######## if_stage ########
if_stage, cell outlines without signal wires:
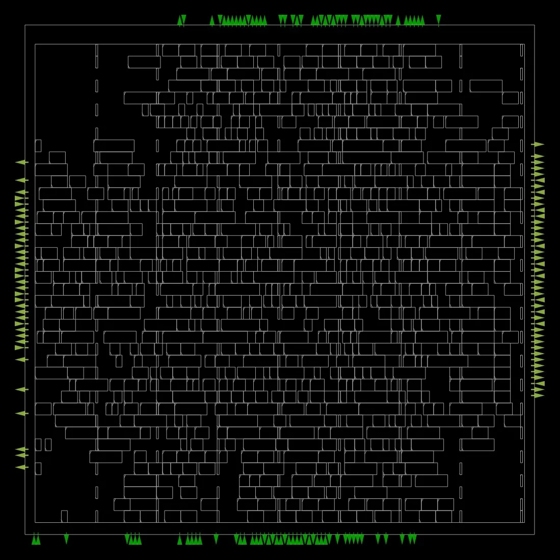

--- src/rtl/if_stage.sv ---
// Instruction-fetch stage: owns the PC and the IF/ID register, resolves JUMP
// locally, holds fetch across an outstanding BEQ and inserts load-use bubbles.
`ifndef IF_STAGE_OPCODES
`define IF_STAGE_OPCODES
`define _STALL 6'h3f
`define ADD    6'h01
`define SUB    6'h02
`define LDW    6'h10
`define SDW    6'h11
`define BEQ    6'h20
`define JUMP   6'h30
`endif

module if_stage #(
  parameter logic [31:0] RESET_PC   = 32'h0000_0000,
  parameter logic [31:0] STALL_WORD = {`_STALL, 26'b0}
) (
  input  logic        clk,
  input  logic        rst,
  output logic [31:0] imem_addr,
  input  logic [31:0] imem_data,
  input  logic        br_valid,
  input  logic        br_taken,
  input  logic [31:0] br_target,
  output logic [31:0] instr_out,
  output logic [31:0] pc_out,
  output logic [2:0]  ld_rs_out,
  output logic [2:0]  ld_rt_out
);
  typedef enum logic {RUN, BR_WAIT} state_t;

  state_t          state_q, state_d;
  logic [31:0]     pc_q, pc_d;
  logic [31:0]     instr_q, instr_d;
  logic [31:0]     pc_out_q, pc_out_d;
  logic [2:0]      ld_rs_q, ld_rs_d;
  logic [2:0]      ld_rt_q, ld_rt_d;
  logic [1:0]      hist_vld_q, hist_vld_d;
  logic [1:0][4:0] hist_dst_q, hist_dst_d;

  logic [5:0]      opcode;
  logic            has_src;
  logic            is_ldw;
  logic [1:0][4:0] src;
  logic [1:0]      use_hit;
  logic [1:0]      fwd_hit;

  assign opcode  = imem_data[31:26];
  assign is_ldw  = (opcode == `LDW);
  assign has_src = (opcode != `JUMP) && (opcode != `_STALL);
  assign src[0]  = imem_data[20:16];
  assign src[1]  = ((opcode == `SDW) || (opcode == `BEQ) || is_ldw) ?
                   imem_data[25:21] : imem_data[15:11];

  // slot0 match forces a bubble; slot1 match selects MEM load data in decode
  genvar gi;
  generate
    for (gi = 0; gi < 2; gi++) begin : g_src
      assign use_hit[gi] = has_src && hist_vld_q[0] && (src[gi] == hist_dst_q[0]);
      assign fwd_hit[gi] = has_src && hist_vld_q[1] && (src[gi] == hist_dst_q[1]);
    end
  endgenerate

  always_comb begin
    state_d    = state_q;
    pc_d       = pc_q;
    instr_d    = STALL_WORD;
    pc_out_d   = RESET_PC;
    ld_rs_d    = 3'd0;
    ld_rt_d    = 3'd0;
    hist_vld_d = {hist_vld_q[0], 1'b0};
    hist_dst_d = {hist_dst_q[0], 5'd0};

    case (state_q)
      RUN: begin
        if (use_hit == 2'b00) begin
          instr_d       = imem_data;
          pc_out_d      = pc_q;
          ld_rs_d       = {2'b00, fwd_hit[0]};
          ld_rt_d       = {2'b00, fwd_hit[1]};
          hist_vld_d[0] = is_ldw;
          hist_dst_d[0] = is_ldw ? imem_data[25:21] : 5'd0;
          if (opcode == `BEQ) begin
            pc_d    = pc_q + 32'd4;
            state_d = BR_WAIT;
          end else if (opcode == `JUMP) begin
            pc_d = {pc_q[31:28], imem_data[25:0], 2'b00};
          end else begin
            pc_d = pc_q + 32'd4;
          end
        end
      end
      BR_WAIT: begin
        if (br_valid) begin
          pc_d    = br_taken ? (br_target & ~32'h3) : pc_q;
          state_d = RUN;
        end
      end
      default: state_d = RUN;
    endcase
  end

  always_ff @(posedge clk) begin
    if (rst) begin
      state_q    <= RUN;
      pc_q       <= RESET_PC;
      instr_q    <= STALL_WORD;
      pc_out_q   <= RESET_PC;
      ld_rs_q    <= 3'd0;
      ld_rt_q    <= 3'd0;
      hist_vld_q <= '0;
      hist_dst_q <= '0;
    end else begin
      state_q    <= state_d;
      pc_q       <= pc_d;
      instr_q    <= instr_d;
      pc_out_q   <= pc_out_d;
      ld_rs_q    <= ld_rs_d;
      ld_rt_q    <= ld_rt_d;
      hist_vld_q <= hist_vld_d;
      hist_dst_q <= hist_dst_d;
    end
  end

  assign imem_addr = pc_q;
  assign instr_out = instr_q;
  assign pc_out    = pc_out_q;
  assign ld_rs_out = ld_rs_q;
  assign ld_rt_out = ld_rt_q;
endmodule
--- config.mk ---
export PLATFORM = sky130hd
export DESIGN_NAME = if_stage
export DESIGN_NICKNAME = d
export VERILOG_FILES = /design/src/rtl/if_stage.sv
export SDC_FILE = /design/constraint.sdc
export NUM_CORES = 1
export LEC_CHECK = 0
export ABC_CLOCK_PERIOD_IN_PS = 2800
export CORE_MARGIN = 2
export CORE_UTILIZATION = 40
export CTS_CLUSTER_SIZE = 12
export DETAILED_ROUTE_END_ITERATION = 12
export MAX_ROUTING_LAYER = met4
export PLACE_DENSITY = 0.83
export SLEW_MARGIN = 20
export SYNTH_ARGS = -nofsm -noshare
export SYNTH_HDL_FRONTEND = slang
export SYNTH_SLANG_ARGS = --single-unit
--- constraint.sdc ---
create_clock -name clk -period 2.8 [get_ports clk]
set_input_delay 0.56 -clock clk [delete_from_list [all_inputs] [get_ports clk]]
set_output_delay 0.56 -clock clk [all_outputs]
set_load 0.01 [all_outputs]
######## debounce_bank_flat ########
--- src/rtl/debounce_bank_if.sv ---
// Raw pin inputs and debounced level/pulse outputs for debounce_bank.
// The master side drives pins and repeat_en; the slave side is the debouncer.
interface debounce_bank_if #(
  parameter int N_BTN = 4,
  parameter int N_SW  = 8
);
  logic [N_BTN-1:0] button;
  logic [N_SW-1:0]  SW;
  logic             repeat_en;
  logic [N_BTN-1:0] button_out;
  logic [N_BTN-1:0] button_pulse;
  logic [N_BTN-1:0] button_release;
  logic [N_BTN-1:0] button_repeat;
  logic [N_SW-1:0]  SW_OK;
  logic [N_SW-1:0]  sw_change;

  modport master (
    output button, SW, repeat_en,
    input  button_out, button_pulse, button_release, button_repeat, SW_OK, sw_change
  );

  modport slave (
    input  button, SW, repeat_en,
    output button_out, button_pulse, button_release, button_repeat, SW_OK, sw_change
  );
endinterface

--- src/rtl/debounce_bank.sv ---
// Per-channel synchroniser + stability counter for buttons and switches, with button auto-repeat.
// New levels appear SYNC_STAGES+STABLE_CYCLES edges after the raw change; all outputs are registered.
module debounce_bank #(
  parameter int N_BTN         = 4,
  parameter int N_SW          = 8,
  parameter int SYNC_STAGES   = 2,
  parameter int STABLE_CYCLES = 100000,
  parameter int HOLD_CYCLES   = 50000000,
  parameter int REPEAT_CYCLES = 10000000
) (
  input  logic           clk,
  input  logic           rst_n,
  debounce_bank_if.slave io
);
  localparam int N_CH = N_BTN + N_SW;
  localparam int CW   = $clog2(STABLE_CYCLES + 1);
  localparam int HMAX = (HOLD_CYCLES > REPEAT_CYCLES) ? HOLD_CYCLES : REPEAT_CYCLES;
  localparam int HW   = $clog2(HMAX + 1);

  logic [N_CH-1:0]  raw;
  logic [N_CH-1:0]  d;
  logic [N_CH-1:0]  rise;
  logic [N_CH-1:0]  fall;
  logic [N_CH-1:0]  ev;
  logic [N_BTN-1:0] rep;

  // Buttons occupy the low channels, switches the high ones.
  assign raw = {io.SW, io.button};

  for (genvar i = 0; i < N_CH; i++) begin : g_ch
    logic [SYNC_STAGES-1:0] sq;
    logic [CW-1:0]          cnt;
    logic                   dq;
    logic                   rq;
    logic                   fq;
    logic                   s;

    assign s     = sq[SYNC_STAGES-1];
    // The accepting cycle is the last of STABLE_CYCLES consecutive disagreements.
    assign ev[i] = (s != dq) && (cnt == CW'(STABLE_CYCLES - 1));

    always_ff @(posedge clk or negedge rst_n) begin
      if (!rst_n) begin
        sq  <= '0;
        cnt <= '0;
        dq  <= 1'b0;
        rq  <= 1'b0;
        fq  <= 1'b0;
      end else begin
        sq <= {sq[SYNC_STAGES-2:0], raw[i]};
        rq <= ev[i] & s;
        fq <= ev[i] & ~s;
        if (s == dq || ev[i]) begin
          cnt <= '0;
        end else begin
          cnt <= cnt + CW'(1);
        end
        if (ev[i]) begin
          dq <= s;
        end
      end
    end

    assign d[i]    = dq;
    assign rise[i] = rq;
    assign fall[i] = fq;
  end

  for (genvar b = 0; b < N_BTN; b++) begin : g_rep
    logic [HW-1:0] h;
    logic [HW-1:0] h_inc;
    logic [HW-1:0] target;
    logic          armed;
    logic          rq;

    assign h_inc  = h + HW'(1);
    // First interval after the press is HOLD_CYCLES, every later one REPEAT_CYCLES.
    assign target = armed ? HW'(REPEAT_CYCLES) : HW'(HOLD_CYCLES);

    always_ff @(posedge clk or negedge rst_n) begin
      if (!rst_n) begin
        h     <= '0;
        armed <= 1'b0;
        rq    <= 1'b0;
      end else if (!io.repeat_en || !d[b] || ev[b]) begin
        // Released, disabled, or a level change this cycle: no repeat, restart the hold.
        h     <= '0;
        armed <= 1'b0;
        rq    <= 1'b0;
      end else if (h_inc == target) begin
        h     <= '0;
        armed <= 1'b1;
        rq    <= 1'b1;
      end else begin
        h     <= h_inc;
        rq    <= 1'b0;
      end
    end

    assign rep[b] = rq;
  end

  assign io.button_out     = d[N_BTN-1:0];
  assign io.button_pulse   = rise[N_BTN-1:0];
  assign io.button_release = fall[N_BTN-1:0];
  assign io.button_repeat  = rep;
  assign io.SW_OK          = d[N_CH-1:N_BTN];
  assign io.sw_change      = rise[N_CH-1:N_BTN] | fall[N_CH-1:N_BTN];
endmodule
--- src/flat_wrapper.sv ---
// flat-port wrapper written by rule: the top's interface ports become plain ports
module debounce_bank_flat 
#(
  parameter int N_BTN         = 4,
  parameter int N_SW          = 8,
  parameter int SYNC_STAGES   = 2,
  parameter int STABLE_CYCLES = 100000,
  parameter int HOLD_CYCLES   = 50000000,
  parameter int REPEAT_CYCLES = 10000000
)
  (clk, rst_n, io_button, io_SW, io_repeat_en, io_button_out, io_button_pulse, io_button_release, io_button_repeat, io_SW_OK, io_sw_change);
  debounce_bank_if #(.N_BTN(N_BTN), .N_SW(N_SW)) io_i ();
  input  logic clk;
  input  logic rst_n;
  input wire logic [$bits(io_i.button)-1:0] io_button;
  input wire logic [$bits(io_i.SW)-1:0] io_SW;
  input wire logic [$bits(io_i.repeat_en)-1:0] io_repeat_en;
  output wire logic [$bits(io_i.button_out)-1:0] io_button_out;
  output wire logic [$bits(io_i.button_pulse)-1:0] io_button_pulse;
  output wire logic [$bits(io_i.button_release)-1:0] io_button_release;
  output wire logic [$bits(io_i.button_repeat)-1:0] io_button_repeat;
  output wire logic [$bits(io_i.SW_OK)-1:0] io_SW_OK;
  output wire logic [$bits(io_i.sw_change)-1:0] io_sw_change;
  assign io_i.button = io_button;
  assign io_i.SW = io_SW;
  assign io_i.repeat_en = io_repeat_en;
  assign io_button_out = io_i.button_out;
  assign io_button_pulse = io_i.button_pulse;
  assign io_button_release = io_i.button_release;
  assign io_button_repeat = io_i.button_repeat;
  assign io_SW_OK = io_i.SW_OK;
  assign io_sw_change = io_i.sw_change;
  debounce_bank #(.N_BTN(N_BTN), .N_SW(N_SW), .SYNC_STAGES(SYNC_STAGES), .STABLE_CYCLES(STABLE_CYCLES), .HOLD_CYCLES(HOLD_CYCLES), .REPEAT_CYCLES(REPEAT_CYCLES)) u_core (.clk(clk), .rst_n(rst_n), .io(io_i));
endmodule
--- config.mk ---
export PLATFORM = sky130hd
export DESIGN_NAME = debounce_bank_flat
export DESIGN_NICKNAME = d
export VERILOG_FILES = /design/src/rtl/debounce_bank_if.sv /design/src/rtl/debounce_bank.sv /design/src/flat_wrapper.sv
export SDC_FILE = /design/constraint.sdc
export NUM_CORES = 1
export LEC_CHECK = 0
export CAP_MARGIN = 10
export CORE_UTILIZATION = 62
export DETAILED_ROUTE_END_ITERATION = 10
export HOLD_SLACK_MARGIN = 0.03
export MAX_ROUTING_LAYER = met4
export PLACE_DENSITY = 0.81
export REMOVE_ABC_BUFFERS = 1
export SETUP_SLACK_MARGIN = 0.15
export SYNTH_ARGS = -nofsm -noshare
export SYNTH_HDL_FRONTEND = slang
export SYNTH_SLANG_ARGS = --single-unit
--- constraint.sdc ---
create_clock -name clk -period 4 [get_ports clk]
set_input_delay 1 -clock clk [delete_from_list [all_inputs] [get_ports clk]]
set_output_delay 1 -clock clk [all_outputs]
set_load 0.02 [all_outputs]
######## clkdiv_bank ########
[src/rtl/clkdiv_pkg.sv]
// Shared constants for the clock divider bank: counter width default,
// the minimum legal divisor and the stock divisors for a 100 MHz CLK_REF.
package clkdiv_pkg;

   localparam int CNT_W_DEF = 27;
   localparam int DIV_MIN   = 2;

   // Periods in CLK_REF cycles at 100 MHz
   localparam int DIV_2HZ   = 50_000_000;
   localparam int DIV_1HZ   = 100_000_000;
   localparam int DIV_FAST  = 4_000_000;
   localparam int DIV_BLINK = 80_000_000;

endpackage

[src/rtl/clkdiv_chan.sv]
// One divider channel: phase counter, active/pending divisor pair and the
// registered clock-level, tick and pending flags.  A new divisor is only
// adopted at a period boundary, while disabled, or on SYNC.
module clkdiv_chan
   import clkdiv_pkg::*;
#(
   parameter int               CNT_W   = CNT_W_DEF,
   parameter logic [CNT_W-1:0] DIV_RST = CNT_W'(DIV_2HZ)
) (
   input  logic             CLK_REF,
   input  logic             rst_n,
   input  logic             en,
   input  logic             sync,
   input  logic             we,
   input  logic [CNT_W-1:0] cfg_div,
   output logic             clk_out,
   output logic             tick,
   output logic             pend
);

   localparam logic [CNT_W-1:0] ONE = CNT_W'(1);

   // Divisors below the minimum would never toggle the output; saturate them.
   function automatic logic [CNT_W-1:0] clamp_div(input logic [CNT_W-1:0] d);
      return (d < CNT_W'(DIV_MIN)) ? CNT_W'(DIV_MIN) : d;
   endfunction

   logic [CNT_W-1:0] cnt;
   logic [CNT_W-1:0] div_act;
   logic [CNT_W-1:0] div_pend;
   logic [CNT_W-1:0] div_pend_nxt;
   logic [CNT_W-1:0] div_act_nxt;
   logic             wrap;
   logic             load;
   logic             clk_p1;
   logic             tick_p1;
   logic             pend_p1;

   // Period boundary detection; a same-cycle write is passed straight through
   // to div_act so it governs the period that starts next.
   always_comb begin
      wrap         = en && (cnt == div_act - ONE);
      load         = sync || !en || wrap;
      div_pend_nxt = we ? clamp_div(cfg_div) : div_pend;
      div_act_nxt  = load ? div_pend_nxt : div_act;
   end

   // Counter, divisor state and registered outputs (outputs reflect cnt of the previous cycle)
   always_ff @(posedge CLK_REF or negedge rst_n) begin
      if (!rst_n) begin
         cnt      <= '0;
         div_act  <= clamp_div(DIV_RST);
         div_pend <= clamp_div(DIV_RST);
         clk_p1   <= 1'b0;
         tick_p1  <= 1'b0;
         pend_p1  <= 1'b0;
      end else begin
         cnt      <= load ? '0 : cnt + ONE;
         div_act  <= div_act_nxt;
         div_pend <= div_pend_nxt;
         clk_p1   <= en && (cnt < (div_act >> 1));
         tick_p1  <= wrap;
         pend_p1  <= (div_act_nxt != div_pend_nxt);
      end
   end

   assign clk_out = clk_p1;
   assign tick    = tick_p1;
   assign pend    = pend_p1;

endmodule

[src/rtl/clkdiv_bank.sv]
// Bank of NUM_CH independent clock dividers sharing one configuration port
// and one SYNC phase-restart strobe.  The top holds only the CFG decode, the
// reset release synchroniser and the channel array.
module clkdiv_bank
   import clkdiv_pkg::*;
#(
   parameter int                      NUM_CH   = 4,
   parameter int                      CNT_W    = CNT_W_DEF,
   parameter logic [NUM_CH*CNT_W-1:0] DIV_INIT = {CNT_W'(DIV_BLINK), CNT_W'(DIV_FAST),
                                                  CNT_W'(DIV_1HZ),   CNT_W'(DIV_2HZ)},
   localparam int                     CH_W     = (NUM_CH > 1) ? $clog2(NUM_CH) : 1
) (
   input  logic              CLK_REF,
   input  logic              RST_N,
   input  logic [NUM_CH-1:0] EN,
   input  logic              SYNC,
   input  logic              CFG_WE,
   input  logic [CH_W-1:0]   CFG_CH,
   input  logic [CNT_W-1:0]  CFG_DIV,
   output logic [NUM_CH-1:0] CLK_OUT,
   output logic [NUM_CH-1:0] TICK,
   output logic [NUM_CH-1:0] PEND
);

   logic              rst_sync_n;
   logic [NUM_CH-1:0] we_ch;

   // Reset asserts asynchronously and releases on a clock edge, so channels
   // first count on the second CLK_REF edge after RST_N rises.
   always_ff @(posedge CLK_REF or negedge RST_N) begin
      if (!RST_N) rst_sync_n <= 1'b0;
      else        rst_sync_n <= 1'b1;
   end

   // Write strobe decode; channel numbers with no channel behind them match nothing.
   always_comb begin
      we_ch = '0;
      for (int i = 0; i < NUM_CH; i++) begin
         we_ch[i] = CFG_WE && (int'(CFG_CH) == i);
      end
   end

   for (genvar g = 0; g < NUM_CH; g++) begin : g_ch
      clkdiv_chan #(
         .CNT_W   (CNT_W),
         .DIV_RST (DIV_INIT[g*CNT_W +: CNT_W])
      ) u_chan (
         .CLK_REF (CLK_REF),
         .rst_n   (rst_sync_n),
         .en      (EN[g]),
         .sync    (SYNC),
         .we      (we_ch[g]),
         .cfg_div (CFG_DIV),
         .clk_out (CLK_OUT[g]),
         .tick    (TICK[g]),
         .pend    (PEND[g])
      );
   end

endmodule
[config.mk]
export PLATFORM = sky130hd
export DESIGN_NAME = clkdiv_bank
export DESIGN_NICKNAME = d
export VERILOG_FILES = /design/src/rtl/clkdiv_pkg.sv /design/src/rtl/clkdiv_chan.sv /design/src/rtl/clkdiv_bank.sv
export SDC_FILE = /design/constraint.sdc
export NUM_CORES = 1
export LEC_CHECK = 0
export CORE_MARGIN = 5
export CORE_UTILIZATION = 50
export DETAILED_ROUTE_END_ITERATION = 12
export PLACE_DENSITY = 0.66
export SLEW_MARGIN = 30
export SYNTH_ARGS = -nofsm -noshare
export SYNTH_HDL_FRONTEND = slang
export SYNTH_SLANG_ARGS = --single-unit
export TNS_END_PERCENT = 5
[constraint.sdc]
create_clock -name CLK_REF -period 13.2 [get_ports CLK_REF]
set_clock_uncertainty 0.2 [all_clocks]
set_input_delay 3.96 -clock CLK_REF [delete_from_list [all_inputs] [get_ports CLK_REF]]
set_output_delay 3.96 -clock CLK_REF [all_outputs]
set_load 0.01 [all_outputs]
if_stage, local utilization:
Scale: 3 px per um. 12 x 12 tiles, from dark blue (low) to red (high), 0 to 100% covered.
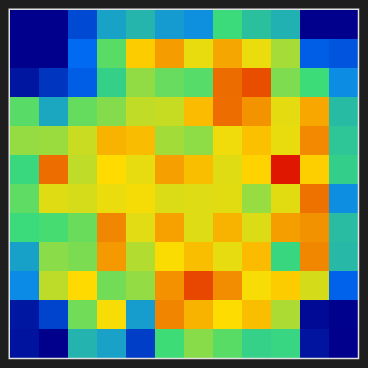
nearly empty tiles	6.2%
fullest tile	98%
emptiest ninth of the die	top left
mean over tiles	56%
tiles over 75% full	26%
core box area: 0.0121 mm2
fin util: 63.5%
Init Core Util: 41.3%

if_stage, met1 routing:
Scale: 4 px per um. Supply wires on this layer in gray.
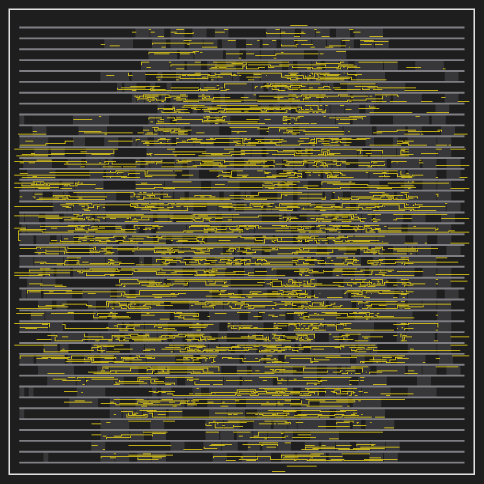
wire length on this layer	7,790 um
main direction	horizontal
longest straight run	53.4 um
share of all routed wire	44%

Notes on 'cell outlines without signal wires' of if_stage above:
tap cell count: 168
Filler cells: 1,047
flop share of the area: 27.9%
cell row count: 40

==> impl_metrics.py, if_stage <==
# Synthesis and PnR figures
metrics = {
    "pwr": {
        "p_switching_mw": 0.871,
        "power_clock_mw": 1.30,
    },
    "timing": {
        "rsz0062_at_grt": "no",
        "slew_viol_final": 0,
        "setup_violations": 0,
        "post-route-period-util_pct": 94.4,
    },
    "logic_synthesis": {
        "yosysWarnings": 0,
        "yosys.area_share.aoi_pct": 18.3,
        "synth_flop_count": 107,
    },
    "layout": {
        "mostFrequentLayoutCell": "clkdlybuf4s50_1",
        "inverters_excl_clock": 23,
        "seq_cells": 107,
    },
    "status": {
        "status": "finished clean",
    },
    "clocking": {
        "htree_levels": 3,
    },
    "grt": {
        "grt-ovfl-total": 0,
    },
}
[if_stage: repair_timing]
action | CTS | global route
gates resized | 20 | 37
cloned | 1 | 0
setup buffers | 4 | 2
pin swaps | 6 | 14
endpoints found under the setup margin | 39 | 99
[if_stage: through the flow]
stage	setup TNS, ps	hold WS [ps]	util, %	power (mW)
floorplan	0	429	-	1.81
global placement	-36270	474	58.4	2.11
detailed placement	-36710	481	58.4	2.11
CTS	-1.95	492	62.1	3.42
global route	0	532	63.5	3.54
finish	0	502	63.5	3.42
[if_stage: worst max-delay path by stage]
stage                  startpoint       endpoint  slack, ps  cells past startpoint
floorplan           imem_data[26]  instr_out[10]        320                      8
global placement    imem_data[31]  imem_addr[26]       -480                      9
detailed placement  imem_data[31]  imem_addr[25]       -490                     10
CTS                 imem_data[27]  imem_addr[29]         -2                     10
global route         imem_addr[3]  imem_addr[24]         30                      8
finish               imem_addr[2]  imem_addr[30]        160                      8
[if_stage: worst reg2reg max path, delay by kind of cell (launching register included)]
kind,cells,cell delay (ps)
and+or+nand+nor,4,1460
DFF,1,350
adders and majority gates,1,310
AOI/OAI and AO/OA,2,280
xor gates and xnor gates,1,120
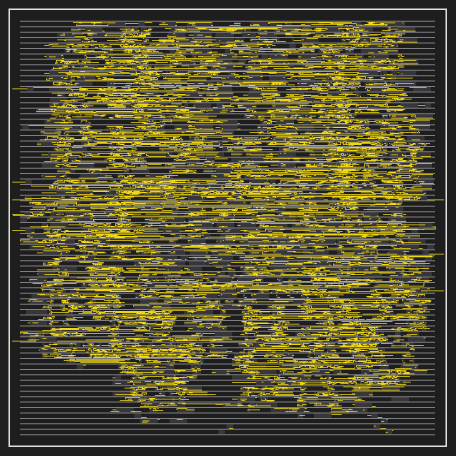
clkdiv_bank: met1 routing
Scale: 2 px per um. Supply wires on this layer in gray.
wire length on this layer	25.5 mm
share of all routed wire	47%
nets with wire on the layer	2,163
main direction	horizontal
M1 GR Usage: 32.8%
via count: 15,900
Detailed Route WL: 54,300 um

==> impl_metrics.py, clkdiv_bank <==
# Synthesis and PnR figures
metrics = {
    "logic_synthesis": {
        "most_common_cell": "dfrtp_1",
        "simple_gate_area_share_pct": 16.4,
        "post_synth.cell_area_avg_um2": 10.1,
        "synthCells": 2145,
    },
    "pwr": {
        "p_int_mw": 2.27,
        "pg_comb_mw": 0.838,
        "clkPwrFrac_pct": 33.4,
        "power_clock_mw": 1.11,
    },
    "detailed_routing": {
        "wl_per_cell_um": 19.6,
        "ant_nets": 0,
    },
    "floorplanning": {
        "ioPinCount": 49,
        "core_mm2": 0.0429,
    },
    "layout": {
        "area_growth_syn_to_layout_pct": 10.1,
        "flop_area_mm2": 0.00853,
        "stdcell_area_mm2": 0.0238,
        "top_regs": "g_ch.u_chan.cnt: 108 flops, g_ch.u_chan.div_act: 108 flops, g_ch.u_chan.div_pend: 108 flops",
        "diodes": 0,
    },
    "timing": {
        "setup_violations": 0,
        "tightest_slew_ps": 847,
    },
    "clocking": {
        "htree_levels": 2,
        "clockBufferDepth": 3,
        "clk_pin_slew_worst_paths_ps": 60,
        "clock_latency_ps": 550,
    },
    "grt": {
        "grt_pass1_vias": 16000,
        "grt_max_degree": 79,
    },
    "status": {
        "status": "finished clean",
    },
    "worst_setup_path": {
        "worstSetupEndpoint": "g_ch[0].u_chan.div_act[0]",
    },
    "place": {
        "gp_congestion": 0.919,
    },
}
## clkdiv_bank: final cells by class
class                           count  share of cell area [%]
Multi-Input combinational cell   1578                    50.8
Sequential cell                   337                    35.9
Clock buffer                       56                    4.81
Tap cell                          585                    3.08
Timing Repair Buffer               65                    2.64
Inverter                          133                    2.10
Clock inverter                     13                   0.726
## clkdiv_bank: stage by stage
stage,power [mW],std cells,utilization [%]
5_1_grt,3.51,2767,55.4
2_1_floorplan,1.99,2145,-
3_5_place_dp,2.23,2698,52.3
3_3_place_gp,2.20,2696,52.3
4_1_cts,3.36,2767,55.4
6_report,3.33,2767,55.4
## clkdiv_bank: worst max-delay path: cells and delay by family
family                 cells  cell delay (ps)
buffers and inverters      2             1240
AND-OR/OR-AND              1              260
multiplexers               1              410
AND/OR/NAND/NOR            4             1180
## clkdiv_bank: layer usage
layer	part of all wire, %	vias to the layer above	GRT usage, %
li1	-	7569	-
met1	47	7887	32.8
met2	46	344	37.3
met3	4.1	87	2.96
met4	2.7	0	6.20
met5	0	-	0
debounce_bank_flat, met1 routing:
Scale: 3 px per um. Supply wires on this layer in gray.
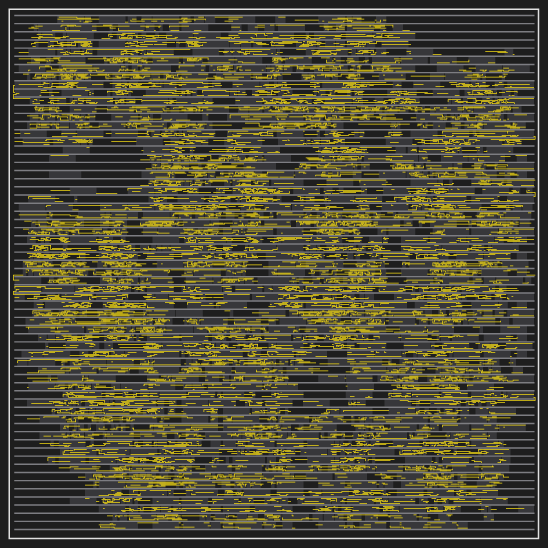
wire length on this layer	16,500 um
main direction	horizontal
longest straight run	34.5 um
share of all routed wire	44%
via count: 14,000
M1 GR Usage: 32.8%

==> impl_metrics.py, debounce_bank_flat <==
# Synthesis and PnR figures
metrics = {
    "layout": {
        "num-clock-buffers": 51,
        "dominant-cell-class": "flip-flops and latches",
        "diodes": 0,
        "seq_cells": 376,
    },
    "status": {
        "status": "finished clean",
    },
    "timing": {
        "tns_ps": 0,
        "slew_headroom_pct": 24.8,
    },
    "floorplanning": {
        "ioPinCount": 47,
    },
    "place": {
        "gp_congestion": 0.981,
        "dp_slack_ps": 554,
    },
    "logic_synthesis": {
        "simple_gate_area_share_pct": 27.5,
        "syn_area_mm2": 0.0188,
        "synth-xor-area-share_pct": 12.6,
        "yosysTopAreaCellShare_pct": 50.2,
        "yosysUniqueCellTypes": 70,
    },
    "worst_setup_path": {
        "critPathKind": "reg -> reg",
    },
    "grt": {
        "grt_max_degree": 125,
    },
    "clocking": {
        "htree_levels": 2,
    },
}
debounce_bank_flat: Yosys cell counts, types with 3 or more instances:
master    instances
nand2_1         139
nand4_1          65
or4_1            11
nor4_1           46
nand3_1         159
xnor2_1         121
inv_1            38
mux2_2           12
ha_1             16
nor4b_1           8
and3_1           45
dfrtp_1         376
or3_1            19
o31a_1            6
nor3_2            5
and2_1           16
and4b_1           3
or2_2            15
xor2_1          149
buf_2             7
a22oi_1           3
buf_1             3
a211oi_1          4
o31ai_1           6
o21ai_0          18
nand2b_1         10
nor3_1          103
o221ai_1          3
a211o_1           6
nor2_1          309
o211ai_1         10
mux2i_1           4
clkbuf_1         60
and4_1           14
a21oi_1          28
a31oi_1           5
buf_4            24
or4b_2            4
nor3b_1          39
nor2b_1           7
debounce_bank_flat: layer usage:
layer | global-route usage, % | vias to the layer above | wire length, um
met5 | - | - | 0
met4 | 8.62 | 0 | 922
met3 | 3.29 | 79 | 1510
met2 | 42.8 | 323 | 18400
met1 | 32.8 | 6829 | 16500
li1 | - | 6784 | -
debounce_bank_flat: power by group:
group	internal (mW)	switching [mW]	total (mW)
clock network	2.59	1.54	4.12
logic	0.0589	0.135	0.194
registers	3.85	0.0437	3.89
total	6.49	1.72	8.21

######## multicycle_control_fsm_flat ########
multicycle_control_fsm_flat, met1 routing:
Scale: 10 px per um. Supply wires on this layer in gray.
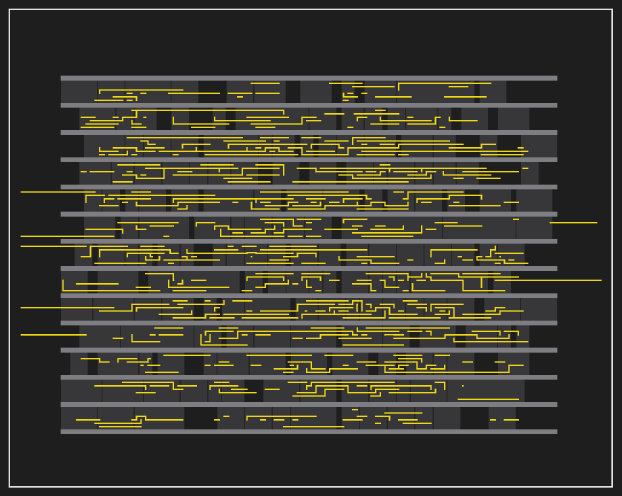

File: src/rtl/multicycle_control_fsm_if.sv
// Bundle of the signals between the multi-cycle controller and the datapath.
// The master side is the controller; the slave side is the datapath and IR.
interface multicycle_control_fsm_if;
    logic [5:0] Op;
    logic [5:0] Funct;
    logic       Zero;
    logic       MemReady;
    logic       IorD;
    logic       MemRead;
    logic       MemWrite;
    logic       IRWrite;
    logic       PCEn;
    logic [1:0] PCSrc;
    logic       ALUSrcA;
    logic [1:0] ALUSrcB;
    logic [2:0] ALUControl;
    logic       RegDst;
    logic       MemtoReg;
    logic       RegWrite;
    logic       InstrDone;
    logic       Error;
    logic [3:0] State;

    modport master (
        input  Op, Funct, Zero, MemReady,
        output IorD, MemRead, MemWrite, IRWrite, PCEn, PCSrc, ALUSrcA, ALUSrcB,
               ALUControl, RegDst, MemtoReg, RegWrite, InstrDone, Error, State
    );

    modport slave (
        output Op, Funct, Zero, MemReady,
        input  IorD, MemRead, MemWrite, IRWrite, PCEn, PCSrc, ALUSrcA, ALUSrcB,
               ALUControl, RegDst, MemtoReg, RegWrite, InstrDone, Error, State
    );
endinterface

File: src/rtl/multicycle_control_fsm.sv
// Moore controller for a shared multi-cycle MIPS datapath (add/sub/and/or/slt,
// addi, beq, lw, sw, j) with a MemReady handshake for variable-latency memory.
module multicycle_control_fsm #(
    parameter logic [2:0] ALU_AND = 3'b000,
    parameter logic [2:0] ALU_OR  = 3'b001,
    parameter logic [2:0] ALU_ADD = 3'b010,
    parameter logic [2:0] ALU_SUB = 3'b110,
    parameter logic [2:0] ALU_SLT = 3'b111
) (
    input  logic                        CLK,
    input  logic                        RST,
    multicycle_control_fsm_if.master    bus
);

    typedef enum logic [3:0] {
        FETCH  = 4'd0,
        DECODE = 4'd1,
        MEMADR = 4'd2,
        MEMRD  = 4'd3,
        MEMWB  = 4'd4,
        MEMWR  = 4'd5,
        EXEC   = 4'd6,
        ALUWB  = 4'd7,
        BRANCH = 4'd8,
        ADDIEX = 4'd9,
        ADDIWB = 4'd10,
        JUMP   = 4'd11,
        ERR    = 4'd12
    } state_t;

    localparam logic [5:0] OP_RTYPE = 6'b000000;
    localparam logic [5:0] OP_LW    = 6'b100011;
    localparam logic [5:0] OP_SW    = 6'b101011;
    localparam logic [5:0] OP_BEQ   = 6'b000100;
    localparam logic [5:0] OP_ADDI  = 6'b001000;
    localparam logic [5:0] OP_J     = 6'b000010;

    // Held as a raw 4-bit vector so the unused codes 13..15 stay representable.
    logic [3:0] state_q, state_d;

    logic       funct_ok;
    logic [2:0] funct_alu;
    logic       pcwrite, branch;
    logic       irwrite, memwrite, regwrite, instrdone;

    always_comb begin
        funct_ok  = 1'b1;
        funct_alu = ALU_ADD;
        unique case (bus.Funct)
            6'b100000: funct_alu = ALU_ADD;
            6'b100010: funct_alu = ALU_SUB;
            6'b100100: funct_alu = ALU_AND;
            6'b100101: funct_alu = ALU_OR;
            6'b101010: funct_alu = ALU_SLT;
            default:   funct_ok  = 1'b0;
        endcase
    end

    always_ff @(posedge CLK) begin
        if (RST) state_q <= FETCH;
        else     state_q <= state_d;
    end

    always_comb begin
        state_d        = state_q;
        bus.IorD       = 1'b0;
        bus.MemRead    = 1'b0;
        memwrite       = 1'b0;
        irwrite        = 1'b0;
        pcwrite        = 1'b0;
        branch         = 1'b0;
        bus.PCSrc      = 2'b00;
        bus.ALUSrcA    = 1'b0;
        bus.ALUSrcB    = 2'b00;
        bus.ALUControl = ALU_ADD;
        bus.RegDst     = 1'b0;
        bus.MemtoReg   = 1'b0;
        regwrite       = 1'b0;
        instrdone      = 1'b0;

        case (state_q)
            FETCH: begin
                bus.MemRead = 1'b1;
                bus.ALUSrcB = 2'b01;
                if (bus.MemReady) begin
                    irwrite = 1'b1;
                    pcwrite = 1'b1;
                    state_d = DECODE;
                end
            end
            DECODE: begin
                bus.ALUSrcB = 2'b11;
                case (bus.Op)
                    OP_RTYPE:     state_d = funct_ok ? EXEC : ERR;
                    OP_LW, OP_SW: state_d = MEMADR;
                    OP_BEQ:       state_d = BRANCH;
                    OP_ADDI:      state_d = ADDIEX;
                    OP_J:         state_d = JUMP;
                    default:      state_d = ERR;
                endcase
            end
            MEMADR: begin
                bus.ALUSrcA = 1'b1;
                bus.ALUSrcB = 2'b10;
                if (bus.Op == OP_LW)      state_d = MEMRD;
                else if (bus.Op == OP_SW) state_d = MEMWR;
                else                      state_d = ERR;
            end
            MEMRD: begin
                bus.MemRead = 1'b1;
                bus.IorD    = 1'b1;
                if (bus.MemReady) state_d = MEMWB;
            end
            MEMWB: begin
                bus.MemtoReg = 1'b1;
                regwrite     = 1'b1;
                instrdone    = 1'b1;
                state_d      = FETCH;
            end
            MEMWR: begin
                bus.IorD = 1'b1;
                memwrite = 1'b1;
                if (bus.MemReady) begin
                    instrdone = 1'b1;
                    state_d   = FETCH;
                end
            end
            EXEC: begin
                bus.ALUSrcA    = 1'b1;
                bus.ALUControl = funct_alu;
                state_d        = ALUWB;
            end
            ALUWB: begin
                bus.RegDst = 1'b1;
                regwrite   = 1'b1;
                instrdone  = 1'b1;
                state_d    = FETCH;
            end
            BRANCH: begin
                bus.ALUSrcA    = 1'b1;
                bus.ALUControl = ALU_SUB;
                branch         = 1'b1;
                bus.PCSrc      = 2'b01;
                instrdone      = 1'b1;
                state_d        = FETCH;
            end
            ADDIEX: begin
                bus.ALUSrcA = 1'b1;
                bus.ALUSrcB = 2'b10;
                state_d     = ADDIWB;
            end
            ADDIWB: begin
                regwrite  = 1'b1;
                instrdone = 1'b1;
                state_d   = FETCH;
            end
            JUMP: begin
                bus.PCSrc = 2'b10;
                pcwrite   = 1'b1;
                instrdone = 1'b1;
                state_d   = FETCH;
            end
            ERR:     state_d = ERR;
            default: state_d = FETCH;
        endcase
    end

    // Enables are suppressed while RST is high so an in-flight access cannot commit.
    always_comb begin
        bus.IRWrite   = irwrite   & ~RST;
        bus.MemWrite  = memwrite  & ~RST;
        bus.RegWrite  = regwrite  & ~RST;
        bus.InstrDone = instrdone & ~RST;
        bus.PCEn      = (pcwrite | (branch & bus.Zero)) & ~RST;
        bus.Error     = (state_q == ERR);
        bus.State     = state_q;
    end

endmodule

File: src/flat_wrapper.sv
// flat-port wrapper written by rule: the top's interface ports become plain ports
module multicycle_control_fsm_flat 
#(
    parameter logic [2:0] ALU_AND = 3'b000,
    parameter logic [2:0] ALU_OR  = 3'b001,
    parameter logic [2:0] ALU_ADD = 3'b010,
    parameter logic [2:0] ALU_SUB = 3'b110,
    parameter logic [2:0] ALU_SLT = 3'b111
)
  (CLK, RST, bus_Op, bus_Funct, bus_Zero, bus_MemReady, bus_IorD, bus_MemRead, bus_MemWrite, bus_IRWrite, bus_PCEn, bus_PCSrc, bus_ALUSrcA, bus_ALUSrcB, bus_ALUControl, bus_RegDst, bus_MemtoReg, bus_RegWrite, bus_InstrDone, bus_Error, bus_State);
  multicycle_control_fsm_if bus_i ();
  input  logic CLK;
  input  logic RST;
  input wire logic [$bits(bus_i.Op)-1:0] bus_Op;
  input wire logic [$bits(bus_i.Funct)-1:0] bus_Funct;
  input wire logic [$bits(bus_i.Zero)-1:0] bus_Zero;
  input wire logic [$bits(bus_i.MemReady)-1:0] bus_MemReady;
  output wire logic [$bits(bus_i.IorD)-1:0] bus_IorD;
  output wire logic [$bits(bus_i.MemRead)-1:0] bus_MemRead;
  output wire logic [$bits(bus_i.MemWrite)-1:0] bus_MemWrite;
  output wire logic [$bits(bus_i.IRWrite)-1:0] bus_IRWrite;
  output wire logic [$bits(bus_i.PCEn)-1:0] bus_PCEn;
  output wire logic [$bits(bus_i.PCSrc)-1:0] bus_PCSrc;
  output wire logic [$bits(bus_i.ALUSrcA)-1:0] bus_ALUSrcA;
  output wire logic [$bits(bus_i.ALUSrcB)-1:0] bus_ALUSrcB;
  output wire logic [$bits(bus_i.ALUControl)-1:0] bus_ALUControl;
  output wire logic [$bits(bus_i.RegDst)-1:0] bus_RegDst;
  output wire logic [$bits(bus_i.MemtoReg)-1:0] bus_MemtoReg;
  output wire logic [$bits(bus_i.RegWrite)-1:0] bus_RegWrite;
  output wire logic [$bits(bus_i.InstrDone)-1:0] bus_InstrDone;
  output wire logic [$bits(bus_i.Error)-1:0] bus_Error;
  output wire logic [$bits(bus_i.State)-1:0] bus_State;
  assign bus_i.Op = bus_Op;
  assign bus_i.Funct = bus_Funct;
  assign bus_i.Zero = bus_Zero;
  assign bus_i.MemReady = bus_MemReady;
  assign bus_IorD = bus_i.IorD;
  assign bus_MemRead = bus_i.MemRead;
  assign bus_MemWrite = bus_i.MemWrite;
  assign bus_IRWrite = bus_i.IRWrite;
  assign bus_PCEn = bus_i.PCEn;
  assign bus_PCSrc = bus_i.PCSrc;
  assign bus_ALUSrcA = bus_i.ALUSrcA;
  assign bus_ALUSrcB = bus_i.ALUSrcB;
  assign bus_ALUControl = bus_i.ALUControl;
  assign bus_RegDst = bus_i.RegDst;
  assign bus_MemtoReg = bus_i.MemtoReg;
  assign bus_RegWrite = bus_i.RegWrite;
  assign bus_InstrDone = bus_i.InstrDone;
  assign bus_Error = bus_i.Error;
  assign bus_State = bus_i.State;
  multicycle_control_fsm #(.ALU_AND(ALU_AND), .ALU_OR(ALU_OR), .ALU_ADD(ALU_ADD), .ALU_SUB(ALU_SUB), .ALU_SLT(ALU_SLT)) u_core (.CLK(CLK), .RST(RST), .bus(bus_i));
endmodule
File: config.mk
export PLATFORM = sky130hd
export DESIGN_NAME = multicycle_control_fsm_flat
export DESIGN_NICKNAME = d
export VERILOG_FILES = /design/src/rtl/multicycle_control_fsm_if.sv /design/src/rtl/multicycle_control_fsm.sv /design/src/flat_wrapper.sv
export SDC_FILE = /design/constraint.sdc
export NUM_CORES = 1
export LEC_CHECK = 0
export CORE_ASPECT_RATIO = 0.75
export CORE_MARGIN = 5
export CORE_UTILIZATION = 39
export CTS_CLUSTER_SIZE = 12
export DETAILED_ROUTE_END_ITERATION = 12
export PLACE_DENSITY = 0.82
export SLEW_MARGIN = 15
export SYNTH_ARGS = -nofsm -noshare
export SYNTH_HDL_FRONTEND = slang
export SYNTH_SLANG_ARGS = --single-unit
File: constraint.sdc
create_clock -name CLK -period 2.3 [get_ports CLK]
set_clock_uncertainty 0.05 [all_clocks]
set_input_delay 0.69 -clock CLK [delete_from_list [all_inputs] [get_ports CLK]]
set_output_delay 0.69 -clock CLK [all_outputs]
set_load 0.02 [all_outputs]
######## alu_sched ########
**src/rtl/alu_sched.sv**
```systemverilog
// alu_sched: round-robin front end sharing one 32-bit alu between two requesters, with per-requester carry and wide multiply sequencing
module alu_sched (
  input  logic        clk,
  input  logic        resetn,
  input  logic        r0_valid,
  output logic        r0_ready,
  input  logic [7:0]  r0_op,
  input  logic [31:0] r0_a,
  input  logic [31:0] r0_b,
  input  logic        r1_valid,
  output logic        r1_ready,
  input  logic [7:0]  r1_op,
  input  logic [31:0] r1_a,
  input  logic [31:0] r1_b,
  output logic        rsp_valid,
  input  logic        rsp_ready,
  output logic        rsp_id,
  output logic [31:0] rsp_c,
  output logic [31:0] rsp_hi,
  output logic [2:0]  rsp_flags,
  output logic [31:0] alu_a,
  output logic [31:0] alu_b,
  output logic [7:0]  alu_op,
  output logic        alu_carry_in,
  input  logic [31:0] alu_c,
  input  logic        alu_carry_out,
  input  logic        alu_is_zero,
  input  logic        alu_is_negative
);
  typedef enum logic [1:0] {IDLE, EXEC, EXEC_HI, RESP} state_t;
  state_t      r_state, w_next;
  logic        r_last, r_wide;
  logic [1:0]  r_carry;
  logic        w_g0, w_g1, w_acc;
  logic [7:0]  w_op;
  logic [31:0] w_a, w_b;
  assign w_g0 = r0_valid & (~r1_valid | r_last);
  assign w_g1 = r1_valid & (~r0_valid | ~r_last);
  assign r0_ready = (r_state == IDLE) & w_g0;
  assign r1_ready = (r_state == IDLE) & w_g1;
  assign w_acc = r0_ready | r1_ready;
  assign w_op = w_g1 ? r1_op : r0_op;
  assign w_a = w_g1 ? r1_a : r0_a;
  assign w_b = w_g1 ? r1_b : r0_b;
  assign rsp_valid = r_state == RESP;
  assign alu_carry_in = r_carry[rsp_id];
  // next state: the wide multiply takes one extra alu pass for the high word
  always_comb begin
    w_next = r_state;
    w_next = r_state == IDLE    ? (w_acc ? EXEC : IDLE) :
             r_state == EXEC    ? (r_wide ? EXEC_HI : RESP) :
             r_state == EXEC_HI ? RESP :
                                  (rsp_ready ? IDLE : RESP);
  end
  // state register
  always_ff @(posedge clk or negedge resetn)
    if (!resetn) r_state <= IDLE;
    else r_state <= w_next;
  // operand latch on accept, result capture from the alu, per-requester carry
  always_ff @(posedge clk or negedge resetn)
    if (!resetn) begin
      r_last    <= 1'b1;
      r_wide    <= 1'b0;
      r_carry   <= '0;
      rsp_id    <= 1'b0;
      rsp_c     <= '0;
      rsp_hi    <= '0;
      rsp_flags <= '0;
      alu_a     <= '0;
      alu_b     <= '0;
      alu_op    <= '0;
    end else begin
      if (w_acc) begin
        alu_a  <= w_a;
        alu_b  <= w_b;
        rsp_id <= w_g1;
        r_last <= w_g1;
        r_wide <= w_op[7];
        alu_op <= w_op[7] ? 8'd17 : {3'b0, w_op[4:0]};
      end
      if (r_state == EXEC) begin
        rsp_c <= alu_c;
        if (r_wide) alu_op <= 8'd18;
        else begin
          rsp_hi           <= '0;
          rsp_flags        <= {alu_carry_out, alu_is_negative, alu_is_zero};
          r_carry[rsp_id]  <= alu_carry_out;
        end
      end
      if (r_state == EXEC_HI) begin
        rsp_hi    <= alu_c;
        rsp_flags <= {1'b0, alu_c[31], (rsp_c == '0) && (alu_c == '0)};
      end
    end
endmodule

```
**config.mk**
```make
export PLATFORM = sky130hd
export DESIGN_NAME = alu_sched
export DESIGN_NICKNAME = d
export VERILOG_FILES = /design/src/rtl/alu_sched.sv
export SDC_FILE = /design/constraint.sdc
export NUM_CORES = 1
export LEC_CHECK = 0
export ABC_CLOCK_PERIOD_IN_PS = 2500
export CAP_MARGIN = 20
export CORE_ASPECT_RATIO = 0.9
export CORE_UTILIZATION = 25
export CTS_CLUSTER_SIZE = 30
export DETAILED_ROUTE_END_ITERATION = 10
export GPL_ROUTABILITY_DRIVEN = 0
export HOLD_SLACK_MARGIN = 0.02
export SYNTH_ARGS = -nofsm -noshare
export SYNTH_HDL_FRONTEND = slang
export SYNTH_SLANG_ARGS = --single-unit
```
**constraint.sdc**
```tcl
create_clock -name clk -period 2.5 [get_ports clk]
set_input_delay 0.5 -clock clk [delete_from_list [all_inputs] [get_ports clk]]
set_output_delay 0.5 -clock clk [all_outputs]
set_load 0.005 [all_outputs]
```
######## stream_pkt_arb ########
===== config.mk =====
export PLATFORM = sky130hd
export DESIGN_NAME = stream_pkt_arb
export DESIGN_NICKNAME = d
export VERILOG_FILES = /design/src/rtl/stream_pkt_arb.sv
export SDC_FILE = /design/constraint.sdc
export NUM_CORES = 1
export LEC_CHECK = 0
export CAP_MARGIN = 20
export CORE_MARGIN = 4
export CORE_UTILIZATION = 36
export CTS_CLUSTER_DIAMETER = 60
export CTS_CLUSTER_SIZE = 20
export DETAILED_ROUTE_END_ITERATION = 8
export GPL_ROUTABILITY_DRIVEN = 0
export PLACE_DENSITY = 0.86
export REMOVE_ABC_BUFFERS = 1
export SETUP_SLACK_MARGIN = 0.4
export SLEW_MARGIN = 20
export SYNTH_ARGS = -nofsm -noshare
export SYNTH_HDL_FRONTEND = slang
export SYNTH_SLANG_ARGS = --single-unit

===== constraint.sdc =====
create_clock -name clk -period 4.86 [get_ports clk]
set_input_delay 0.729 -clock clk [delete_from_list [all_inputs] [get_ports clk]]
set_output_delay 0.729 -clock clk [all_outputs]
set_load 0.005 [all_outputs]

===== src/rtl/stream_pkt_arb.sv =====
`timescale 1ns/1ps
// Packet-aware round-robin arbiter: grants one source per whole packet onto a
// single registered stream, tags beats with the source index, and optionally truncates oversize packets.
module stream_pkt_arb #(
    parameter int unsigned NUM_PORTS     = 4,
    parameter int unsigned DATA_WIDTH    = 8,
    parameter int unsigned MAX_PKT_BEATS = 0,
    localparam int unsigned PORT_WIDTH   = $clog2(NUM_PORTS)
) (
    input  logic                            clk,
    input  logic                            rst,
    input  logic [NUM_PORTS*DATA_WIDTH-1:0] s_data,
    input  logic [NUM_PORTS-1:0]            s_last,
    input  logic [NUM_PORTS*DATA_WIDTH-1:0] s_header,
    input  logic [NUM_PORTS-1:0]            s_drop,
    input  logic [NUM_PORTS-1:0]            s_valid,
    output logic [NUM_PORTS-1:0]            s_ready,
    output logic [DATA_WIDTH-1:0]           m_data,
    output logic                            m_last,
    output logic [DATA_WIDTH-1:0]           m_header,
    output logic                            m_drop,
    output logic [PORT_WIDTH-1:0]           m_port,
    output logic                            m_valid,
    input  logic                            m_ready
);

    localparam int unsigned CNT_WIDTH = (MAX_PKT_BEATS > 0) ? $clog2(MAX_PKT_BEATS + 1) : 1;
    localparam logic [CNT_WIDTH-1:0] CNT_LAST =
        (MAX_PKT_BEATS > 0) ? CNT_WIDTH'(MAX_PKT_BEATS - 1) : '0;

    typedef enum logic [1:0] {
        ST_IDLE,
        ST_PKT,
        ST_FLUSH
    } state_t;

    state_t                  state;
    logic [PORT_WIDTH-1:0]   grant;
    logic [PORT_WIDTH-1:0]   last_grant;
    logic [CNT_WIDTH-1:0]    count;
    logic [PORT_WIDTH-1:0]   arb_idx;
    logic                    out_load;
    logic                    beat_acc;
    logic                    truncate;
    logic [DATA_WIDTH-1:0]   g_data;
    logic [DATA_WIDTH-1:0]   g_header;
    logic                    g_last;
    logic                    g_drop;

    // Round-robin pick: first valid port after last_grant, wrapping; lowest offset wins.
    always_comb begin
        arb_idx = '0;
        for (int k = int'(NUM_PORTS); k >= 1; k--) begin
            if (s_valid[(int'(last_grant) + k) % int'(NUM_PORTS)]) begin
                arb_idx = PORT_WIDTH'((int'(last_grant) + k) % int'(NUM_PORTS));
            end
        end
    end

    assign out_load = ~m_valid | m_ready;

    always_comb begin
        s_ready = '0;
        if ((state == ST_PKT && out_load) || state == ST_FLUSH) begin
            s_ready[grant] = 1'b1;
        end
    end

    assign g_data   = s_data[32'(grant)*DATA_WIDTH +: DATA_WIDTH];
    assign g_header = s_header[32'(grant)*DATA_WIDTH +: DATA_WIDTH];
    assign g_last   = s_last[grant];
    assign g_drop   = s_drop[grant];
    assign beat_acc = s_valid[grant] & s_ready[grant];
    assign truncate = (MAX_PKT_BEATS > 0) && (count == CNT_LAST);

    always_ff @(posedge clk) begin
        if (rst) begin
            state      <= ST_IDLE;
            m_valid    <= 1'b0;
            grant      <= '0;
            last_grant <= PORT_WIDTH'(NUM_PORTS - 1);
            count      <= '0;
        end else begin
            if (m_ready) begin
                m_valid <= 1'b0;
            end
            case (state)
                ST_IDLE: begin
                    if (|s_valid) begin
                        grant <= arb_idx;
                        count <= '0;
                        state <= ST_PKT;
                    end
                end
                ST_PKT: begin
                    if (beat_acc) begin
                        m_valid  <= 1'b1;
                        m_data   <= g_data;
                        m_header <= g_header;
                        m_port   <= grant;
                        count    <= count + CNT_WIDTH'(1);
                        if (g_last) begin
                            m_last     <= 1'b1;
                            m_drop     <= g_drop;
                            last_grant <= grant;
                            state      <= ST_IDLE;
                        end else if (truncate) begin
                            // Oversize: close the packet here, mark it bad, discard the tail.
                            m_last <= 1'b1;
                            m_drop <= 1'b1;
                            state  <= ST_FLUSH;
                        end else begin
                            m_last <= 1'b0;
                            m_drop <= g_drop;
                        end
                    end
                end
                ST_FLUSH: begin
                    if (beat_acc && g_last) begin
                        last_grant <= grant;
                        state      <= ST_IDLE;
                    end
                end
                default: state <= ST_IDLE;
            endcase
        end
    end

endmodule


alu_sched, local utilization:
Scale: 2 px per um. 17 x 15 tiles, from dark blue (low) to red (high), 0 to 100% covered.
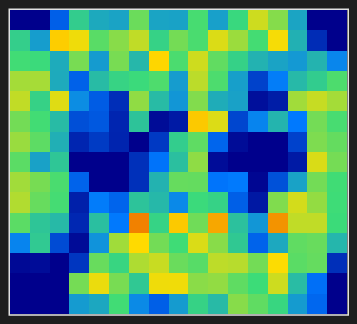
mean over tiles	40%
densest ninth of the die	bottom middle
tiles over 75% full	3.1%
nearly empty tiles	11%
fullest tile	85%
Init Core Util: 25.6%
core box area: 0.0244 mm2
fin util: 43.3%

==> impl_metrics.py, alu_sched <==
# Synthesis and PnR figures
metrics = {
    "status": {
        "status": "finished clean",
    },
    "pwr": {
        "leakage_nw": 4.50,
    },
    "hold_path": {
        "hp-class": "reg -> reg",
    },
    "logic_synthesis": {
        "muxShareOfSynthArea_pct": 17.5,
        "simple_gate_area_share_pct": 8.54,
        "most_common_cell": "dfrtp_1",
        "yosys.area_share.aoi_pct": 11.8,
        "yosysSeqAreaShare_pct": 58.4,
    },
    "layout": {
        "mostFrequentLayoutCell": "clkdlybuf4s50_1",
        "buf_share_pct": 32.4,
        "stdcell_area_mm2": 0.0106,
        "comb_area_share_pct": 23.3,
        "nFillCells": 2378,
    },
    "detailed_routing": {
        "drt_wl_total_um": 20100,
        "via_per_inst": 4.41,
    },
    "place": {
        "port_buffers": 323,
        "place.detailed.hpwl_um": 15000,
    },
    "worst_setup_path": {
        "critPathKind": "in -> out",
    },
    "grt": {
        "grt_pass1_vias": 5427,
    },
    "clocking": {
        "clk_pin_slew_worst_paths_ps": 70,
        "numCtsBuffers": 17,
    },
}
## alu_sched: final timing paths
kind,start,to,slack (ps),cells after the start
min in group asynchronous,resetn,rsp_hi[3],590,2
worst max register to register,r_state[0],rsp_hi[27],370,5
worst min register to register,alu_b[14],alu_b[14],480,2
max in group asynchronous,resetn,r_last,1160,3
worst max-delay path,r0_valid,r1_ready,80,4
worst min-delay path,alu_b[14],alu_b[14],480,2
## alu_sched: through the flow
stage	hold slack [ps]	total power [mW]	instances	util [%]	worst slack (ps)
6_report	476	11.9	1201	43.3	77.4
5_1_grt	511	12.7	1201	43.3	22.4
4_1_cts	485	12.1	1201	43.2	6.46
3_5_place_dp	469	9.44	1168	40.8	83.4
3_3_place_gp	459	9.38	1168	40.8	102
2_1_floorplan	204	6.20	525	-	777
## alu_sched: metal layers
| metal | track usage, % | vias up |
|---|---|---|
| li1 | - | 2550 |
| met1 | 20.3 | 2549 |
| met2 | 25.7 | 184 |
| met3 | 5.24 | 11 |
| met4 | 4.03 | 2 |
| met5 | 0 | - |
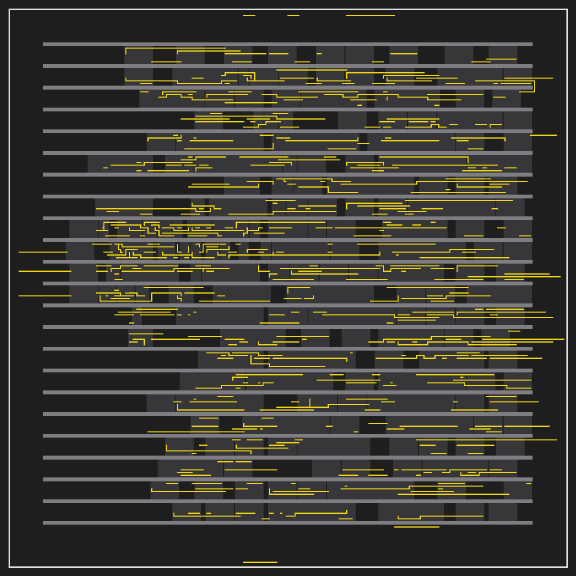
stream_pkt_arb: met1 routing
Scale: 8 px per um. Supply wires on this layer in gray.
longest straight run	18.9 um
wire length on this layer	1,740 um
main direction	horizontal
share of all routed wire	36%
M1 GR Usage: 23.8%
Detailed Route WL: 4860 um
via count: 1,262

stream_pkt_arb, local utilization:
Scale: 6 px per um. 7 x 7 tiles, from dark blue (low) to red (high), 0 to 100% covered.
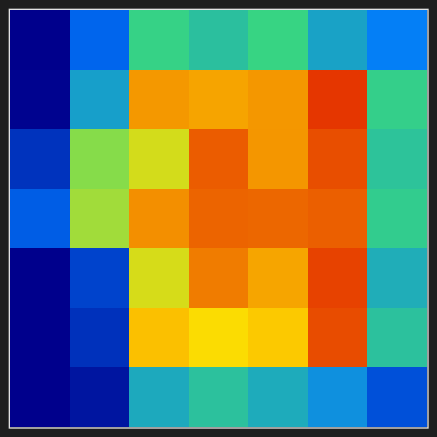
densest ninth of the die	middle
nearly empty tiles	10%
mean over tiles	51%
fullest tile	94%
emptiest ninth of the die	bottom left
fin util: 68.9%
core box area: 0.00366 mm2

==> impl_metrics.py, stream_pkt_arb <==
# Synthesis and PnR figures
metrics = {
    "clocking": {
        "clockBufferDepth": 2,
        "clock_latency_ps": 270,
        "htree_levels": 1,
        "postCtsHoldBufs": 0,
        "cts_tree": "done",
        "clk_pin_slew_worst_paths_ps": 90,
        "cts_resized": 0,
    },
    "grt": {
        "grt_usage_pct": 20.4,
        "grt_busiest_layer": "met2",
    },
    "detailed_routing": {
        "drc": 0,
        "met2_length_um": 2520,
        "via_per_inst": 5.32,
    },
    "timing": {
        "finClkSkew_ps": 5.66,
        "post-route-period-util_pct": 60.4,
        "rsz0062_at_grt": "no",
    },
    "worst_setup_path": {
        "worst_ep_arrival_time_ps": 2210,
        "worstSetupEndpoint": "s_ready[1]",
        "reg2regPathDepth": 4,
        "crit_start": "m_ready",
        "r2r_setup_slack_ps": 2890,
        "reg2reg_to": "m_data[0]",
    },
    "logic_synthesis": {
        "async_reset_ff_share_pct": 0,
        "simple_gate_area_share_pct": 7.06,
        "yosys-stat-area_mm2": 0.00136,
        "muxShareOfSynthArea_pct": 31.4,
        "syn_area_mm2": 0.00136,
        "synth_flop_count": 26,
        "yosysWarnings": 0,
        "fa_ha_area_share_pct": 0,
    },
    "layout": {
        "seq_cells": 26,
        "drive_above_1_share_pct": 15.9,
        "nFillCells": 235,
    },
    "pwr": {
        "p_comb_share_pct": 29.3,
        "clkPwrFrac_pct": 26.4,
        "power-top-group": "registers",
        "power_frac_seq_pct": 44.3,
        "power.total_mw": 0.597,
    },
    "flow_run": {
        "drv_cap": 0,
    },
    "floorplanning": {
        "ioPinCount": 104,
    },
    "status": {
        "status": "finished clean",
    },
}
stream_pkt_arb: layout by cell type, fill, tap and decap left out:
cell type        count
a211o_1              1
a21oi_1              4
a221oi_1             1
a31o_2               1
buf_4                3
clkbuf_16            1
clkbuf_8             3
clkdlybuf4s50_1    103
dfxtp_1              6
edfxtp_1            20
inv_1                3
mux4_2              19
nand2_1              4
nand2b_1             2
nand3_1              1
nand4_2              1
nor2_1               6
nor3_1               3
nor3b_2              1
o21ai_0              2
o221a_2              1
o221ai_1             1
o22ai_1              1
or3_1                1
stream_pkt_arb: cell usage after synthesis (2+ instances only):
cell type / number / area (um2)
edfxtp_1: 20 / 601
mux4_2: 19 / 428
dfxtp_1: 6 / 120
nor2_1: 6 / 22.5
a21oi_1: 4 / 20.0
clkbuf_1: 4 / 15.0
nand2_1: 4 / 15.0
inv_1: 3 / 11.3
nor3_1: 3 / 15.0
buf_2: 2 / 10.0
nand2b_1: 2 / 12.5
o21ai_0: 2 / 10.0
stream_pkt_arb: critical path: cells and delay by family:
family | cells | cell delay (ps)
buffers and inverters | 2 | 990
and+or+nand+nor | 3 | 490
multicycle_control_fsm_flat, cell outlines without signal wires:
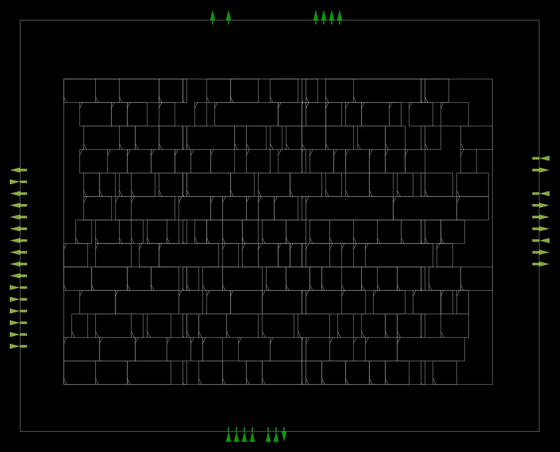
Filler cells: 107
core box area: 0.00176 mm2

Notes on 'met1 routing' of multicycle_control_fsm_flat above:
share of all routed wire	39%
nets with wire on the layer	184
longest straight run	16.6 um
main direction	horizontal
wire length on this layer	1,300 um

==> impl_metrics.py, multicycle_control_fsm_flat <==
# Synthesis and PnR figures
metrics = {
    "status": {
        "status": "finished, violations left",
        "violations": "setup timing",
    },
    "floorplanning": {
        "die_w_um": 60.2,
        "rows": 13,
    },
    "worst_setup_path": {
        "worst-path-max-fanout": 2,
        "crit_path_cell_trace": "buf_6, or3b_4, o2bb2a_4, nor2_4, buf_6",
        "crit_path_end_kind": "primary output",
        "cpPeakStageDelay_ps": 390,
        "worst_ep_arrival_time_ps": 1610,
    },
    "clocking": {
        "clock_latency_ps": 250,
        "postCtsHoldBufs": 0,
        "post_cts_buffers": 3,
        "cts_tree": "done",
        "cts_sinks": 4,
    },
    "logic_synthesis": {
        "synth_top_cell_by_area": "dfxtp_1",
        "post_synth.cell_area_avg_um2": 6.40,
        "yosys_cells": 115,
        "most_common_cell": "nor2_1",
        "synthCells": 115,
        "common_cells": "nor2_1 (17), a21oi_1 (10), nand2_1 (9), nand2b_1 (9)",
    },
    "flow_run": {
        "warnings": 29,
    },
    "layout": {
        "comb_cells": 98,
        "buf_share_pct": 44.0,
        "inverters_excl_clock": 3,
        "utilization_pct": 84.3,
        "seq_cells": 4,
        "diodes": 0,
    },
    "pwr": {
        "powerSeq_mw": 0.138,
        "power.total_mw": 1.17,
        "p_switching_mw": 0.580,
        "pg_comb_mw": 0.942,
        "leakage_nw": 0.735,
    },
    "grt": {
        "met3_usage_pct": 2.70,
    },
    "timing": {
        "setup_violations": 1,
        "fin_ws_ps": -53.9,
    },
    "detailed_routing": {
        "drt-met1-wl_um": 1300,
        "routed-wl-met3_um": 370,
    },
    "place": {
        "place.detailed.hpwl_um": 2500,
    },
}
-- multicycle_control_fsm_flat: layout by cell type, fill, tap and decap left out, types with 2 or more instances in the layout --
cell type	synthesis	final
nand2b_1	9	7
o21ai_0	2	2
a31oi_1	6	6
clkbuf_2	0	2
nand3b_1	2	2
clkdlybuf4s50_1	0	7
o211a_1	2	2
buf_2	4	6
o21ai_1	2	2
a21oi_1	10	10
nand2_1	9	9
nor3_1	6	6
and3_1	2	2
buf_6	0	5
clkdlybuf4s15_1	0	4
nor2_1	17	15
dlygate4sd2_1	0	9
nor3_2	3	3
nand2b_4	0	2
inv_2	2	2
buf_4	0	40
clkbuf_4	0	3
dfxtp_2	0	3
dlymetal6s2s_1	0	3
-- multicycle_control_fsm_flat: path summary, 6_finish.rpt --
check	start	end	slack, ps	depth (start not counted)
setup / recovery	bus_Funct[2]	bus_ALUControl[0]	-50	5
setup reg to reg	u_core.bus.State[0]	u_core.bus.State[1]	460	6
hold / removal	u_core.bus.State[1]	u_core.bus.State[2]	760	3
hold reg to reg	u_core.bus.State[1]	u_core.bus.State[2]	760	3

######## uart_rx_fifo_flat ########
## src/rtl/uart_rx_fifo_if.sv

```systemverilog
// uart_rx_fifo_if: byte-in/byte-out bundle between the UART receiver, the rx FIFO and its consumer
//   uart_re/rd_data  receiver byte strobe and data
//   pop/ovf_clr      consumer read strobe and overflow clear
//   data_out/empty/full/count  FWFT head and fill state
//   overflow/thresh_irq/timeout_irq/rx_irq  status and interrupts
interface uart_rx_fifo_if #(parameter int DEPTH_LOG2 = 4);
  logic uart_re, pop, ovf_clr, empty, full, overflow, thresh_irq, timeout_irq, rx_irq;
  logic [7:0] rd_data, data_out;
  logic [DEPTH_LOG2:0] count;
  modport master(output uart_re, rd_data, pop, ovf_clr,
                 input data_out, empty, full, count, overflow, thresh_irq, timeout_irq, rx_irq);
  modport slave(input uart_re, rd_data, pop, ovf_clr,
                output data_out, empty, full, count, overflow, thresh_irq, timeout_irq, rx_irq);
endinterface

```

## src/rtl/uart_rx_fifo.sv

```systemverilog
// uart_rx_fifo: FWFT receive buffer with sticky overflow, fill-threshold and idle-timeout interrupts
//   clk    system clock
//   rst_n  asynchronous active-low reset
//   bus    uart_rx_fifo_if.slave (receiver push side, consumer pop side, status/irqs)
module uart_rx_fifo #(
  parameter int DEPTH_LOG2 = 4,
  parameter int THRESH = 8,
  parameter int TIMEOUT_CYCLES = 17360
) (
  input logic clk,
  input logic rst_n,
  uart_rx_fifo_if.slave bus
);
  localparam int D = 2 ** DEPTH_LOG2;
  localparam logic [DEPTH_LOG2:0] FULL_CNT = (DEPTH_LOG2 + 1)'(D);
  localparam logic [DEPTH_LOG2:0] THR = (DEPTH_LOG2 + 1)'(THRESH);
  localparam logic [15:0] TMO = 16'(TIMEOUT_CYCLES);
  logic [7:0] mem [D];
  logic [DEPTH_LOG2-1:0] wptr, rptr;
  logic [DEPTH_LOG2:0] count, count_nx;
  logic [15:0] idle, idle_nx;
  logic overflow, overflow_nx, thresh, thresh_nx, timeout, timeout_nx, rx, push_ok, pop_ok;
  always_comb begin
    pop_ok = bus.pop && count != '0;
    // a full FIFO still takes the byte when the head leaves on the same edge
    push_ok = bus.uart_re && (count != FULL_CNT || pop_ok);
    count_nx = (push_ok && !pop_ok) ? count + 1'b1 : (pop_ok && !push_ok) ? count - 1'b1 : count;
    overflow_nx = (bus.uart_re && !push_ok) ? 1'b1 : bus.ovf_clr ? 1'b0 : overflow;
    idle_nx = (push_ok || pop_ok || count == '0) ? 16'd0 : (idle == TMO) ? idle : idle + 16'd1;
    thresh_nx = count_nx >= THR;
    timeout_nx = idle_nx == TMO && count_nx != '0;
  end
  always_ff @(posedge clk or negedge rst_n)
    if (!rst_n) begin
      wptr <= '0;
      rptr <= '0;
      count <= '0;
      overflow <= 1'b0;
      idle <= '0;
      thresh <= 1'b0;
      timeout <= 1'b0;
      rx <= 1'b0;
    end else begin
      if (push_ok) wptr <= wptr + 1'b1;
      if (pop_ok) rptr <= rptr + 1'b1;
      count <= count_nx;
      overflow <= overflow_nx;
      idle <= idle_nx;
      thresh <= thresh_nx;
      timeout <= timeout_nx;
      rx <= thresh_nx | timeout_nx;
    end
  always_ff @(posedge clk)
    if (push_ok) mem[wptr] <= bus.rd_data;
  assign bus.data_out = (count == '0) ? 8'h00 : mem[rptr];
  assign bus.empty = count == '0;
  assign bus.full = count == FULL_CNT;
  assign bus.count = count;
  assign bus.overflow = overflow;
  assign bus.thresh_irq = thresh;
  assign bus.timeout_irq = timeout;
  assign bus.rx_irq = rx;
endmodule
```

## src/flat_wrapper.sv

```systemverilog
// flat-port wrapper written by rule: the top's interface ports become plain ports
module uart_rx_fifo_flat 
#(
  parameter int DEPTH_LOG2 = 4,
  parameter int THRESH = 8,
  parameter int TIMEOUT_CYCLES = 17360
)
  (clk, rst_n, bus_uart_re, bus_rd_data, bus_pop, bus_ovf_clr, bus_data_out, bus_empty, bus_full, bus_count, bus_overflow, bus_thresh_irq, bus_timeout_irq, bus_rx_irq);
  uart_rx_fifo_if #(.DEPTH_LOG2(DEPTH_LOG2)) bus_i ();
  input logic clk;
  input logic rst_n;
  input wire logic [$bits(bus_i.uart_re)-1:0] bus_uart_re;
  input wire logic [$bits(bus_i.rd_data)-1:0] bus_rd_data;
  input wire logic [$bits(bus_i.pop)-1:0] bus_pop;
  input wire logic [$bits(bus_i.ovf_clr)-1:0] bus_ovf_clr;
  output wire logic [$bits(bus_i.data_out)-1:0] bus_data_out;
  output wire logic [$bits(bus_i.empty)-1:0] bus_empty;
  output wire logic [$bits(bus_i.full)-1:0] bus_full;
  output wire logic [$bits(bus_i.count)-1:0] bus_count;
  output wire logic [$bits(bus_i.overflow)-1:0] bus_overflow;
  output wire logic [$bits(bus_i.thresh_irq)-1:0] bus_thresh_irq;
  output wire logic [$bits(bus_i.timeout_irq)-1:0] bus_timeout_irq;
  output wire logic [$bits(bus_i.rx_irq)-1:0] bus_rx_irq;
  assign bus_i.uart_re = bus_uart_re;
  assign bus_i.rd_data = bus_rd_data;
  assign bus_i.pop = bus_pop;
  assign bus_i.ovf_clr = bus_ovf_clr;
  assign bus_data_out = bus_i.data_out;
  assign bus_empty = bus_i.empty;
  assign bus_full = bus_i.full;
  assign bus_count = bus_i.count;
  assign bus_overflow = bus_i.overflow;
  assign bus_thresh_irq = bus_i.thresh_irq;
  assign bus_timeout_irq = bus_i.timeout_irq;
  assign bus_rx_irq = bus_i.rx_irq;
  uart_rx_fifo #(.DEPTH_LOG2(DEPTH_LOG2), .THRESH(THRESH), .TIMEOUT_CYCLES(TIMEOUT_CYCLES)) u_core (.clk(clk), .rst_n(rst_n), .bus(bus_i));
endmodule
```

## config.mk

```make
export PLATFORM = sky130hd
export DESIGN_NAME = uart_rx_fifo_flat
export DESIGN_NICKNAME = d
export VERILOG_FILES = /design/src/rtl/uart_rx_fifo_if.sv /design/src/rtl/uart_rx_fifo.sv /design/src/flat_wrapper.sv
export SDC_FILE = /design/constraint.sdc
export NUM_CORES = 1
export LEC_CHECK = 0
export CORE_MARGIN = 2
export CORE_UTILIZATION = 28
export DETAILED_ROUTE_END_ITERATION = 6
export MAX_ROUTING_LAYER = met4
export SLEW_MARGIN = 25
export SYNTH_ARGS = -nofsm -noshare
export SYNTH_HDL_FRONTEND = slang
export SYNTH_SLANG_ARGS = --single-unit
```

## constraint.sdc

```tcl
create_clock -name clk -period 3.93 [get_ports clk]
set_input_delay 0.9825 -clock clk [delete_from_list [all_inputs] [get_ports clk]]
set_output_delay 0.9825 -clock clk [all_outputs]
set_load 0.03 [all_outputs]
```

######## bip_report_tx ########
===== config.mk =====
export PLATFORM = sky130hd
export DESIGN_NAME = bip_report_tx
export DESIGN_NICKNAME = d
export VERILOG_FILES = /design/src/rtl/bip_report_pkg.sv /design/src/rtl/frame_shifter.sv /design/src/rtl/bip_report_tx.sv
export SDC_FILE = /design/constraint.sdc
export NUM_CORES = 1
export LEC_CHECK = 0
export ABC_AREA = 1
export CAP_MARGIN = 20
export CORE_ASPECT_RATIO = 1.75
export CORE_MARGIN = 1
export CORE_UTILIZATION = 45
export CTS_BUF_LIST = sky130_fd_sc_hd__clkbuf_4
export DETAILED_ROUTE_END_ITERATION = 12
export MAX_ROUTING_LAYER = met4
export SYNTH_ARGS = -nofsm -noshare
export SYNTH_HDL_FRONTEND = slang
export SYNTH_HIERARCHICAL = 1
export SYNTH_SLANG_ARGS = --single-unit

===== constraint.sdc =====
create_clock -name i_clk -period 1.7 [get_ports i_clk]
set_input_delay 0.255 -clock i_clk [delete_from_list [all_inputs] [get_ports i_clk]]
set_output_delay 0.255 -clock i_clk [all_outputs]
set_load 0.05 [all_outputs]

===== src/rtl/bip_report_pkg.sv =====
// -----------------------------------------------------------------------------
// bip_report_pkg
//   Shared definitions for the BIP end-of-run report transmitter.
//   - state_t         : report FSM states (RUN, SEND, DONE)
//   - HEADER_DEF      : default frame start byte
//   - frame_bytes()   : number of bytes in one report frame
//   - byte_idx_width(): width of a counter able to index every frame byte
//   - NB_FRAME_BYTES / NB_BYTE_IDX : values for the default widths
// -----------------------------------------------------------------------------
package bip_report_pkg;

  typedef enum logic [1:0] {
    ST_RUN  = 2'd0,
    ST_SEND = 2'd1,
    ST_DONE = 2'd2
  } state_t;

  localparam logic [7:0] HEADER_DEF = 8'hA5;

  // Header, PC widened to 16 bits, accumulator, cycle count, checksum.
  function automatic int frame_bytes(input int nb_bits, input int nb_cnt);
    return 1 + 2 + nb_bits / 8 + nb_cnt / 8 + 1;
  endfunction

  function automatic int byte_idx_width(input int n_bytes);
    return (n_bytes <= 2) ? 1 : $clog2(n_bytes);
  endfunction

  localparam int NB_FRAME_BYTES = frame_bytes(16, 32);
  localparam int NB_BYTE_IDX    = byte_idx_width(NB_FRAME_BYTES);

endpackage


===== src/rtl/frame_shifter.sv =====
// -----------------------------------------------------------------------------
// frame_shifter
//   Holds one report frame and presents it a byte at a time, MSB field first.
//   On i_load the snapshot is packed as HEADER | PC(16) | ACC | CNT | CHECKSUM,
//   where CHECKSUM is the XOR of every byte after the header. Each i_shift
//   moves the next byte into the output position.
//
// Ports
//   i_clk   : clock, rising edge
//   i_rst   : asynchronous reset, active-low
//   i_load  : capture i_pc / i_acc / i_cnt into the frame
//   i_shift : current byte has been accepted, advance to the next one
//   i_pc    : program counter snapshot
//   i_acc   : accumulator snapshot
//   i_cnt   : executed-cycle count snapshot
//   o_byte  : byte currently presented
//   o_last  : o_byte is the checksum (final byte of the frame)
// -----------------------------------------------------------------------------
module frame_shifter
  import bip_report_pkg::*;
#(
  parameter int         NB_BITS = 16,
  parameter int         NB_PC   = 11,
  parameter int         NB_CNT  = 32,
  parameter logic [7:0] HEADER  = HEADER_DEF
) (
  input  logic               i_clk,
  input  logic               i_rst,
  input  logic               i_load,
  input  logic               i_shift,
  input  logic [NB_PC-1:0]   i_pc,
  input  logic [NB_BITS-1:0] i_acc,
  input  logic [NB_CNT-1:0]  i_cnt,
  output logic [7:0]         o_byte,
  output logic               o_last
);

  localparam int NB_FRAME = frame_bytes(NB_BITS, NB_CNT);
  localparam int NB_PAY   = NB_FRAME - 2;
  localparam int NB_IDX   = byte_idx_width(NB_FRAME);

  logic [NB_PAY*8-1:0]   w_payload;
  logic [7:0]            w_chk;
  logic [NB_FRAME*8-1:0] r_frame;
  logic [NB_IDX-1:0]     r_idx;

  // The PC field is always two bytes wide regardless of NB_PC.
  assign w_payload = {16'(i_pc), i_acc, i_cnt};

  // Checksum covers the payload only, never the header.
  always_comb begin
    w_chk = 8'h00;
    for (int b = 0; b < NB_PAY; b++) begin
      w_chk = w_chk ^ w_payload[b*8 +: 8];
    end
  end

  // Frame register and byte index. Shifting zeros in means the output reads
  // 0 once the whole frame has gone out, same as after reset.
  always_ff @(posedge i_clk or negedge i_rst) begin
    if (!i_rst) begin
      r_frame <= '0;
      r_idx   <= '0;
    end else if (i_load) begin
      r_frame <= {HEADER, w_payload, w_chk};
      r_idx   <= '0;
    end else if (i_shift) begin
      r_frame <= {r_frame[NB_FRAME*8-9:0], 8'h00};
      r_idx   <= r_idx + NB_IDX'(1);
    end
  end

  assign o_byte = r_frame[NB_FRAME*8-1 -: 8];
  assign o_last = (r_idx == NB_IDX'(NB_FRAME - 1));

endmodule


===== src/rtl/bip_report_tx.sv =====
// -----------------------------------------------------------------------------
// bip_report_tx
//   End-of-run reporter for the BIP core. Counts executed cycles while the
//   processor runs; when halt is first seen it snapshots PC, ACC and the
//   count into a byte frame and streams it to uart_tx over valid/ready.
//   Exactly one frame per reset.
//
// Ports
//   i_clk      : clock, rising edge
//   i_rst      : asynchronous reset, active-low
//   i_halt     : BIP halted (level)
//   i_pc       : BIP program counter
//   i_acc      : BIP accumulator
//   o_tx_data  : byte to uart_tx
//   o_tx_valid : o_tx_data is valid
//   i_tx_ready : uart_tx accepts the byte this cycle
//   o_done     : frame fully transmitted
// -----------------------------------------------------------------------------
module bip_report_tx
  import bip_report_pkg::*;
#(
  parameter int         NB_BITS = 16,
  parameter int         NB_PC   = 11,
  parameter int         NB_CNT  = 32,
  parameter logic [7:0] HEADER  = HEADER_DEF
) (
  input  logic               i_clk,
  input  logic               i_rst,
  input  logic               i_halt,
  input  logic [NB_PC-1:0]   i_pc,
  input  logic [NB_BITS-1:0] i_acc,
  output logic [7:0]         o_tx_data,
  output logic               o_tx_valid,
  input  logic               i_tx_ready,
  output logic               o_done
);

  state_t            r_state;
  state_t            w_next;
  logic [NB_CNT-1:0] r_cnt;
  logic              w_load;
  logic              w_shift;
  logic              w_last;

  // State register.
  always_ff @(posedge i_clk or negedge i_rst) begin
    if (!i_rst) begin
      r_state <= ST_RUN;
    end else begin
      r_state <= w_next;
    end
  end

  // Next state plus frame load/shift strobes. Halt only matters in RUN, so
  // the snapshot is taken once; DONE is left only through reset.
  always_comb begin
    w_next  = r_state;
    w_load  = 1'b0;
    w_shift = 1'b0;
    case (r_state)
      ST_RUN: begin
        if (i_halt) begin
          w_next = ST_SEND;
          w_load = 1'b1;
        end
      end
      ST_SEND: begin
        if (i_tx_ready) begin
          w_shift = 1'b1;
          if (w_last) begin
            w_next = ST_DONE;
          end
        end
      end
      ST_DONE: begin
        w_next = ST_DONE;
      end
      default: begin
        w_next = ST_RUN;
      end
    endcase
  end

  // Executed-cycle counter: counts running cycles, sticks at all-ones.
  always_ff @(posedge i_clk or negedge i_rst) begin
    if (!i_rst) begin
      r_cnt <= '0;
    end else if ((r_state == ST_RUN) && !i_halt && (r_cnt != '1)) begin
      r_cnt <= r_cnt + NB_CNT'(1);
    end
  end

  frame_shifter #(
    .NB_BITS (NB_BITS),
    .NB_PC   (NB_PC),
    .NB_CNT  (NB_CNT),
    .HEADER  (HEADER)
  ) u_frame_shifter (
    .i_clk   (i_clk),
    .i_rst   (i_rst),
    .i_load  (w_load),
    .i_shift (w_shift),
    .i_pc    (i_pc),
    .i_acc   (i_acc),
    .i_cnt   (r_cnt),
    .o_byte  (o_tx_data),
    .o_last  (w_last)
  );

  // Valid and done come straight from the state register, so an async reset
  // drops valid immediately.
  assign o_tx_valid = (r_state == ST_SEND);
  assign o_done     = (r_state == ST_DONE);

endmodule

######## endscene_overlay ########
## config.mk

```make
export PLATFORM = sky130hd
export DESIGN_NAME = endscene_overlay
export DESIGN_NICKNAME = d
export VERILOG_FILES = /design/src/rtl/endscene_pkg.sv /design/src/rtl/endscene_pix_pipe.sv /design/src/rtl/endscene_overlay.sv
export SDC_FILE = /design/constraint.sdc
export NUM_CORES = 1
export LEC_CHECK = 0
export ABC_AREA = 1
export ABC_CLOCK_PERIOD_IN_PS = 2500
export CELL_PAD_IN_SITES_DETAIL_PLACEMENT = 1
export CELL_PAD_IN_SITES_GLOBAL_PLACEMENT = 1
export CORE_MARGIN = 5
export CORE_UTILIZATION = 36
export CTS_BUF_LIST = sky130_fd_sc_hd__clkbuf_4
export CTS_CLUSTER_SIZE = 40
export DETAILED_ROUTE_END_ITERATION = 8
export GPL_TIMING_DRIVEN = 0
export HOLD_SLACK_MARGIN = 0.08
export PLACE_DENSITY = 0.89
export SLEW_MARGIN = 20
export SYNTH_ARGS = -nofsm -noshare
export SYNTH_HDL_FRONTEND = slang
export SYNTH_HIERARCHICAL = 1
export SYNTH_SLANG_ARGS = --single-unit
export TNS_END_PERCENT = 30
```

## constraint.sdc

```tcl
create_clock -name Clk -period 2.5 [get_ports Clk]
set_input_delay 0.5 -clock Clk [delete_from_list [all_inputs] [get_ports Clk]]
set_output_delay 0.5 -clock Clk [all_outputs]
set_load 0.01 [all_outputs]
```

## src/rtl/endscene_pkg.sv

```systemverilog
// Shared types and constants for the end-scene text overlay.
package endscene_pkg;

  typedef enum logic [1:0] {
    ST_IDLE     = 2'd0,
    ST_SLIDE_IN = 2'd1,
    ST_HOLD     = 2'd2,
    ST_DONE     = 2'd3
  } state_e;

  localparam int unsigned BMP_W    = 40;
  localparam int unsigned BMP_H    = 32;
  localparam int unsigned ROW_AW   = 5;
  localparam int unsigned COL_W    = 6;
  localparam int unsigned COORD_W  = 10;
  localparam int unsigned SCREEN_W = 640;
  localparam int unsigned SCREEN_H = 480;

endpackage

```

## src/rtl/endscene_pix_pipe.sv

```systemverilog
// Two-stage beam-coordinate to bitmap-bit pipeline: stage 1 issues the ROM row
// address, stage 2 picks the column bit from the returned row.
module endscene_pix_pipe
  import endscene_pkg::*;
#(
  parameter int unsigned X_POS      = 240,
  parameter int unsigned SCALE_LOG2 = 2
) (
  input  logic                clk,
  input  logic                rst_n,
  input  logic [COORD_W-1:0]  draw_x_i,
  input  logic [COORD_W-1:0]  draw_y_i,
  input  logic [COORD_W-1:0]  text_y_i,
  input  logic [BMP_W-1:0]    rom_data_i,
  input  logic                gate_i,
  output logic [ROW_AW-1:0]   rom_addr_o,
  output logic                text_on_o
);

  localparam int unsigned DW = COORD_W + 1;
  localparam logic [DW-1:0] BOX_W = DW'(BMP_W << SCALE_LOG2);
  localparam logic [DW-1:0] BOX_H = DW'(BMP_H << SCALE_LOG2);

  logic [DW-1:0]     dx_c, dy_c;
  logic              in_box_c;
  logic [ROW_AW-1:0] row_c;
  logic [COL_W-1:0]  col_c, bit_idx_c;

  logic [ROW_AW-1:0] rom_addr_q;
  logic [COL_W-1:0]  col_q;
  logic              in_box_q;
  logic              text_on_q;

  // Differences are 11 bits wide so a beam left of / above the box shows up as a set sign bit.
  always_comb begin
    dx_c      = DW'(draw_x_i) - DW'(X_POS);
    dy_c      = DW'(draw_y_i) - DW'(text_y_i);
    in_box_c  = !dx_c[DW-1] && (dx_c < BOX_W) && !dy_c[DW-1] && (dy_c < BOX_H);
    row_c     = in_box_c ? ROW_AW'(dy_c >> SCALE_LOG2) : '0;
    col_c     = in_box_c ? COL_W'(dx_c >> SCALE_LOG2) : '0;
    bit_idx_c = COL_W'(BMP_W - 1) - col_q;
  end

  always_ff @(posedge clk or negedge rst_n) begin
    if (!rst_n) begin
      rom_addr_q <= '0;
      col_q      <= '0;
      in_box_q   <= 1'b0;
      text_on_q  <= 1'b0;
    end else begin
      rom_addr_q <= row_c;
      col_q      <= col_c;
      in_box_q   <= in_box_c;
      text_on_q  <= in_box_q & rom_data_i[bit_idx_c] & gate_i;
    end
  end

  assign rom_addr_o = rom_addr_q;
  assign text_on_o  = text_on_q;

endmodule

```

## src/rtl/endscene_overlay.sv

```systemverilog
// End-scene overlay: slides the bitmap text to rest, holds it, then reports done.
// Define ENDSCENE_BLINK_EN to blink the text while holding.
module endscene_overlay
  import endscene_pkg::*;
#(
  parameter int unsigned SCALE_LOG2  = 2,
  parameter int unsigned X_POS       = 240,
  parameter int unsigned Y_START     = 0,
  parameter int unsigned Y_FINAL     = 176,
  parameter int unsigned SLIDE_STEP  = 4,
  parameter int unsigned HOLD_FRAMES = 180
`ifdef ENDSCENE_BLINK_EN
  ,
  parameter int unsigned BLINK_FRAMES = 30
`endif
) (
  input  logic                Clk,
  input  logic                Reset_n,
  input  logic                frame_clk,
  input  logic                game_over,
  input  logic                restart,
  input  logic [COORD_W-1:0]  DrawX,
  input  logic [COORD_W-1:0]  DrawY,
  output logic [ROW_AW-1:0]   rom_addr,
  input  logic [BMP_W-1:0]    rom_data,
  output logic                text_on,
  output logic                overlay_active,
  output logic                scene_done
);

  localparam int unsigned HOLD_W = (HOLD_FRAMES > 1) ? $clog2(HOLD_FRAMES) : 1;

  state_e              state_q, state_d;
  logic [COORD_W-1:0]  text_y_q, text_y_d, next_y_c;
  logic [COORD_W:0]    slide_sum_c;
  logic [HOLD_W-1:0]   hold_cnt_q, hold_cnt_d;
  logic                frame_q, tick_c;
  logic                overlay_active_q, scene_done_q;
  logic                blink_vis;

  assign tick_c      = frame_clk & ~frame_q;
  assign slide_sum_c = (COORD_W+1)'(text_y_q) + (COORD_W+1)'(SLIDE_STEP);
  assign next_y_c    = (slide_sum_c >= (COORD_W+1)'(Y_FINAL)) ? COORD_W'(Y_FINAL)
                                                              : slide_sum_c[COORD_W-1:0];

  always_comb begin
    state_d    = state_q;
    text_y_d   = text_y_q;
    hold_cnt_d = hold_cnt_q;
    case (state_q)
      ST_IDLE: begin
        if (game_over) begin
          state_d  = ST_SLIDE_IN;
          text_y_d = COORD_W'(Y_START);
        end
      end
      ST_SLIDE_IN: begin
        if (tick_c) begin
          text_y_d = next_y_c;
          if (next_y_c == COORD_W'(Y_FINAL)) begin
            state_d    = ST_HOLD;
            hold_cnt_d = '0;
          end
        end
      end
      ST_HOLD: begin
        if (tick_c) begin
          hold_cnt_d = hold_cnt_q + HOLD_W'(1);
          if (hold_cnt_q == HOLD_W'(HOLD_FRAMES - 1)) state_d = ST_DONE;
        end
      end
      default: ;
    endcase
    // restart wins over any same-cycle start pulse or tick
    if (restart) state_d = ST_IDLE;
  end

  always_ff @(posedge Clk or negedge Reset_n) begin
    if (!Reset_n) begin
      state_q          <= ST_IDLE;
      text_y_q         <= COORD_W'(Y_START);
      hold_cnt_q       <= '0;
      frame_q          <= 1'b0;
      overlay_active_q <= 1'b0;
      scene_done_q     <= 1'b0;
    end else begin
      state_q          <= state_d;
      text_y_q         <= text_y_d;
      hold_cnt_q       <= hold_cnt_d;
      frame_q          <= frame_clk;
      overlay_active_q <= (state_d != ST_IDLE);
      scene_done_q     <= (state_d == ST_DONE);
    end
  end

`ifdef ENDSCENE_BLINK_EN
  localparam int unsigned BLINK_W = (BLINK_FRAMES > 1) ? $clog2(BLINK_FRAMES) : 1;

  logic [BLINK_W-1:0] blink_cnt_q, blink_cnt_d;
  logic               blink_vis_q, blink_vis_d;

  // Blink phase restarts visible on every entry to HOLD and is forced visible elsewhere.
  always_comb begin
    blink_cnt_d = blink_cnt_q;
    blink_vis_d = blink_vis_q;
    if (state_d != ST_HOLD || state_q != ST_HOLD) begin
      blink_cnt_d = '0;
      blink_vis_d = 1'b1;
    end else if (tick_c) begin
      if (blink_cnt_q == BLINK_W'(BLINK_FRAMES - 1)) begin
        blink_cnt_d = '0;
        blink_vis_d = ~blink_vis_q;
      end else begin
        blink_cnt_d = blink_cnt_q + BLINK_W'(1);
      end
    end
  end

  always_ff @(posedge Clk or negedge Reset_n) begin
    if (!Reset_n) begin
      blink_cnt_q <= '0;
      blink_vis_q <= 1'b1;
    end else begin
      blink_cnt_q <= blink_cnt_d;
      blink_vis_q <= blink_vis_d;
    end
  end

  assign blink_vis = blink_vis_q;
`else
  assign blink_vis = 1'b1;
`endif

  endscene_pix_pipe #(
    .X_POS      (X_POS),
    .SCALE_LOG2 (SCALE_LOG2)
  ) u_pix_pipe (
    .clk        (Clk),
    .rst_n      (Reset_n),
    .draw_x_i   (DrawX),
    .draw_y_i   (DrawY),
    .text_y_i   (text_y_q),
    .rom_data_i (rom_data),
    .gate_i     (overlay_active_q & blink_vis),
    .rom_addr_o (rom_addr),
    .text_on_o  (text_on)
  );

  assign overlay_active = overlay_active_q;
  assign scene_done     = scene_done_q;

endmodule

```

######## serial_subtractor ########
$ cat config.mk
export PLATFORM = sky130hd
export DESIGN_NAME = serial_subtractor
export DESIGN_NICKNAME = d
export VERILOG_FILES = /design/src/rtl/serial_subtractor.sv
export SDC_FILE = /design/constraint.sdc
export NUM_CORES = 1
export LEC_CHECK = 0
export ABC_AREA = 1
export CAP_MARGIN = 20
export CORE_UTILIZATION = 30
export CTS_CLUSTER_DIAMETER = 40
export DETAILED_ROUTE_END_ITERATION = 16
export MAX_ROUTING_LAYER = met4
export SLEW_MARGIN = 15
export SYNTH_ARGS = -nofsm -noshare
export SYNTH_HDL_FRONTEND = slang
export SYNTH_SLANG_ARGS = --single-unit
export TNS_END_PERCENT = 30
$ cat constraint.sdc
create_clock -name clk -period 1.2 [get_ports clk]
set_clock_uncertainty 0.05 [all_clocks]
set_input_delay 0.24 -clock clk [delete_from_list [all_inputs] [get_ports clk]]
set_output_delay 0.24 -clock clk [all_outputs]
set_load 0.01 [all_outputs]
$ cat src/rtl/serial_subtractor.sv
// Bit-serial WIDTH-bit subtractor: d = a - b - bin, LSB first, one bit per clock.
// Optional signed-overflow output ovf is enabled by defining SERIAL_SUB_OVF_EN.
module serial_subtractor #(
  parameter int WIDTH = 8
) (
  input  logic             clk,
  input  logic             rst_n,
  input  logic             start,
  input  logic [WIDTH-1:0] a,
  input  logic [WIDTH-1:0] b,
  input  logic             bin,
  output logic             busy,
  output logic             done,
  output logic [WIDTH-1:0] d,
  output logic             bout
`ifdef SERIAL_SUB_OVF_EN
  ,
  output logic             ovf
`endif
);

  // Handshake: start is accepted only in IDLE (busy=0, done=0); busy is high for
  // exactly WIDTH cycles, then done pulses for one cycle with d/bout valid.
  // start seen while busy or done is dropped, never queued.

  localparam int CW = $clog2(WIDTH) + 1;
  localparam logic [CW-1:0] LAST = CW'(WIDTH - 1);

  typedef enum logic [1:0] {
    IDLE  = 2'd0,
    SHIFT = 2'd1,
    DONE  = 2'd2
  } state_t;

  state_t           state;
  state_t           state_nxt;
  logic [WIDTH-1:0] a_sr;
  logic [WIDTH-1:0] b_sr;
  logic [WIDTH-1:0] r_sr;
  logic             br;
  logic [CW-1:0]    cnt;
  logic             diff_bit;
  logic             borrow_bit;
  logic             last_bit;

  // Single full-subtractor cell operating on the current LSBs.
  assign diff_bit   = a_sr[0] ^ b_sr[0] ^ br;
  assign borrow_bit = (b_sr[0] & br) | (~a_sr[0] & b_sr[0]) | (~a_sr[0] & br);
  assign last_bit   = (cnt == LAST);

  always_comb begin
    state_nxt = state;
    case (state)
      IDLE:    if (start) state_nxt = SHIFT;
      SHIFT:   if (last_bit) state_nxt = DONE;
      DONE:    state_nxt = IDLE;
      default: state_nxt = IDLE;
    endcase
  end

  always_ff @(posedge clk or negedge rst_n) begin
    if (!rst_n) state <= IDLE;
    else        state <= state_nxt;
  end

  assign busy = (state == SHIFT);
  assign done = (state == DONE);

  always_ff @(posedge clk or negedge rst_n) begin
    if (!rst_n) begin
      a_sr <= '0;
      b_sr <= '0;
      r_sr <= '0;
      br   <= 1'b0;
      cnt  <= '0;
      d    <= '0;
      bout <= 1'b0;
`ifdef SERIAL_SUB_OVF_EN
      ovf  <= 1'b0;
`endif
    end else begin
      if (state == IDLE && start) begin
        a_sr <= a;
        b_sr <= b;
        br   <= bin;
        cnt  <= '0;
      end else if (state == SHIFT) begin
        a_sr <= {1'b0, a_sr[WIDTH-1:1]};
        b_sr <= {1'b0, b_sr[WIDTH-1:1]};
        r_sr <= {diff_bit, r_sr[WIDTH-1:1]};
        br   <= borrow_bit;
        cnt  <= cnt + 1'b1;
        // Results publish only on the final bit so d/bout hold during SHIFT.
        if (last_bit) begin
          d    <= {diff_bit, r_sr[WIDTH-1:1]};
          bout <= borrow_bit;
`ifdef SERIAL_SUB_OVF_EN
          ovf  <= br ^ borrow_bit;
`endif
        end
      end
    end
  end

endmodule

uart_rx_fifo_flat, nets reached from selected ports:
Scale: 2 px per um.
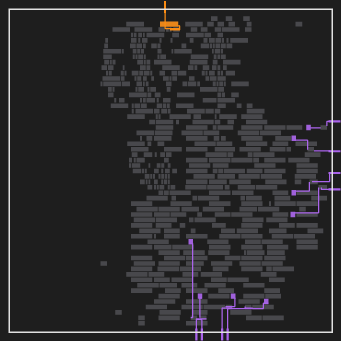
color	port	bits	direction	edge	end cells	buffers	wire
orange	bus_overflow	1	output	top	1	1	24.1 um
purple	bus_data_out	8	output	4 right, 4 bottom	8	8	215 um
IO Port Bufs: 31
I/O pin cnt: 32

uart_rx_fifo_flat, cell outlines without signal wires:
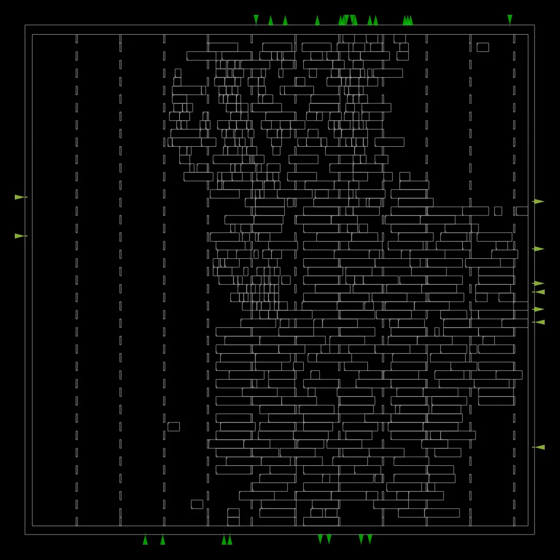
cell row count: 57
fin cells: 809
Flops: 161
core box area: 0.0242 mm2
tap cell count: 324

==> impl_metrics.py, uart_rx_fifo_flat <==
# Synthesis and PnR figures
metrics = {
    "status": {
        "status": "finished clean",
    },
    "logic_synthesis": {
        "post_synth.cell_area_avg_um2": 16.6,
    },
    "detailed_routing": {
        "wl_per_cell_um": 17.9,
        "met2_length_um": 7450,
        "via_per_inst": 4.68,
    },
    "worst_setup_path": {
        "crit_start": "u_core.rptr[0]",
        "r2r_setup_slack_ps": 1110,
        "worstSetupEndpoint": "bus_data_out[7]",
    },
    "clocking": {
        "cts_tree": "done",
        "numCtsBuffers": 17,
    },
    "floorplanning": {
        "die_w_um": 161,
    },
    "flow_run": {
        "drv_cap": 0,
    },
    "grt": {
        "grt_pass1_vias": 3992,
    },
    "timing": {
        "timing.fmax_ghz": 0.262,
    },
    "pwr": {
        "p_switching_mw": 1.80,
        "powerDensity_mw_per_mm2": 679,
    },
    "layout": {
        "buf_share_pct": 6.87,
    },
}
==> uart_rx_fifo_flat: logic make-up after synthesis <==
group	after synthesis
AOI/OAI and AO/OA	30
xor gates and xnor gates	26
adders and majority gates	11
buffers and inverters	36
DFF	161
muxes	42
and+or+nand+nor	108
==> uart_rx_fifo_flat: critical path: stages (launching register included) <==
cell and delay, ps:
dfrtp_4 490, buf_4 170, mux4_2 500, mux4_2 500, and2_1 180, clkdlybuf4s50_1 590
==> uart_rx_fifo_flat: sequential cells by signal, summed over array words and instances, names as in the netlist <==
name	flops
u_core.bus.rx_irq	1
u_core.idle	16
u_core.rptr	4
u_core.bus.count	5
u_core.bus.thresh_irq	1
u_core.mem	128
u_core.bus.overflow	1
u_core.bus.timeout_irq	1
u_core.wptr	4
==> uart_rx_fifo_flat: stage by stage <==
stage | setup slack (ps) | area [um2] | util, %
finish | 112 | 8300 | 34.2
global route | 34.0 | 8300 | 34.2
CTS | 42.0 | 8290 | 34.2
detailed placement | 281 | 7750 | 31.9
global placement | 312 | 7750 | 31.9
floorplan | 744 | 6880 | -
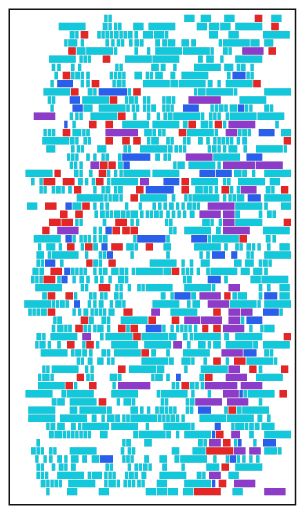
bip_report_tx: cell sizes after repair
Scale: 3 px per um.
color	size	cells	most used
red	_3 and _4 cells	98	buf_4
cyan	_0 and _1 cells	838	nand2_1
blue	_2 cells	47	o221ai_2
purple	_6 and larger	46	buf_12
Non-clock buffers: 124
fin area: 0.00863 mm2
Area Overhead vs Synth: 26.8%
Final Worst Setup Slack: -12.6 ps

bip_report_tx, met1 routing:
Scale: 4 px per um. Supply wires on this layer in gray.
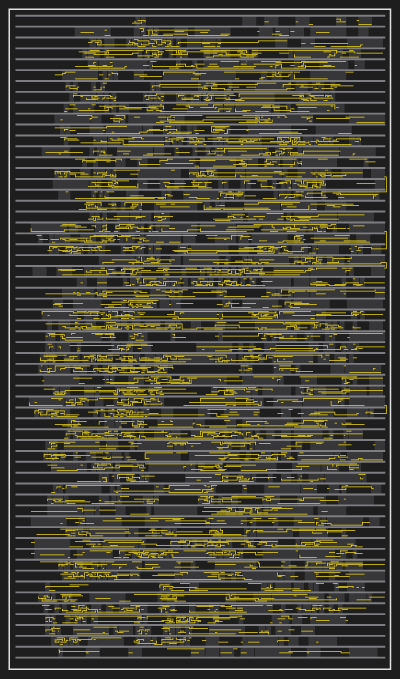
longest straight run	29.4 um
wire length on this layer	7,620 um
nets with wire on the layer	970
Detailed Route WL: 18,300 um
M1 GR Usage: 28.1%
via count: 6,228

==> impl_metrics.py, bip_report_tx <==
# Synthesis and PnR figures
metrics = {
    "status": {
        "status": "finished, violations left",
        "violations": "DRC, setup timing",
    },
    "place": {
        "gp_congestion": 0.956,
    },
    "logic_synthesis": {
        "async_reset_ff_share_pct": 100,
        "post_synth.cell_area_avg_um2": 7.49,
    },
    "worst_setup_path": {
        "worst-path-max-fanout": 2,
    },
    "detailed_routing": {
        "dr.pass1.iters": 9,
        "drc": 2,
        "drt-met1-wl_um": 7620,
        "ant_nets": 0,
    },
    "grt": {
        "met3_usage_pct": 3.64,
        "grt-ovfl-total": 0,
    },
    "pwr": {
        "powerSeq_mw": 4.05,
        "clkPwrFrac_pct": 22.5,
        "ir_worst_vdd_uv": 543,
    },
    "clocking": {
        "htree_levels": 4,
        "cts_resized": 10,
    },
    "timing": {
        "fin_ws_ps": -12.6,
        "holdWs_ps": 197,
        "tns_ps": -12.6,
        "setup_violations": 1,
        "post-route-period-util_pct": 101,
    },
    "layout": {
        "utilization_pct": 58.1,
    },
}
-- bip_report_tx: path summary, 6_finish.rpt --
check / from / end / slack (ps) / cells past startpoint
min in group i_clk: i_pc[10] / u_frame_shifter/r_frame[66] / 350 / 3
setup / recovery: r_state[0] / o_tx_valid / -10 / 4
max in group asynchronous: i_rst / u_frame_shifter/r_idx[3] / 900 / 3
hold reg to reg: u_frame_shifter/r_frame[58] / u_frame_shifter/r_frame[66] / 480 / 2
setup reg to reg: r_state[0] / u_frame_shifter/r_frame[37] / 20 / 10
hold / removal: i_rst / u_frame_shifter/r_frame[72] / 200 / 2
-- bip_report_tx: worst max-delay path, stage by stage, from the launching register on --
cell	delay, ps
dfrtp_1	400
buf_4	140
ha_4	150
buf_6	110
buf_12	140
-- bip_report_tx: area by class of cell --
cell class | instances | area, um2
Clock buffer | 17 | 128
Tap cell | 183 | 229
Clock inverter | 15 | 225
Inverter | 138 | 538
Sequential cell | 118 | 2960
Fill cell | 1357 | 6210
Timing Repair Buffer | 124 | 1340
Antenna cell | 1 | 2.50
Multi-Input combinational cell | 617 | 3210
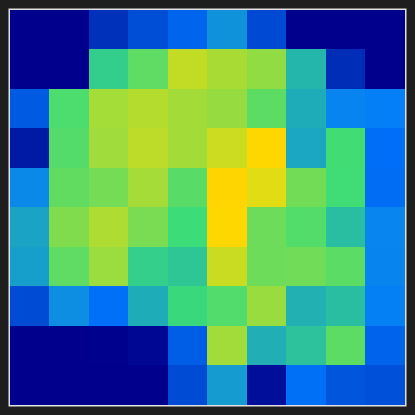
endscene_overlay: local utilization
Scale: 4 px per um. 10 x 10 tiles, from dark blue (low) to red (high), 0 to 100% covered.
fullest tile	76%
densest ninth of the die	middle
mean over tiles	37%
emptiest ninth of the die	bottom left
fin util: 48.7%
Init Core Util: 36.9%
core box area: 0.00769 mm2

==> impl_metrics.py, endscene_overlay <==
# Synthesis and PnR figures
metrics = {
    "status": {
        "status": "finished clean",
    },
    "timing": {
        "tns_ps": 0,
        "holdWs_ps": 91.0,
        "slew_viol_final": 0,
        "tightest_slew_ps": 466,
        "finClkSkew_ps": 17.6,
    },
    "place": {
        "gp_congestion": 0.862,
        "dp.cells": 581,
    },
    "layout": {
        "fin_nets": 564,
        "area_growth_syn_to_layout_pct": 32.0,
        "final_layout_top_logic_cells": "nand2_1 (122), clkdlybuf4s50_1 (69), inv_1 (61), nand3_1 (45), dfrtp_1 (36)",
        "drive_above_1_share_pct": 12.9,
        "diodes": 0,
    },
    "detailed_routing": {
        "via_per_inst": 4.83,
        "routed-wl-met3_um": 325,
    },
    "worst_setup_path": {
        "worst-path-max-fanout": 10,
        "critPathKind": "reg -> reg",
        "cp_num_buf_inv": 2,
    },
    "logic_synthesis": {
        "ys.flop_type": "dfrtp_1",
        "yosys-stat-area_mm2": 0.00283,
        "synth_top_cell_by_area": "dfrtp_1",
        "common_cells": "nand2_1 (122), inv_1 (61), nand3_1 (45)",
        "yosysWarnings": 6,
    },
    "grt": {
        "grt_max_degree": 20,
        "use_met2_pct": 30.3,
        "met3_usage_pct": 3.33,
    },
    "clocking": {
        "root_buffer": "clkbuf_4",
    },
    "floorplanning": {
        "ioPinCount": 73,
        "rows": 32,
    },
}
## endscene_overlay: cells by family after synthesis
kind of cell / share of synthesized area [%]
flip-flops: 31.8
XOR/XNOR: 3.40
AND/OR/NAND/NOR: 42.3
AND-OR/OR-AND: 6.53
multiplexers: 0.353
adder cells (fa/ha/maj): 5.74
buffers and inverters: 9.89
## endscene_overlay: area by class of cell
class,count,area share (%)
Tap cell,102,3.41
Timing Repair Buffer,71,19.3
Sequential cell,36,24.1
Clock inverter,3,0.502
Clock buffer,5,1.00
Inverter,65,6.52
Buffer,6,0.970
Multi-Input combinational cell,301,44.2
## endscene_overlay: flip-flops by register name, summed over array words and instances (netlist names)
signal / flops
text_y_q: 10
hold_cnt_q: 8
u_pix_pipe/col_q: 6
u_pix_pipe/rom_addr_o: 5
state_q: 2
frame_q: 1
overlay_active: 1
scene_done: 1
u_pix_pipe/in_box_q: 1
u_pix_pipe/text_on_o: 1
## endscene_overlay: power by group
group          internal (mW)  switching, mW  leakage (nW)
registers              0.596         0.0144         0.495
logic                  0.180          0.183          1.33
clock network          0.108          0.211        0.0349
serial_subtractor, met1 routing:
Scale: 8 px per um. Supply wires on this layer in gray.
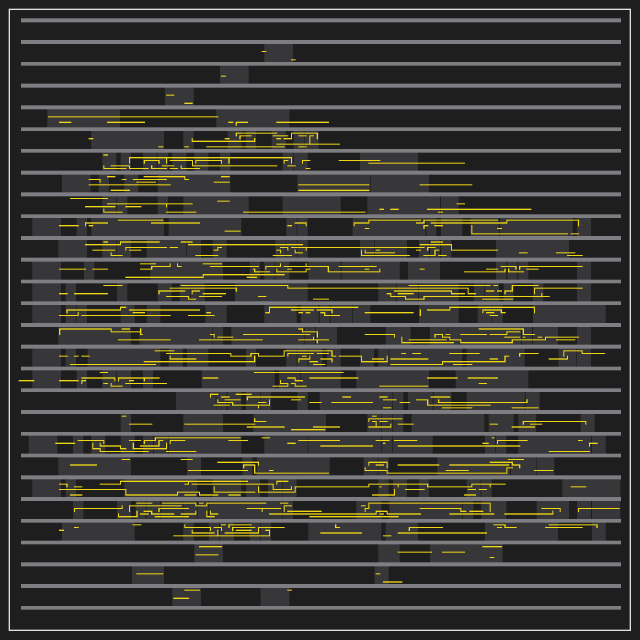
main direction	horizontal
wire length on this layer	1,690 um
share of all routed wire	48%
longest straight run	22.5 um
M1 GR Usage: 17.1%
Detailed Route WL: 3490 um

==> impl_metrics.py, serial_subtractor <==
# Synthesis and PnR figures
metrics = {
    "timing": {
        "tns_ps": -456,
        "holdWs_ps": 390,
        "slew_headroom_pct": 78.4,
        "fin_ws_ps": -84.6,
        "slew_viol_final": 0,
        "rsz0062_at_grt": "yes",
        "setup_violations": 14,
        "timing.fmax_ghz": 0.778,
        "hold_violations": 0,
    },
    "pwr": {
        "p_int_mw": 3.46,
        "ir_worst_vdd_uv": 838,
        "leakage_nw": 1.11,
        "clkPwrFrac_pct": 17.3,
        "power-top-group": "combinational logic",
    },
    "detailed_routing": {
        "routed-via-count": 1366,
        "via_per_inst": 4.45,
        "ant_nets": 0,
        "drc": 0,
    },
    "worst_setup_path": {
        "cp_data_required_time_ps": 910,
        "worst-path-max-fanout": 3,
        "r2r_setup_slack_ps": -50,
    },
    "grt": {
        "grt-ovfl-total": 0,
        "met3_usage_pct": 3.65,
        "use_met2_pct": 18.6,
        "grt_pass1_vias": 1292,
        "grt_usage_pct": 12.9,
    },
    "logic_synthesis": {
        "yosys_cells": 187,
        "yosysTopAreaCellShare_pct": 57.1,
        "yosysWarnings": 0,
        "synth_flop_count": 39,
        "syn-num-nets": 209,
        "post_synth.cell_area_avg_um2": 9.13,
        "synthCells": 187,
    },
    "place": {
        "dp_slack_ps": -198,
        "gp_congestion": 0.754,
        "port_buffers": 30,
    },
    "layout": {
        "fin_nets": 256,
        "fin_cells": 307,
    },
    "flow_run": {
        "drv_cap": 0,
    },
    "hold_path": {
        "hp-class": "in -> async",
    },
    "clocking": {
        "clockBufferDepth": 2,
        "cts_sinks": 39,
    },
    "status": {
        "status": "finished, violations left",
        "violations": "setup timing",
    },
}
-- serial_subtractor: cells in the mapped netlist, drive strengths merged --
| library cell | instances |
|---|---|
| o21ai | 17 |
| buf | 8 |
| dfrtp | 39 |
| ha | 1 |
| nand2 | 67 |
| a21oi | 1 |
| fa | 1 |
| inv | 13 |
| nor2 | 6 |
| nand3 | 34 |
-- serial_subtractor: area by class of cell --
type | count | area [um2]
Clock buffer | 8 | 100
Fill cell | 551 | 3160
Inverter | 13 | 53.8
Multi-Input combinational cell | 129 | 702
Sequential cell | 39 | 976
Tap cell | 72 | 90.1
Timing Repair Buffer | 46 | 427
-- serial_subtractor: worst max-delay path, cell delays in order (launching register included) --
cell and delay, ps:
dfrtp_1 390, inv_2 90, nand2_4 60, inv_4 80, buf_6 100
-- serial_subtractor: kinds of logic (layout without fill, tap and decap cells) --
group,count (synthesis),count (layout),synth area share [%]
flip-flops,39,39,57.1
AND-OR/OR-AND,18,18,6.81
buffers and inverters,21,67,6.37
AND/OR/NAND/NOR,107,109,27.8
adder cells (fa/ha/maj),2,2,1.90

######## gmii_frame_tx ########
gmii_frame_tx, nets reached from selected ports:
Scale: 6 px per um.
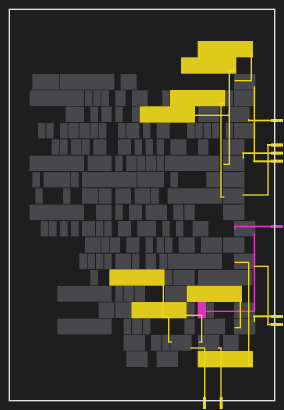

===== config.mk =====
export PLATFORM = sky130hd
export DESIGN_NAME = gmii_frame_tx
export DESIGN_NICKNAME = d
export VERILOG_FILES = /design/src/rtl/gmii_frame_tx.sv
export SDC_FILE = /design/constraint.sdc
export NUM_CORES = 1
export LEC_CHECK = 0
export ABC_AREA = 1
export CORE_AREA = 3 3 41 62
export DETAILED_ROUTE_END_ITERATION = 16
export DIE_AREA = 0 0 44 65
export PLACE_DENSITY = 0.77
export SLEW_MARGIN = 15
export SYNTH_ARGS = -nofsm -noshare
export SYNTH_HDL_FRONTEND = slang
export SYNTH_SLANG_ARGS = --single-unit

===== constraint.sdc =====
create_clock -name clock -period 1.6 [get_ports clock]
set_input_delay 0.24 -clock clock [delete_from_list [all_inputs] [get_ports clock]]
set_output_delay 0.24 -clock clock [all_outputs]
set_load 0.01 [all_outputs]

===== src/rtl/gmii_frame_tx.sv =====
// GMII frame transmitter: drains a show-ahead packet FIFO into preamble/SFD/payload on GMII TX.
// Define GMII_TX_FCS_EN to append a CRC-32 FCS; by default the payload is sent as-is.
module gmii_frame_tx (
    input  logic       clock,
    input  logic       reset_n,
    input  logic       fifo_empty,
    input  logic [7:0] fifo_d,
    input  logic       fifo_er,
    input  logic       fifo_frame_end,
    output logic       fifo_en,
    output logic       tx_en,
    output logic [7:0] txd,
    output logic       tx_er,
    output logic       frame_done,
    output logic       underrun
);

    localparam logic [2:0] ST_IDLE     = 3'd0;
    localparam logic [2:0] ST_PREAMBLE = 3'd1;
    localparam logic [2:0] ST_SFD      = 3'd2;
    localparam logic [2:0] ST_DATA     = 3'd3;
    localparam logic [2:0] ST_DROP     = 3'd5;
    localparam logic [2:0] ST_IFG      = 3'd6;
`ifdef GMII_TX_FCS_EN
    localparam logic [2:0] ST_FCS      = 3'd4;
    localparam logic [3:0] FCS_LAST    = 4'd3;
`endif

    localparam logic [7:0] PREAMBLE_BYTE = 8'h55;
    localparam logic [7:0] SFD_BYTE      = 8'hD5;
    localparam logic [3:0] PREAMBLE_LAST = 4'd6;
    // The first IFG cycle still shows the frame tail, so 12 IFG cycles plus
    // the IDLE cycle give exactly 12 low cycles of tx_en between frames.
    localparam logic [3:0] IFG_LAST      = 4'd11;

    logic [2:0] state_reg, state_next;
    logic [3:0] cnt_reg, cnt_next;
    logic       tx_en_next, tx_er_next, frame_done_next, underrun_next;
    logic [7:0] txd_next;

    always_comb begin
        fifo_en = 1'b0;
        case (state_reg)
            ST_SFD, ST_DATA, ST_DROP: fifo_en = !fifo_empty;
            default:                  fifo_en = 1'b0;
        endcase
    end

`ifdef GMII_TX_FCS_EN
    logic [31:0] crc_reg, crc_next;
    logic [31:0] crc_chain [0:8];
    logic [31:0] fcs_val;
    logic [7:0]  fcs_byte;

    // Reflected CRC-32, one bit per stage, LSB of the byte first.
    assign crc_chain[0] = crc_reg ^ {24'h000000, fifo_d};
    generate
        for (genvar gi = 0; gi < 8; gi++) begin : g_crc_bit
            assign crc_chain[gi+1] = crc_chain[gi][0] ? ((crc_chain[gi] >> 1) ^ 32'hEDB88320)
                                                      : (crc_chain[gi] >> 1);
        end
    endgenerate

    always_comb begin
        crc_next = crc_reg;
        if (state_reg == ST_PREAMBLE)
            crc_next = 32'hFFFFFFFF;
        else if (fifo_en && (state_reg == ST_SFD || state_reg == ST_DATA))
            crc_next = crc_chain[8];
    end

    assign fcs_val  = ~crc_reg;
    assign fcs_byte = fcs_val[{cnt_reg[1:0], 3'b000} +: 8];

    always_ff @(posedge clock or negedge reset_n) begin
        if (!reset_n)
            crc_reg <= 32'hFFFFFFFF;
        else
            crc_reg <= crc_next;
    end
`endif

    // Outputs are registered with the value for the state being entered, so a
    // word popped in one cycle is on the wire in the next.
    always_comb begin
        state_next      = state_reg;
        cnt_next        = cnt_reg;
        tx_en_next      = 1'b0;
        txd_next        = 8'h00;
        tx_er_next      = 1'b0;
        frame_done_next = 1'b0;
        underrun_next   = 1'b0;
        case (state_reg)
            ST_IDLE: begin
                if (!fifo_empty) begin
                    state_next = ST_PREAMBLE;
                    cnt_next   = 4'd0;
                    tx_en_next = 1'b1;
                    txd_next   = PREAMBLE_BYTE;
                end
            end
            ST_PREAMBLE: begin
                tx_en_next = 1'b1;
                if (cnt_reg == PREAMBLE_LAST) begin
                    state_next = ST_SFD;
                    txd_next   = SFD_BYTE;
                end else begin
                    cnt_next = cnt_reg + 4'd1;
                    txd_next = PREAMBLE_BYTE;
                end
            end
            ST_SFD, ST_DATA: begin
                tx_en_next = 1'b1;
                if (fifo_empty) begin
                    tx_er_next    = 1'b1;
                    underrun_next = 1'b1;
                    state_next    = ST_DROP;
                end else begin
                    txd_next   = fifo_d;
                    tx_er_next = fifo_er;
                    if (fifo_frame_end) begin
                        cnt_next = 4'd0;
`ifdef GMII_TX_FCS_EN
                        state_next = ST_FCS;
`else
                        state_next      = ST_IFG;
                        frame_done_next = 1'b1;
`endif
                    end else begin
                        state_next = ST_DATA;
                    end
                end
            end
`ifdef GMII_TX_FCS_EN
            ST_FCS: begin
                tx_en_next = 1'b1;
                txd_next   = fcs_byte;
                if (cnt_reg == FCS_LAST) begin
                    state_next      = ST_IFG;
                    cnt_next        = 4'd0;
                    frame_done_next = 1'b1;
                end else begin
                    cnt_next = cnt_reg + 4'd1;
                end
            end
`endif
            ST_DROP: begin
                if (!fifo_empty && fifo_frame_end) begin
                    state_next = ST_IFG;
                    cnt_next   = 4'd0;
                end
            end
            ST_IFG: begin
                if (cnt_reg == IFG_LAST) begin
                    state_next = ST_IDLE;
                    cnt_next   = 4'd0;
                end else begin
                    cnt_next = cnt_reg + 4'd1;
                end
            end
            default: begin
                state_next = ST_IDLE;
                cnt_next   = 4'd0;
            end
        endcase
    end

    always_ff @(posedge clock or negedge reset_n) begin
        if (!reset_n) begin
            state_reg  <= ST_IDLE;
            cnt_reg    <= 4'd0;
            tx_en      <= 1'b0;
            txd        <= 8'h00;
            tx_er      <= 1'b0;
            frame_done <= 1'b0;
            underrun   <= 1'b0;
        end else begin
            state_reg  <= state_next;
            cnt_reg    <= cnt_next;
            tx_en      <= tx_en_next;
            txd        <= txd_next;
            tx_er      <= tx_er_next;
            frame_done <= frame_done_next;
            underrun   <= underrun_next;
        end
    end

endmodule


######## adc_ram_reader ########
===== src/rtl/adc_ram_reader_pkg.sv =====
// Shared host command codes, UART/ADC widths and reader FSM states.
package adc_ram_reader_pkg;

  localparam int UART_WIDTH = 8;
  localparam int ADC_WIDTH  = 12;
  localparam int ADDR       = 9;
  localparam int SAMPLES    = 256;

  // Host command bytes and completion codes
  localparam logic [UART_WIDTH-1:0] STRT_ADC = 8'h01;
  localparam logic [UART_WIDTH-1:0] ADC_RD   = 8'h02;
  localparam logic [UART_WIDTH-1:0] SEND_ADC = 8'h03;
  localparam logic [UART_WIDTH-1:0] ADC_TX   = 8'h04;

  typedef enum logic [2:0] {
    IDLE,
    RD_REQ,
    RD_WAIT,
    SEND_HI,
    SEND_LO,
    DONE
  } reader_state_t;

  function automatic int cnt_width(input int n);
    return (n > 1) ? $clog2(n) : 1;
  endfunction

endpackage


===== src/rtl/adc_ram_reader.sv =====
// Drains the ADC sample RAM on a SEND_ADC command and streams each sample
// to the UART TX as a high byte followed by a low byte.
module adc_ram_reader
  import adc_ram_reader_pkg::*;
#(
  parameter int DATA_W = ADC_WIDTH,
  parameter int ADDR_W = ADDR,
  parameter int NWORDS = 2 * SAMPLES
) (
  input  logic                  clk,
  input  logic                  rst,
  input  logic [UART_WIDTH-1:0] command,
  output logic                  ram_re,
  output logic [ADDR_W-1:0]     ram_addr,
  input  logic [DATA_W-1:0]     ram_dout,
  output logic [UART_WIDTH-1:0] tx_data,
  output logic                  tx_valid,
  input  logic                  tx_ready,
  output logic                  busy,
  output logic [UART_WIDTH-1:0] status
);

  localparam int CNT_W = cnt_width(NWORDS);
  localparam logic [CNT_W-1:0] LAST = CNT_W'(NWORDS - 1);

  reader_state_t     state;
  logic [CNT_W-1:0]  count;
  logic [DATA_W-1:0] sample;
  logic              prev_match;
  logic              match;
  logic [15:0]       dout_ext;
  logic [15:0]       sample_ext;

  assign match      = (command == SEND_ADC);
  assign dout_ext   = 16'(ram_dout);
  assign sample_ext = 16'(sample);

  // Only a fresh match seen while idle starts a drain; a held command never retriggers
  always_ff @(posedge clk or negedge rst) begin
    if (!rst) begin
      state      <= IDLE;
      count      <= '0;
      sample     <= '0;
      prev_match <= 1'b0;
      ram_re     <= 1'b0;
      ram_addr   <= '0;
      tx_data    <= '0;
      tx_valid   <= 1'b0;
      busy       <= 1'b0;
      status     <= '0;
    end else begin
      prev_match <= match;
      ram_re     <= 1'b0;
      case (state)
        IDLE: begin
          if (match && !prev_match) begin
            state    <= RD_REQ;
            count    <= '0;
            ram_re   <= 1'b1;
            ram_addr <= '0;
            busy     <= 1'b1;
            status   <= '0;
          end
        end
        RD_REQ: state <= RD_WAIT;
        RD_WAIT: begin
          sample   <= ram_dout;
          tx_data  <= dout_ext[15:8];
          tx_valid <= 1'b1;
          state    <= SEND_HI;
        end
        SEND_HI: begin
          if (tx_ready) begin
            tx_data <= sample_ext[7:0];
            state   <= SEND_LO;
          end
        end
        SEND_LO: begin
          if (tx_ready) begin
            tx_valid <= 1'b0;
            if (count == LAST) begin
              state  <= DONE;
              busy   <= 1'b0;
              status <= ADC_TX;
            end else begin
              count    <= count + 1'b1;
              ram_addr <= ADDR_W'(count + 1'b1);
              ram_re   <= 1'b1;
              state    <= RD_REQ;
            end
          end
        end
        DONE:    state <= IDLE;
        default: state <= IDLE;
      endcase
    end
  end

endmodule


===== config.mk =====
export PLATFORM = sky130hd
export DESIGN_NAME = adc_ram_reader
export DESIGN_NICKNAME = d
export VERILOG_FILES = /design/src/rtl/adc_ram_reader_pkg.sv /design/src/rtl/adc_ram_reader.sv
export SDC_FILE = /design/constraint.sdc
export NUM_CORES = 1
export LEC_CHECK = 0
export CELL_PAD_IN_SITES_DETAIL_PLACEMENT = 1
export CELL_PAD_IN_SITES_GLOBAL_PLACEMENT = 1
export CORE_UTILIZATION = 37
export CTS_CLUSTER_DIAMETER = 50
export CTS_CLUSTER_SIZE = 16
export DETAILED_ROUTE_END_ITERATION = 10
export PLACE_DENSITY_LB_ADDON = 0.08
export SLEW_MARGIN = 25
export SYNTH_ARGS = -nofsm -noshare
export SYNTH_HDL_FRONTEND = slang
export SYNTH_SLANG_ARGS = --single-unit

===== constraint.sdc =====
create_clock -name clk -period 4.01 [get_ports clk]
set_input_delay 0.802 -clock clk [delete_from_list [all_inputs] [get_ports clk]]
set_output_delay 0.802 -clock clk [all_outputs]
set_load 0.05 [all_outputs]

adc_ram_reader, local utilization:
Scale: 6 px per um. 7 x 7 tiles, from dark blue (low) to red (high), 0 to 100% covered.
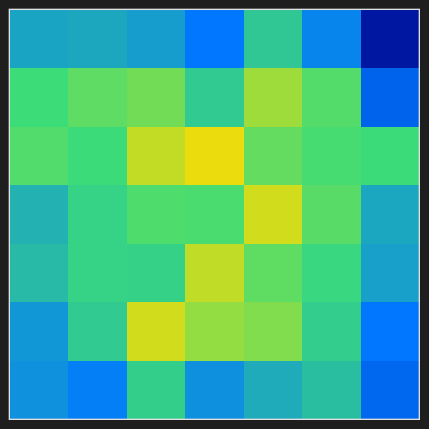
densest ninth of the die	middle
mean over tiles	45%
fullest tile	72%

==> impl_metrics.py, adc_ram_reader <==
# Synthesis and PnR figures
metrics = {
    "layout": {
        "fin_nets": 240,
        "buf_share_pct": 20.3,
        "seq_cells": 33,
        "seq_share_pct": 38.2,
        "comb_area_um2": 727,
        "diodes": 0,
        "area_growth_syn_to_layout_pct": 33.7,
        "flop_area_um2": 826,
    },
    "logic_synthesis": {
        "fa_ha_area_share_pct": 1.55,
        "top_logic_kind": "simple AND/OR/NAND/NOR gates",
        "async_reset_ff_share_pct": 100,
        "synth_top_cell_by_area": "dfrtp_1",
        "synthCells": 172,
        "yosys_cells": 172,
        "synth_flop_count": 33,
    },
    "timing": {
        "setup_violations": 0,
        "slew_headroom_pct": 54.9,
        "tns_ps": 0,
        "rsz0062_at_grt": "no",
    },
    "pwr": {
        "p_switching_mw": 0.654,
        "power-top-group": "combinational logic",
        "p_comb_share_pct": 44.1,
    },
    "worst_setup_path": {
        "reg2regPathDepth": 8,
        "cpPeakStageDelay_ps": 540,
        "worst-path-max-fanout": 10,
        "cp_data_required_time_ps": 4230,
        "critPathKind": "reg -> reg",
        "path_depth": 8,
        "crit_path_cell_trace": "ha_1, and3_1, and3_1, ha_1, nor2b_1, nand2_1, o31ai_1, a22o_1",
    },
    "floorplanning": {
        "taps": 50,
        "die_w_um": 68.1,
    },
    "clocking": {
        "clockBufferDepth": 2,
        "numCtsBuffers": 5,
        "cts_resized": 0,
    },
    "grt": {
        "grt-ovfl-total": 0,
        "antenna_found_initial": 0,
    },
    "place": {
        "port_buffers": 43,
        "gp_congestion": 0.804,
    },
    "detailed_routing": {
        "drt_iter0_markers": 79,
        "ant_nets": 0,
        "via_per_inst": 5.35,
    },
    "hold_path": {
        "worstHoldStart": "sample[4]",
        "hp-class": "reg -> reg",
    },
    "status": {
        "status": "finished clean",
    },
}
[adc_ram_reader: stage by stage]
stage	instances	total power, mW	utilization (%)	hold slack (ps)	setup WS (ps)
floorplan	178	0.986	-	439	1690
global placement	258	1.17	50.4	451	1300
detailed placement	258	1.20	50.4	463	1240
CTS	266	1.48	52.9	478	1520
global route	266	1.56	52.9	494	1360
finish	266	1.46	52.9	477	1510
[adc_ram_reader: metal layers]
layer,up-vias,GRT usage [%],routed length (um)
met2,35,36.6,2190
li1,673,-,-
met5,-,0,0
met1,709,21.9,1680
met3,7,4.83,146
met4,0,7.29,63
[adc_ram_reader: state kept, by name, indices dropped and copies added, names as in the netlist]
name        flops
tx_data         8
busy            1
count           9
sample          8
status          1
state           3
tx_valid        1
ram_re          1
prev_match      1
[adc_ram_reader: cells by family (layout without fill, tap and decap cells)]
group,count (synthesis),after routing
AND-OR/OR-AND,30,30
adder cells (fa/ha/maj),2,2
buffers and inverters,16,54
flip-flops,33,33
multiplexers,5,5
other,1,7
AND/OR/NAND/NOR,85,85
gmii_frame_tx, cell sizes after repair:
Scale: 6 px per um.
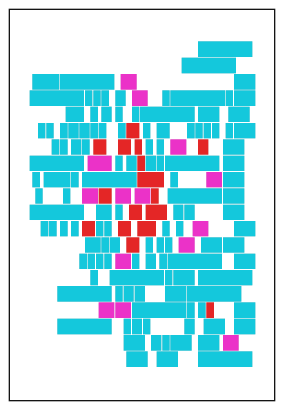
color	size	cells	most used
red	_2 cells	16	nor2_2
cyan	_0 and _1 cells	124	nand2_1
magenta	_3 and _4 cells	14	buf_4
Area Overhead vs Synth: 38.9%
Final Worst Setup Slack: 125 ps
fin area: 0.00131 mm2
Non-clock buffers: 35

## Picture notes: 'nets reached from selected ports' of gmii_frame_tx
color	port	bits	direction	edge	end cells	buffers	wire
yellow	txd	8	output	6 right, 2 bottom	8	8	166 um
magenta	fifo_er	1	input	right	1	1	29.2 um
I/O pin cnt: 26
IO Port Bufs: 25

==> impl_metrics.py, gmii_frame_tx <==
# Synthesis and PnR figures
metrics = {
    "status": {
        "status": "finished clean",
    },
    "layout": {
        "diodes": 0,
        "largest_reg_flops": 8,
        "fin_cells": 176,
        "comb_area_um2": 404,
        "inverters_excl_clock": 15,
        "comb_area_share_pct": 30.8,
        "mostFrequentLayoutCell": "nand2_1",
    },
    "clocking": {
        "post_cts_buffers": 1,
        "cts_tree": "done",
        "cts_resized": 5,
        "clockBufferDepth": 2,
    },
    "timing": {
        "period_needed_ps": 1480,
        "rsz0062_at_grt": "no",
        "holdWs_ps": 248,
    },
    "pwr": {
        "power.total_mw": 1.94,
        "leakage_nw": 0.671,
    },
    "detailed_routing": {
        "highest_layer": "met4",
        "wl_per_cell_um": 13.0,
        "drt-met1-wl_um": 864,
    },
    "worst_setup_path": {
        "cpMaxStageDelayCell": "dfrtp_1",
        "cp_data_required_time_ps": 1360,
    },
    "place": {
        "placed_cell_area_mm2": 0.00128,
        "dp.cells": 171,
    },
    "floorplanning": {
        "die_h_um": 65,
        "floorplan.core_util_pct": 46.0,
        "die_area_mm2": 0.00286,
    },
    "grt": {
        "grt-ovfl-total": 0,
        "grt_max_degree": 20,
        "use_met2_pct": 33.0,
        "grt_pass1_vias": 906,
    },
    "logic_synthesis": {
        "syn_area_um2": 943,
        "top_logic_kind": "simple AND/OR/NAND/NOR gates",
    },
    "flow_run": {
        "warnings": 27,
    },
}
[gmii_frame_tx: path summary, 6_finish.rpt]
kind                       depth (start not counted)    endpoint
setup / recovery                                   4     fifo_en
max in group asynchronous                          2  cnt_reg[0]
hold / removal                                     2       tx_er
min in group clock                                 3      txd[3]
setup reg to reg                                   8  cnt_reg[0]
hold reg to reg                                    2  cnt_reg[3]
[gmii_frame_tx: cell usage after synthesis (all sizes together)]
master / number
dfrtp: 19
buf: 1
nand2: 38
a31oi: 1
o21ai: 6
xor2: 1
ha: 2
inv: 15
o22ai: 1
nor2: 18
a21oi: 2
o21bai: 2
nand3: 10
[gmii_frame_tx: critical path: cells and delay by family, from the launching register on]
kind,cells,cell delay (ps)
AND/OR/NAND/NOR,1,100
flip-flops,1,450
AND-OR/OR-AND,1,150
buffers and inverters,2,230
[gmii_frame_tx: where the power goes]
| group | switching, mW | internal [mW] | total (mW) |
|---|---|---|---|
| Clock | 0.155 | 0.0976 | 0.253 |
| Combinational | 0.530 | 0.451 | 0.981 |
| Sequential | 0.0819 | 0.623 | 0.705 |


==> screenshots <==
Local utilization.
shot_01.png
Scale: 3 px per um. 9 x 16 tiles, from dark blue (low) to red (high), 0 to 100% covered.
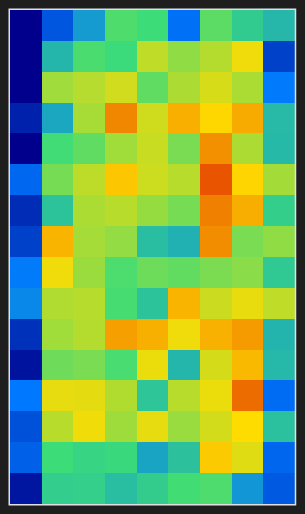
shot_02.png
Scale: 4 px per um. 8 x 8 tiles, from dark blue (low) to red (high), 0 to 100% covered.
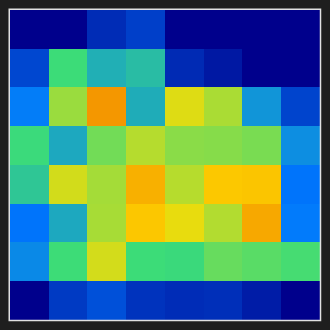
shot_03.png
Scale: 2 px per um. 18 x 18 tiles, from dark blue (low) to red (high), 0 to 100% covered.
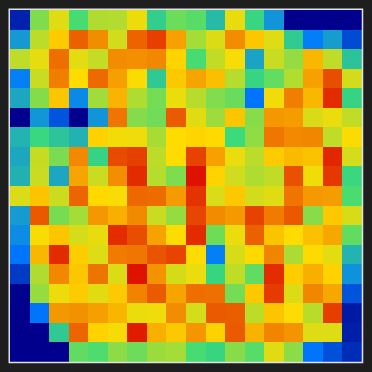
shot_04.png
Scale: 6 px per um. 6 x 5 tiles, from dark blue (low) to red (high), 0 to 100% covered.
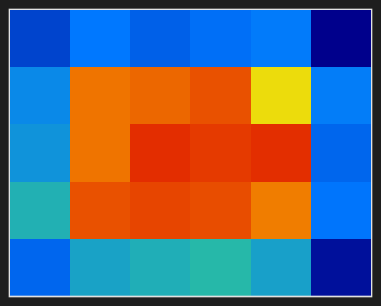
shot_05.png
Scale: 2 px per um. 16 x 16 tiles, from dark blue (low) to red (high), 0 to 100% covered.
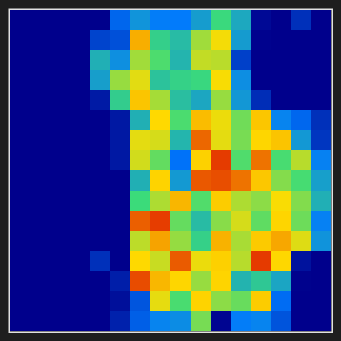
shot_06.png
Scale: 1.5 px per um. 22 x 22 tiles, from dark blue (low) to red (high), 0 to 100% covered.
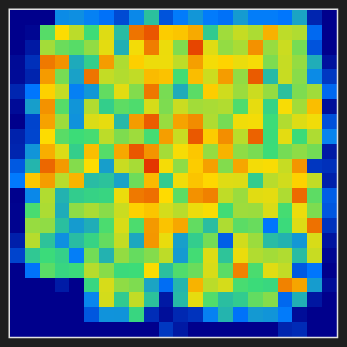
| from | picture |
|---|---|
| serial_subtractor | shot_02.png |
| bip_report_tx | shot_01.png |
| debounce_bank_flat | shot_03.png |
| uart_rx_fifo_flat | shot_05.png |
| multicycle_control_fsm_flat | shot_04.png |
| clkdiv_bank | shot_06.png |
- lowest utilization: shot_05.png


==> gallery <==
Met1 routing.
Plate I
Scale: 8 px per um. Supply wires on this layer in gray.
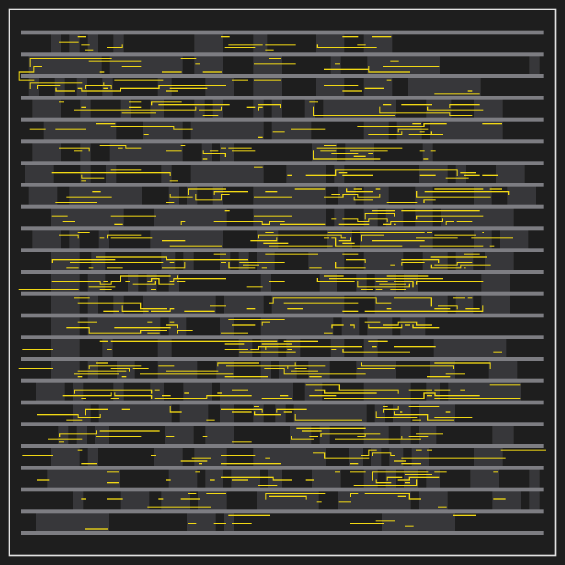
Plate II
Scale: 6 px per um. Supply wires on this layer in gray.
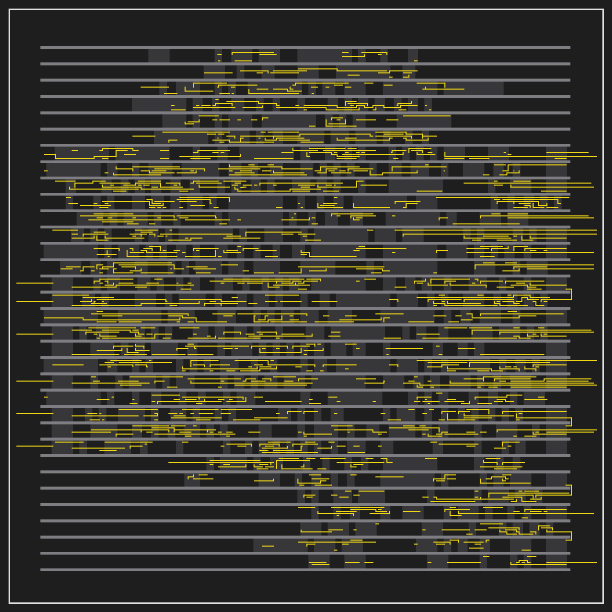
Plate III
Scale: 3 px per um. Supply wires on this layer in gray.
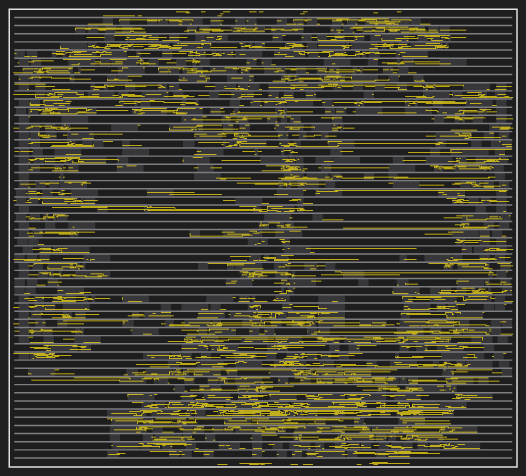
Plate IV
Scale: 4 px per um. Supply wires on this layer in gray.
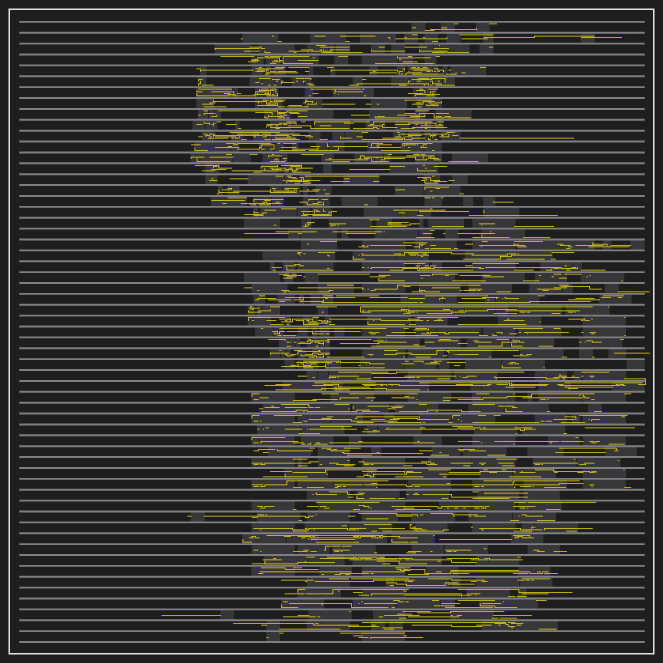
Plate V
Scale: 10 px per um. Supply wires on this layer in gray.
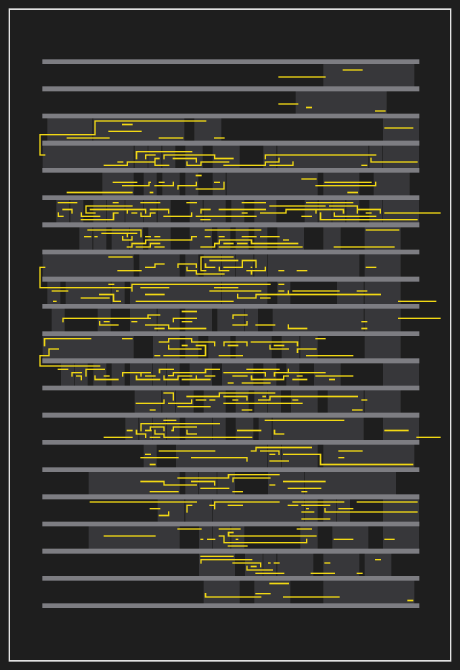
- endscene_overlay = Plate II
- uart_rx_fifo_flat = Plate IV
- alu_sched = Plate III
- adc_ram_reader = Plate I
- gmii_frame_tx = Plate V
The one with the smallest die is Plate V.

Key to Plate IV:
main direction	horizontal
wire length on this layer	6,170 um

Power and IR drop assume default switching activity.
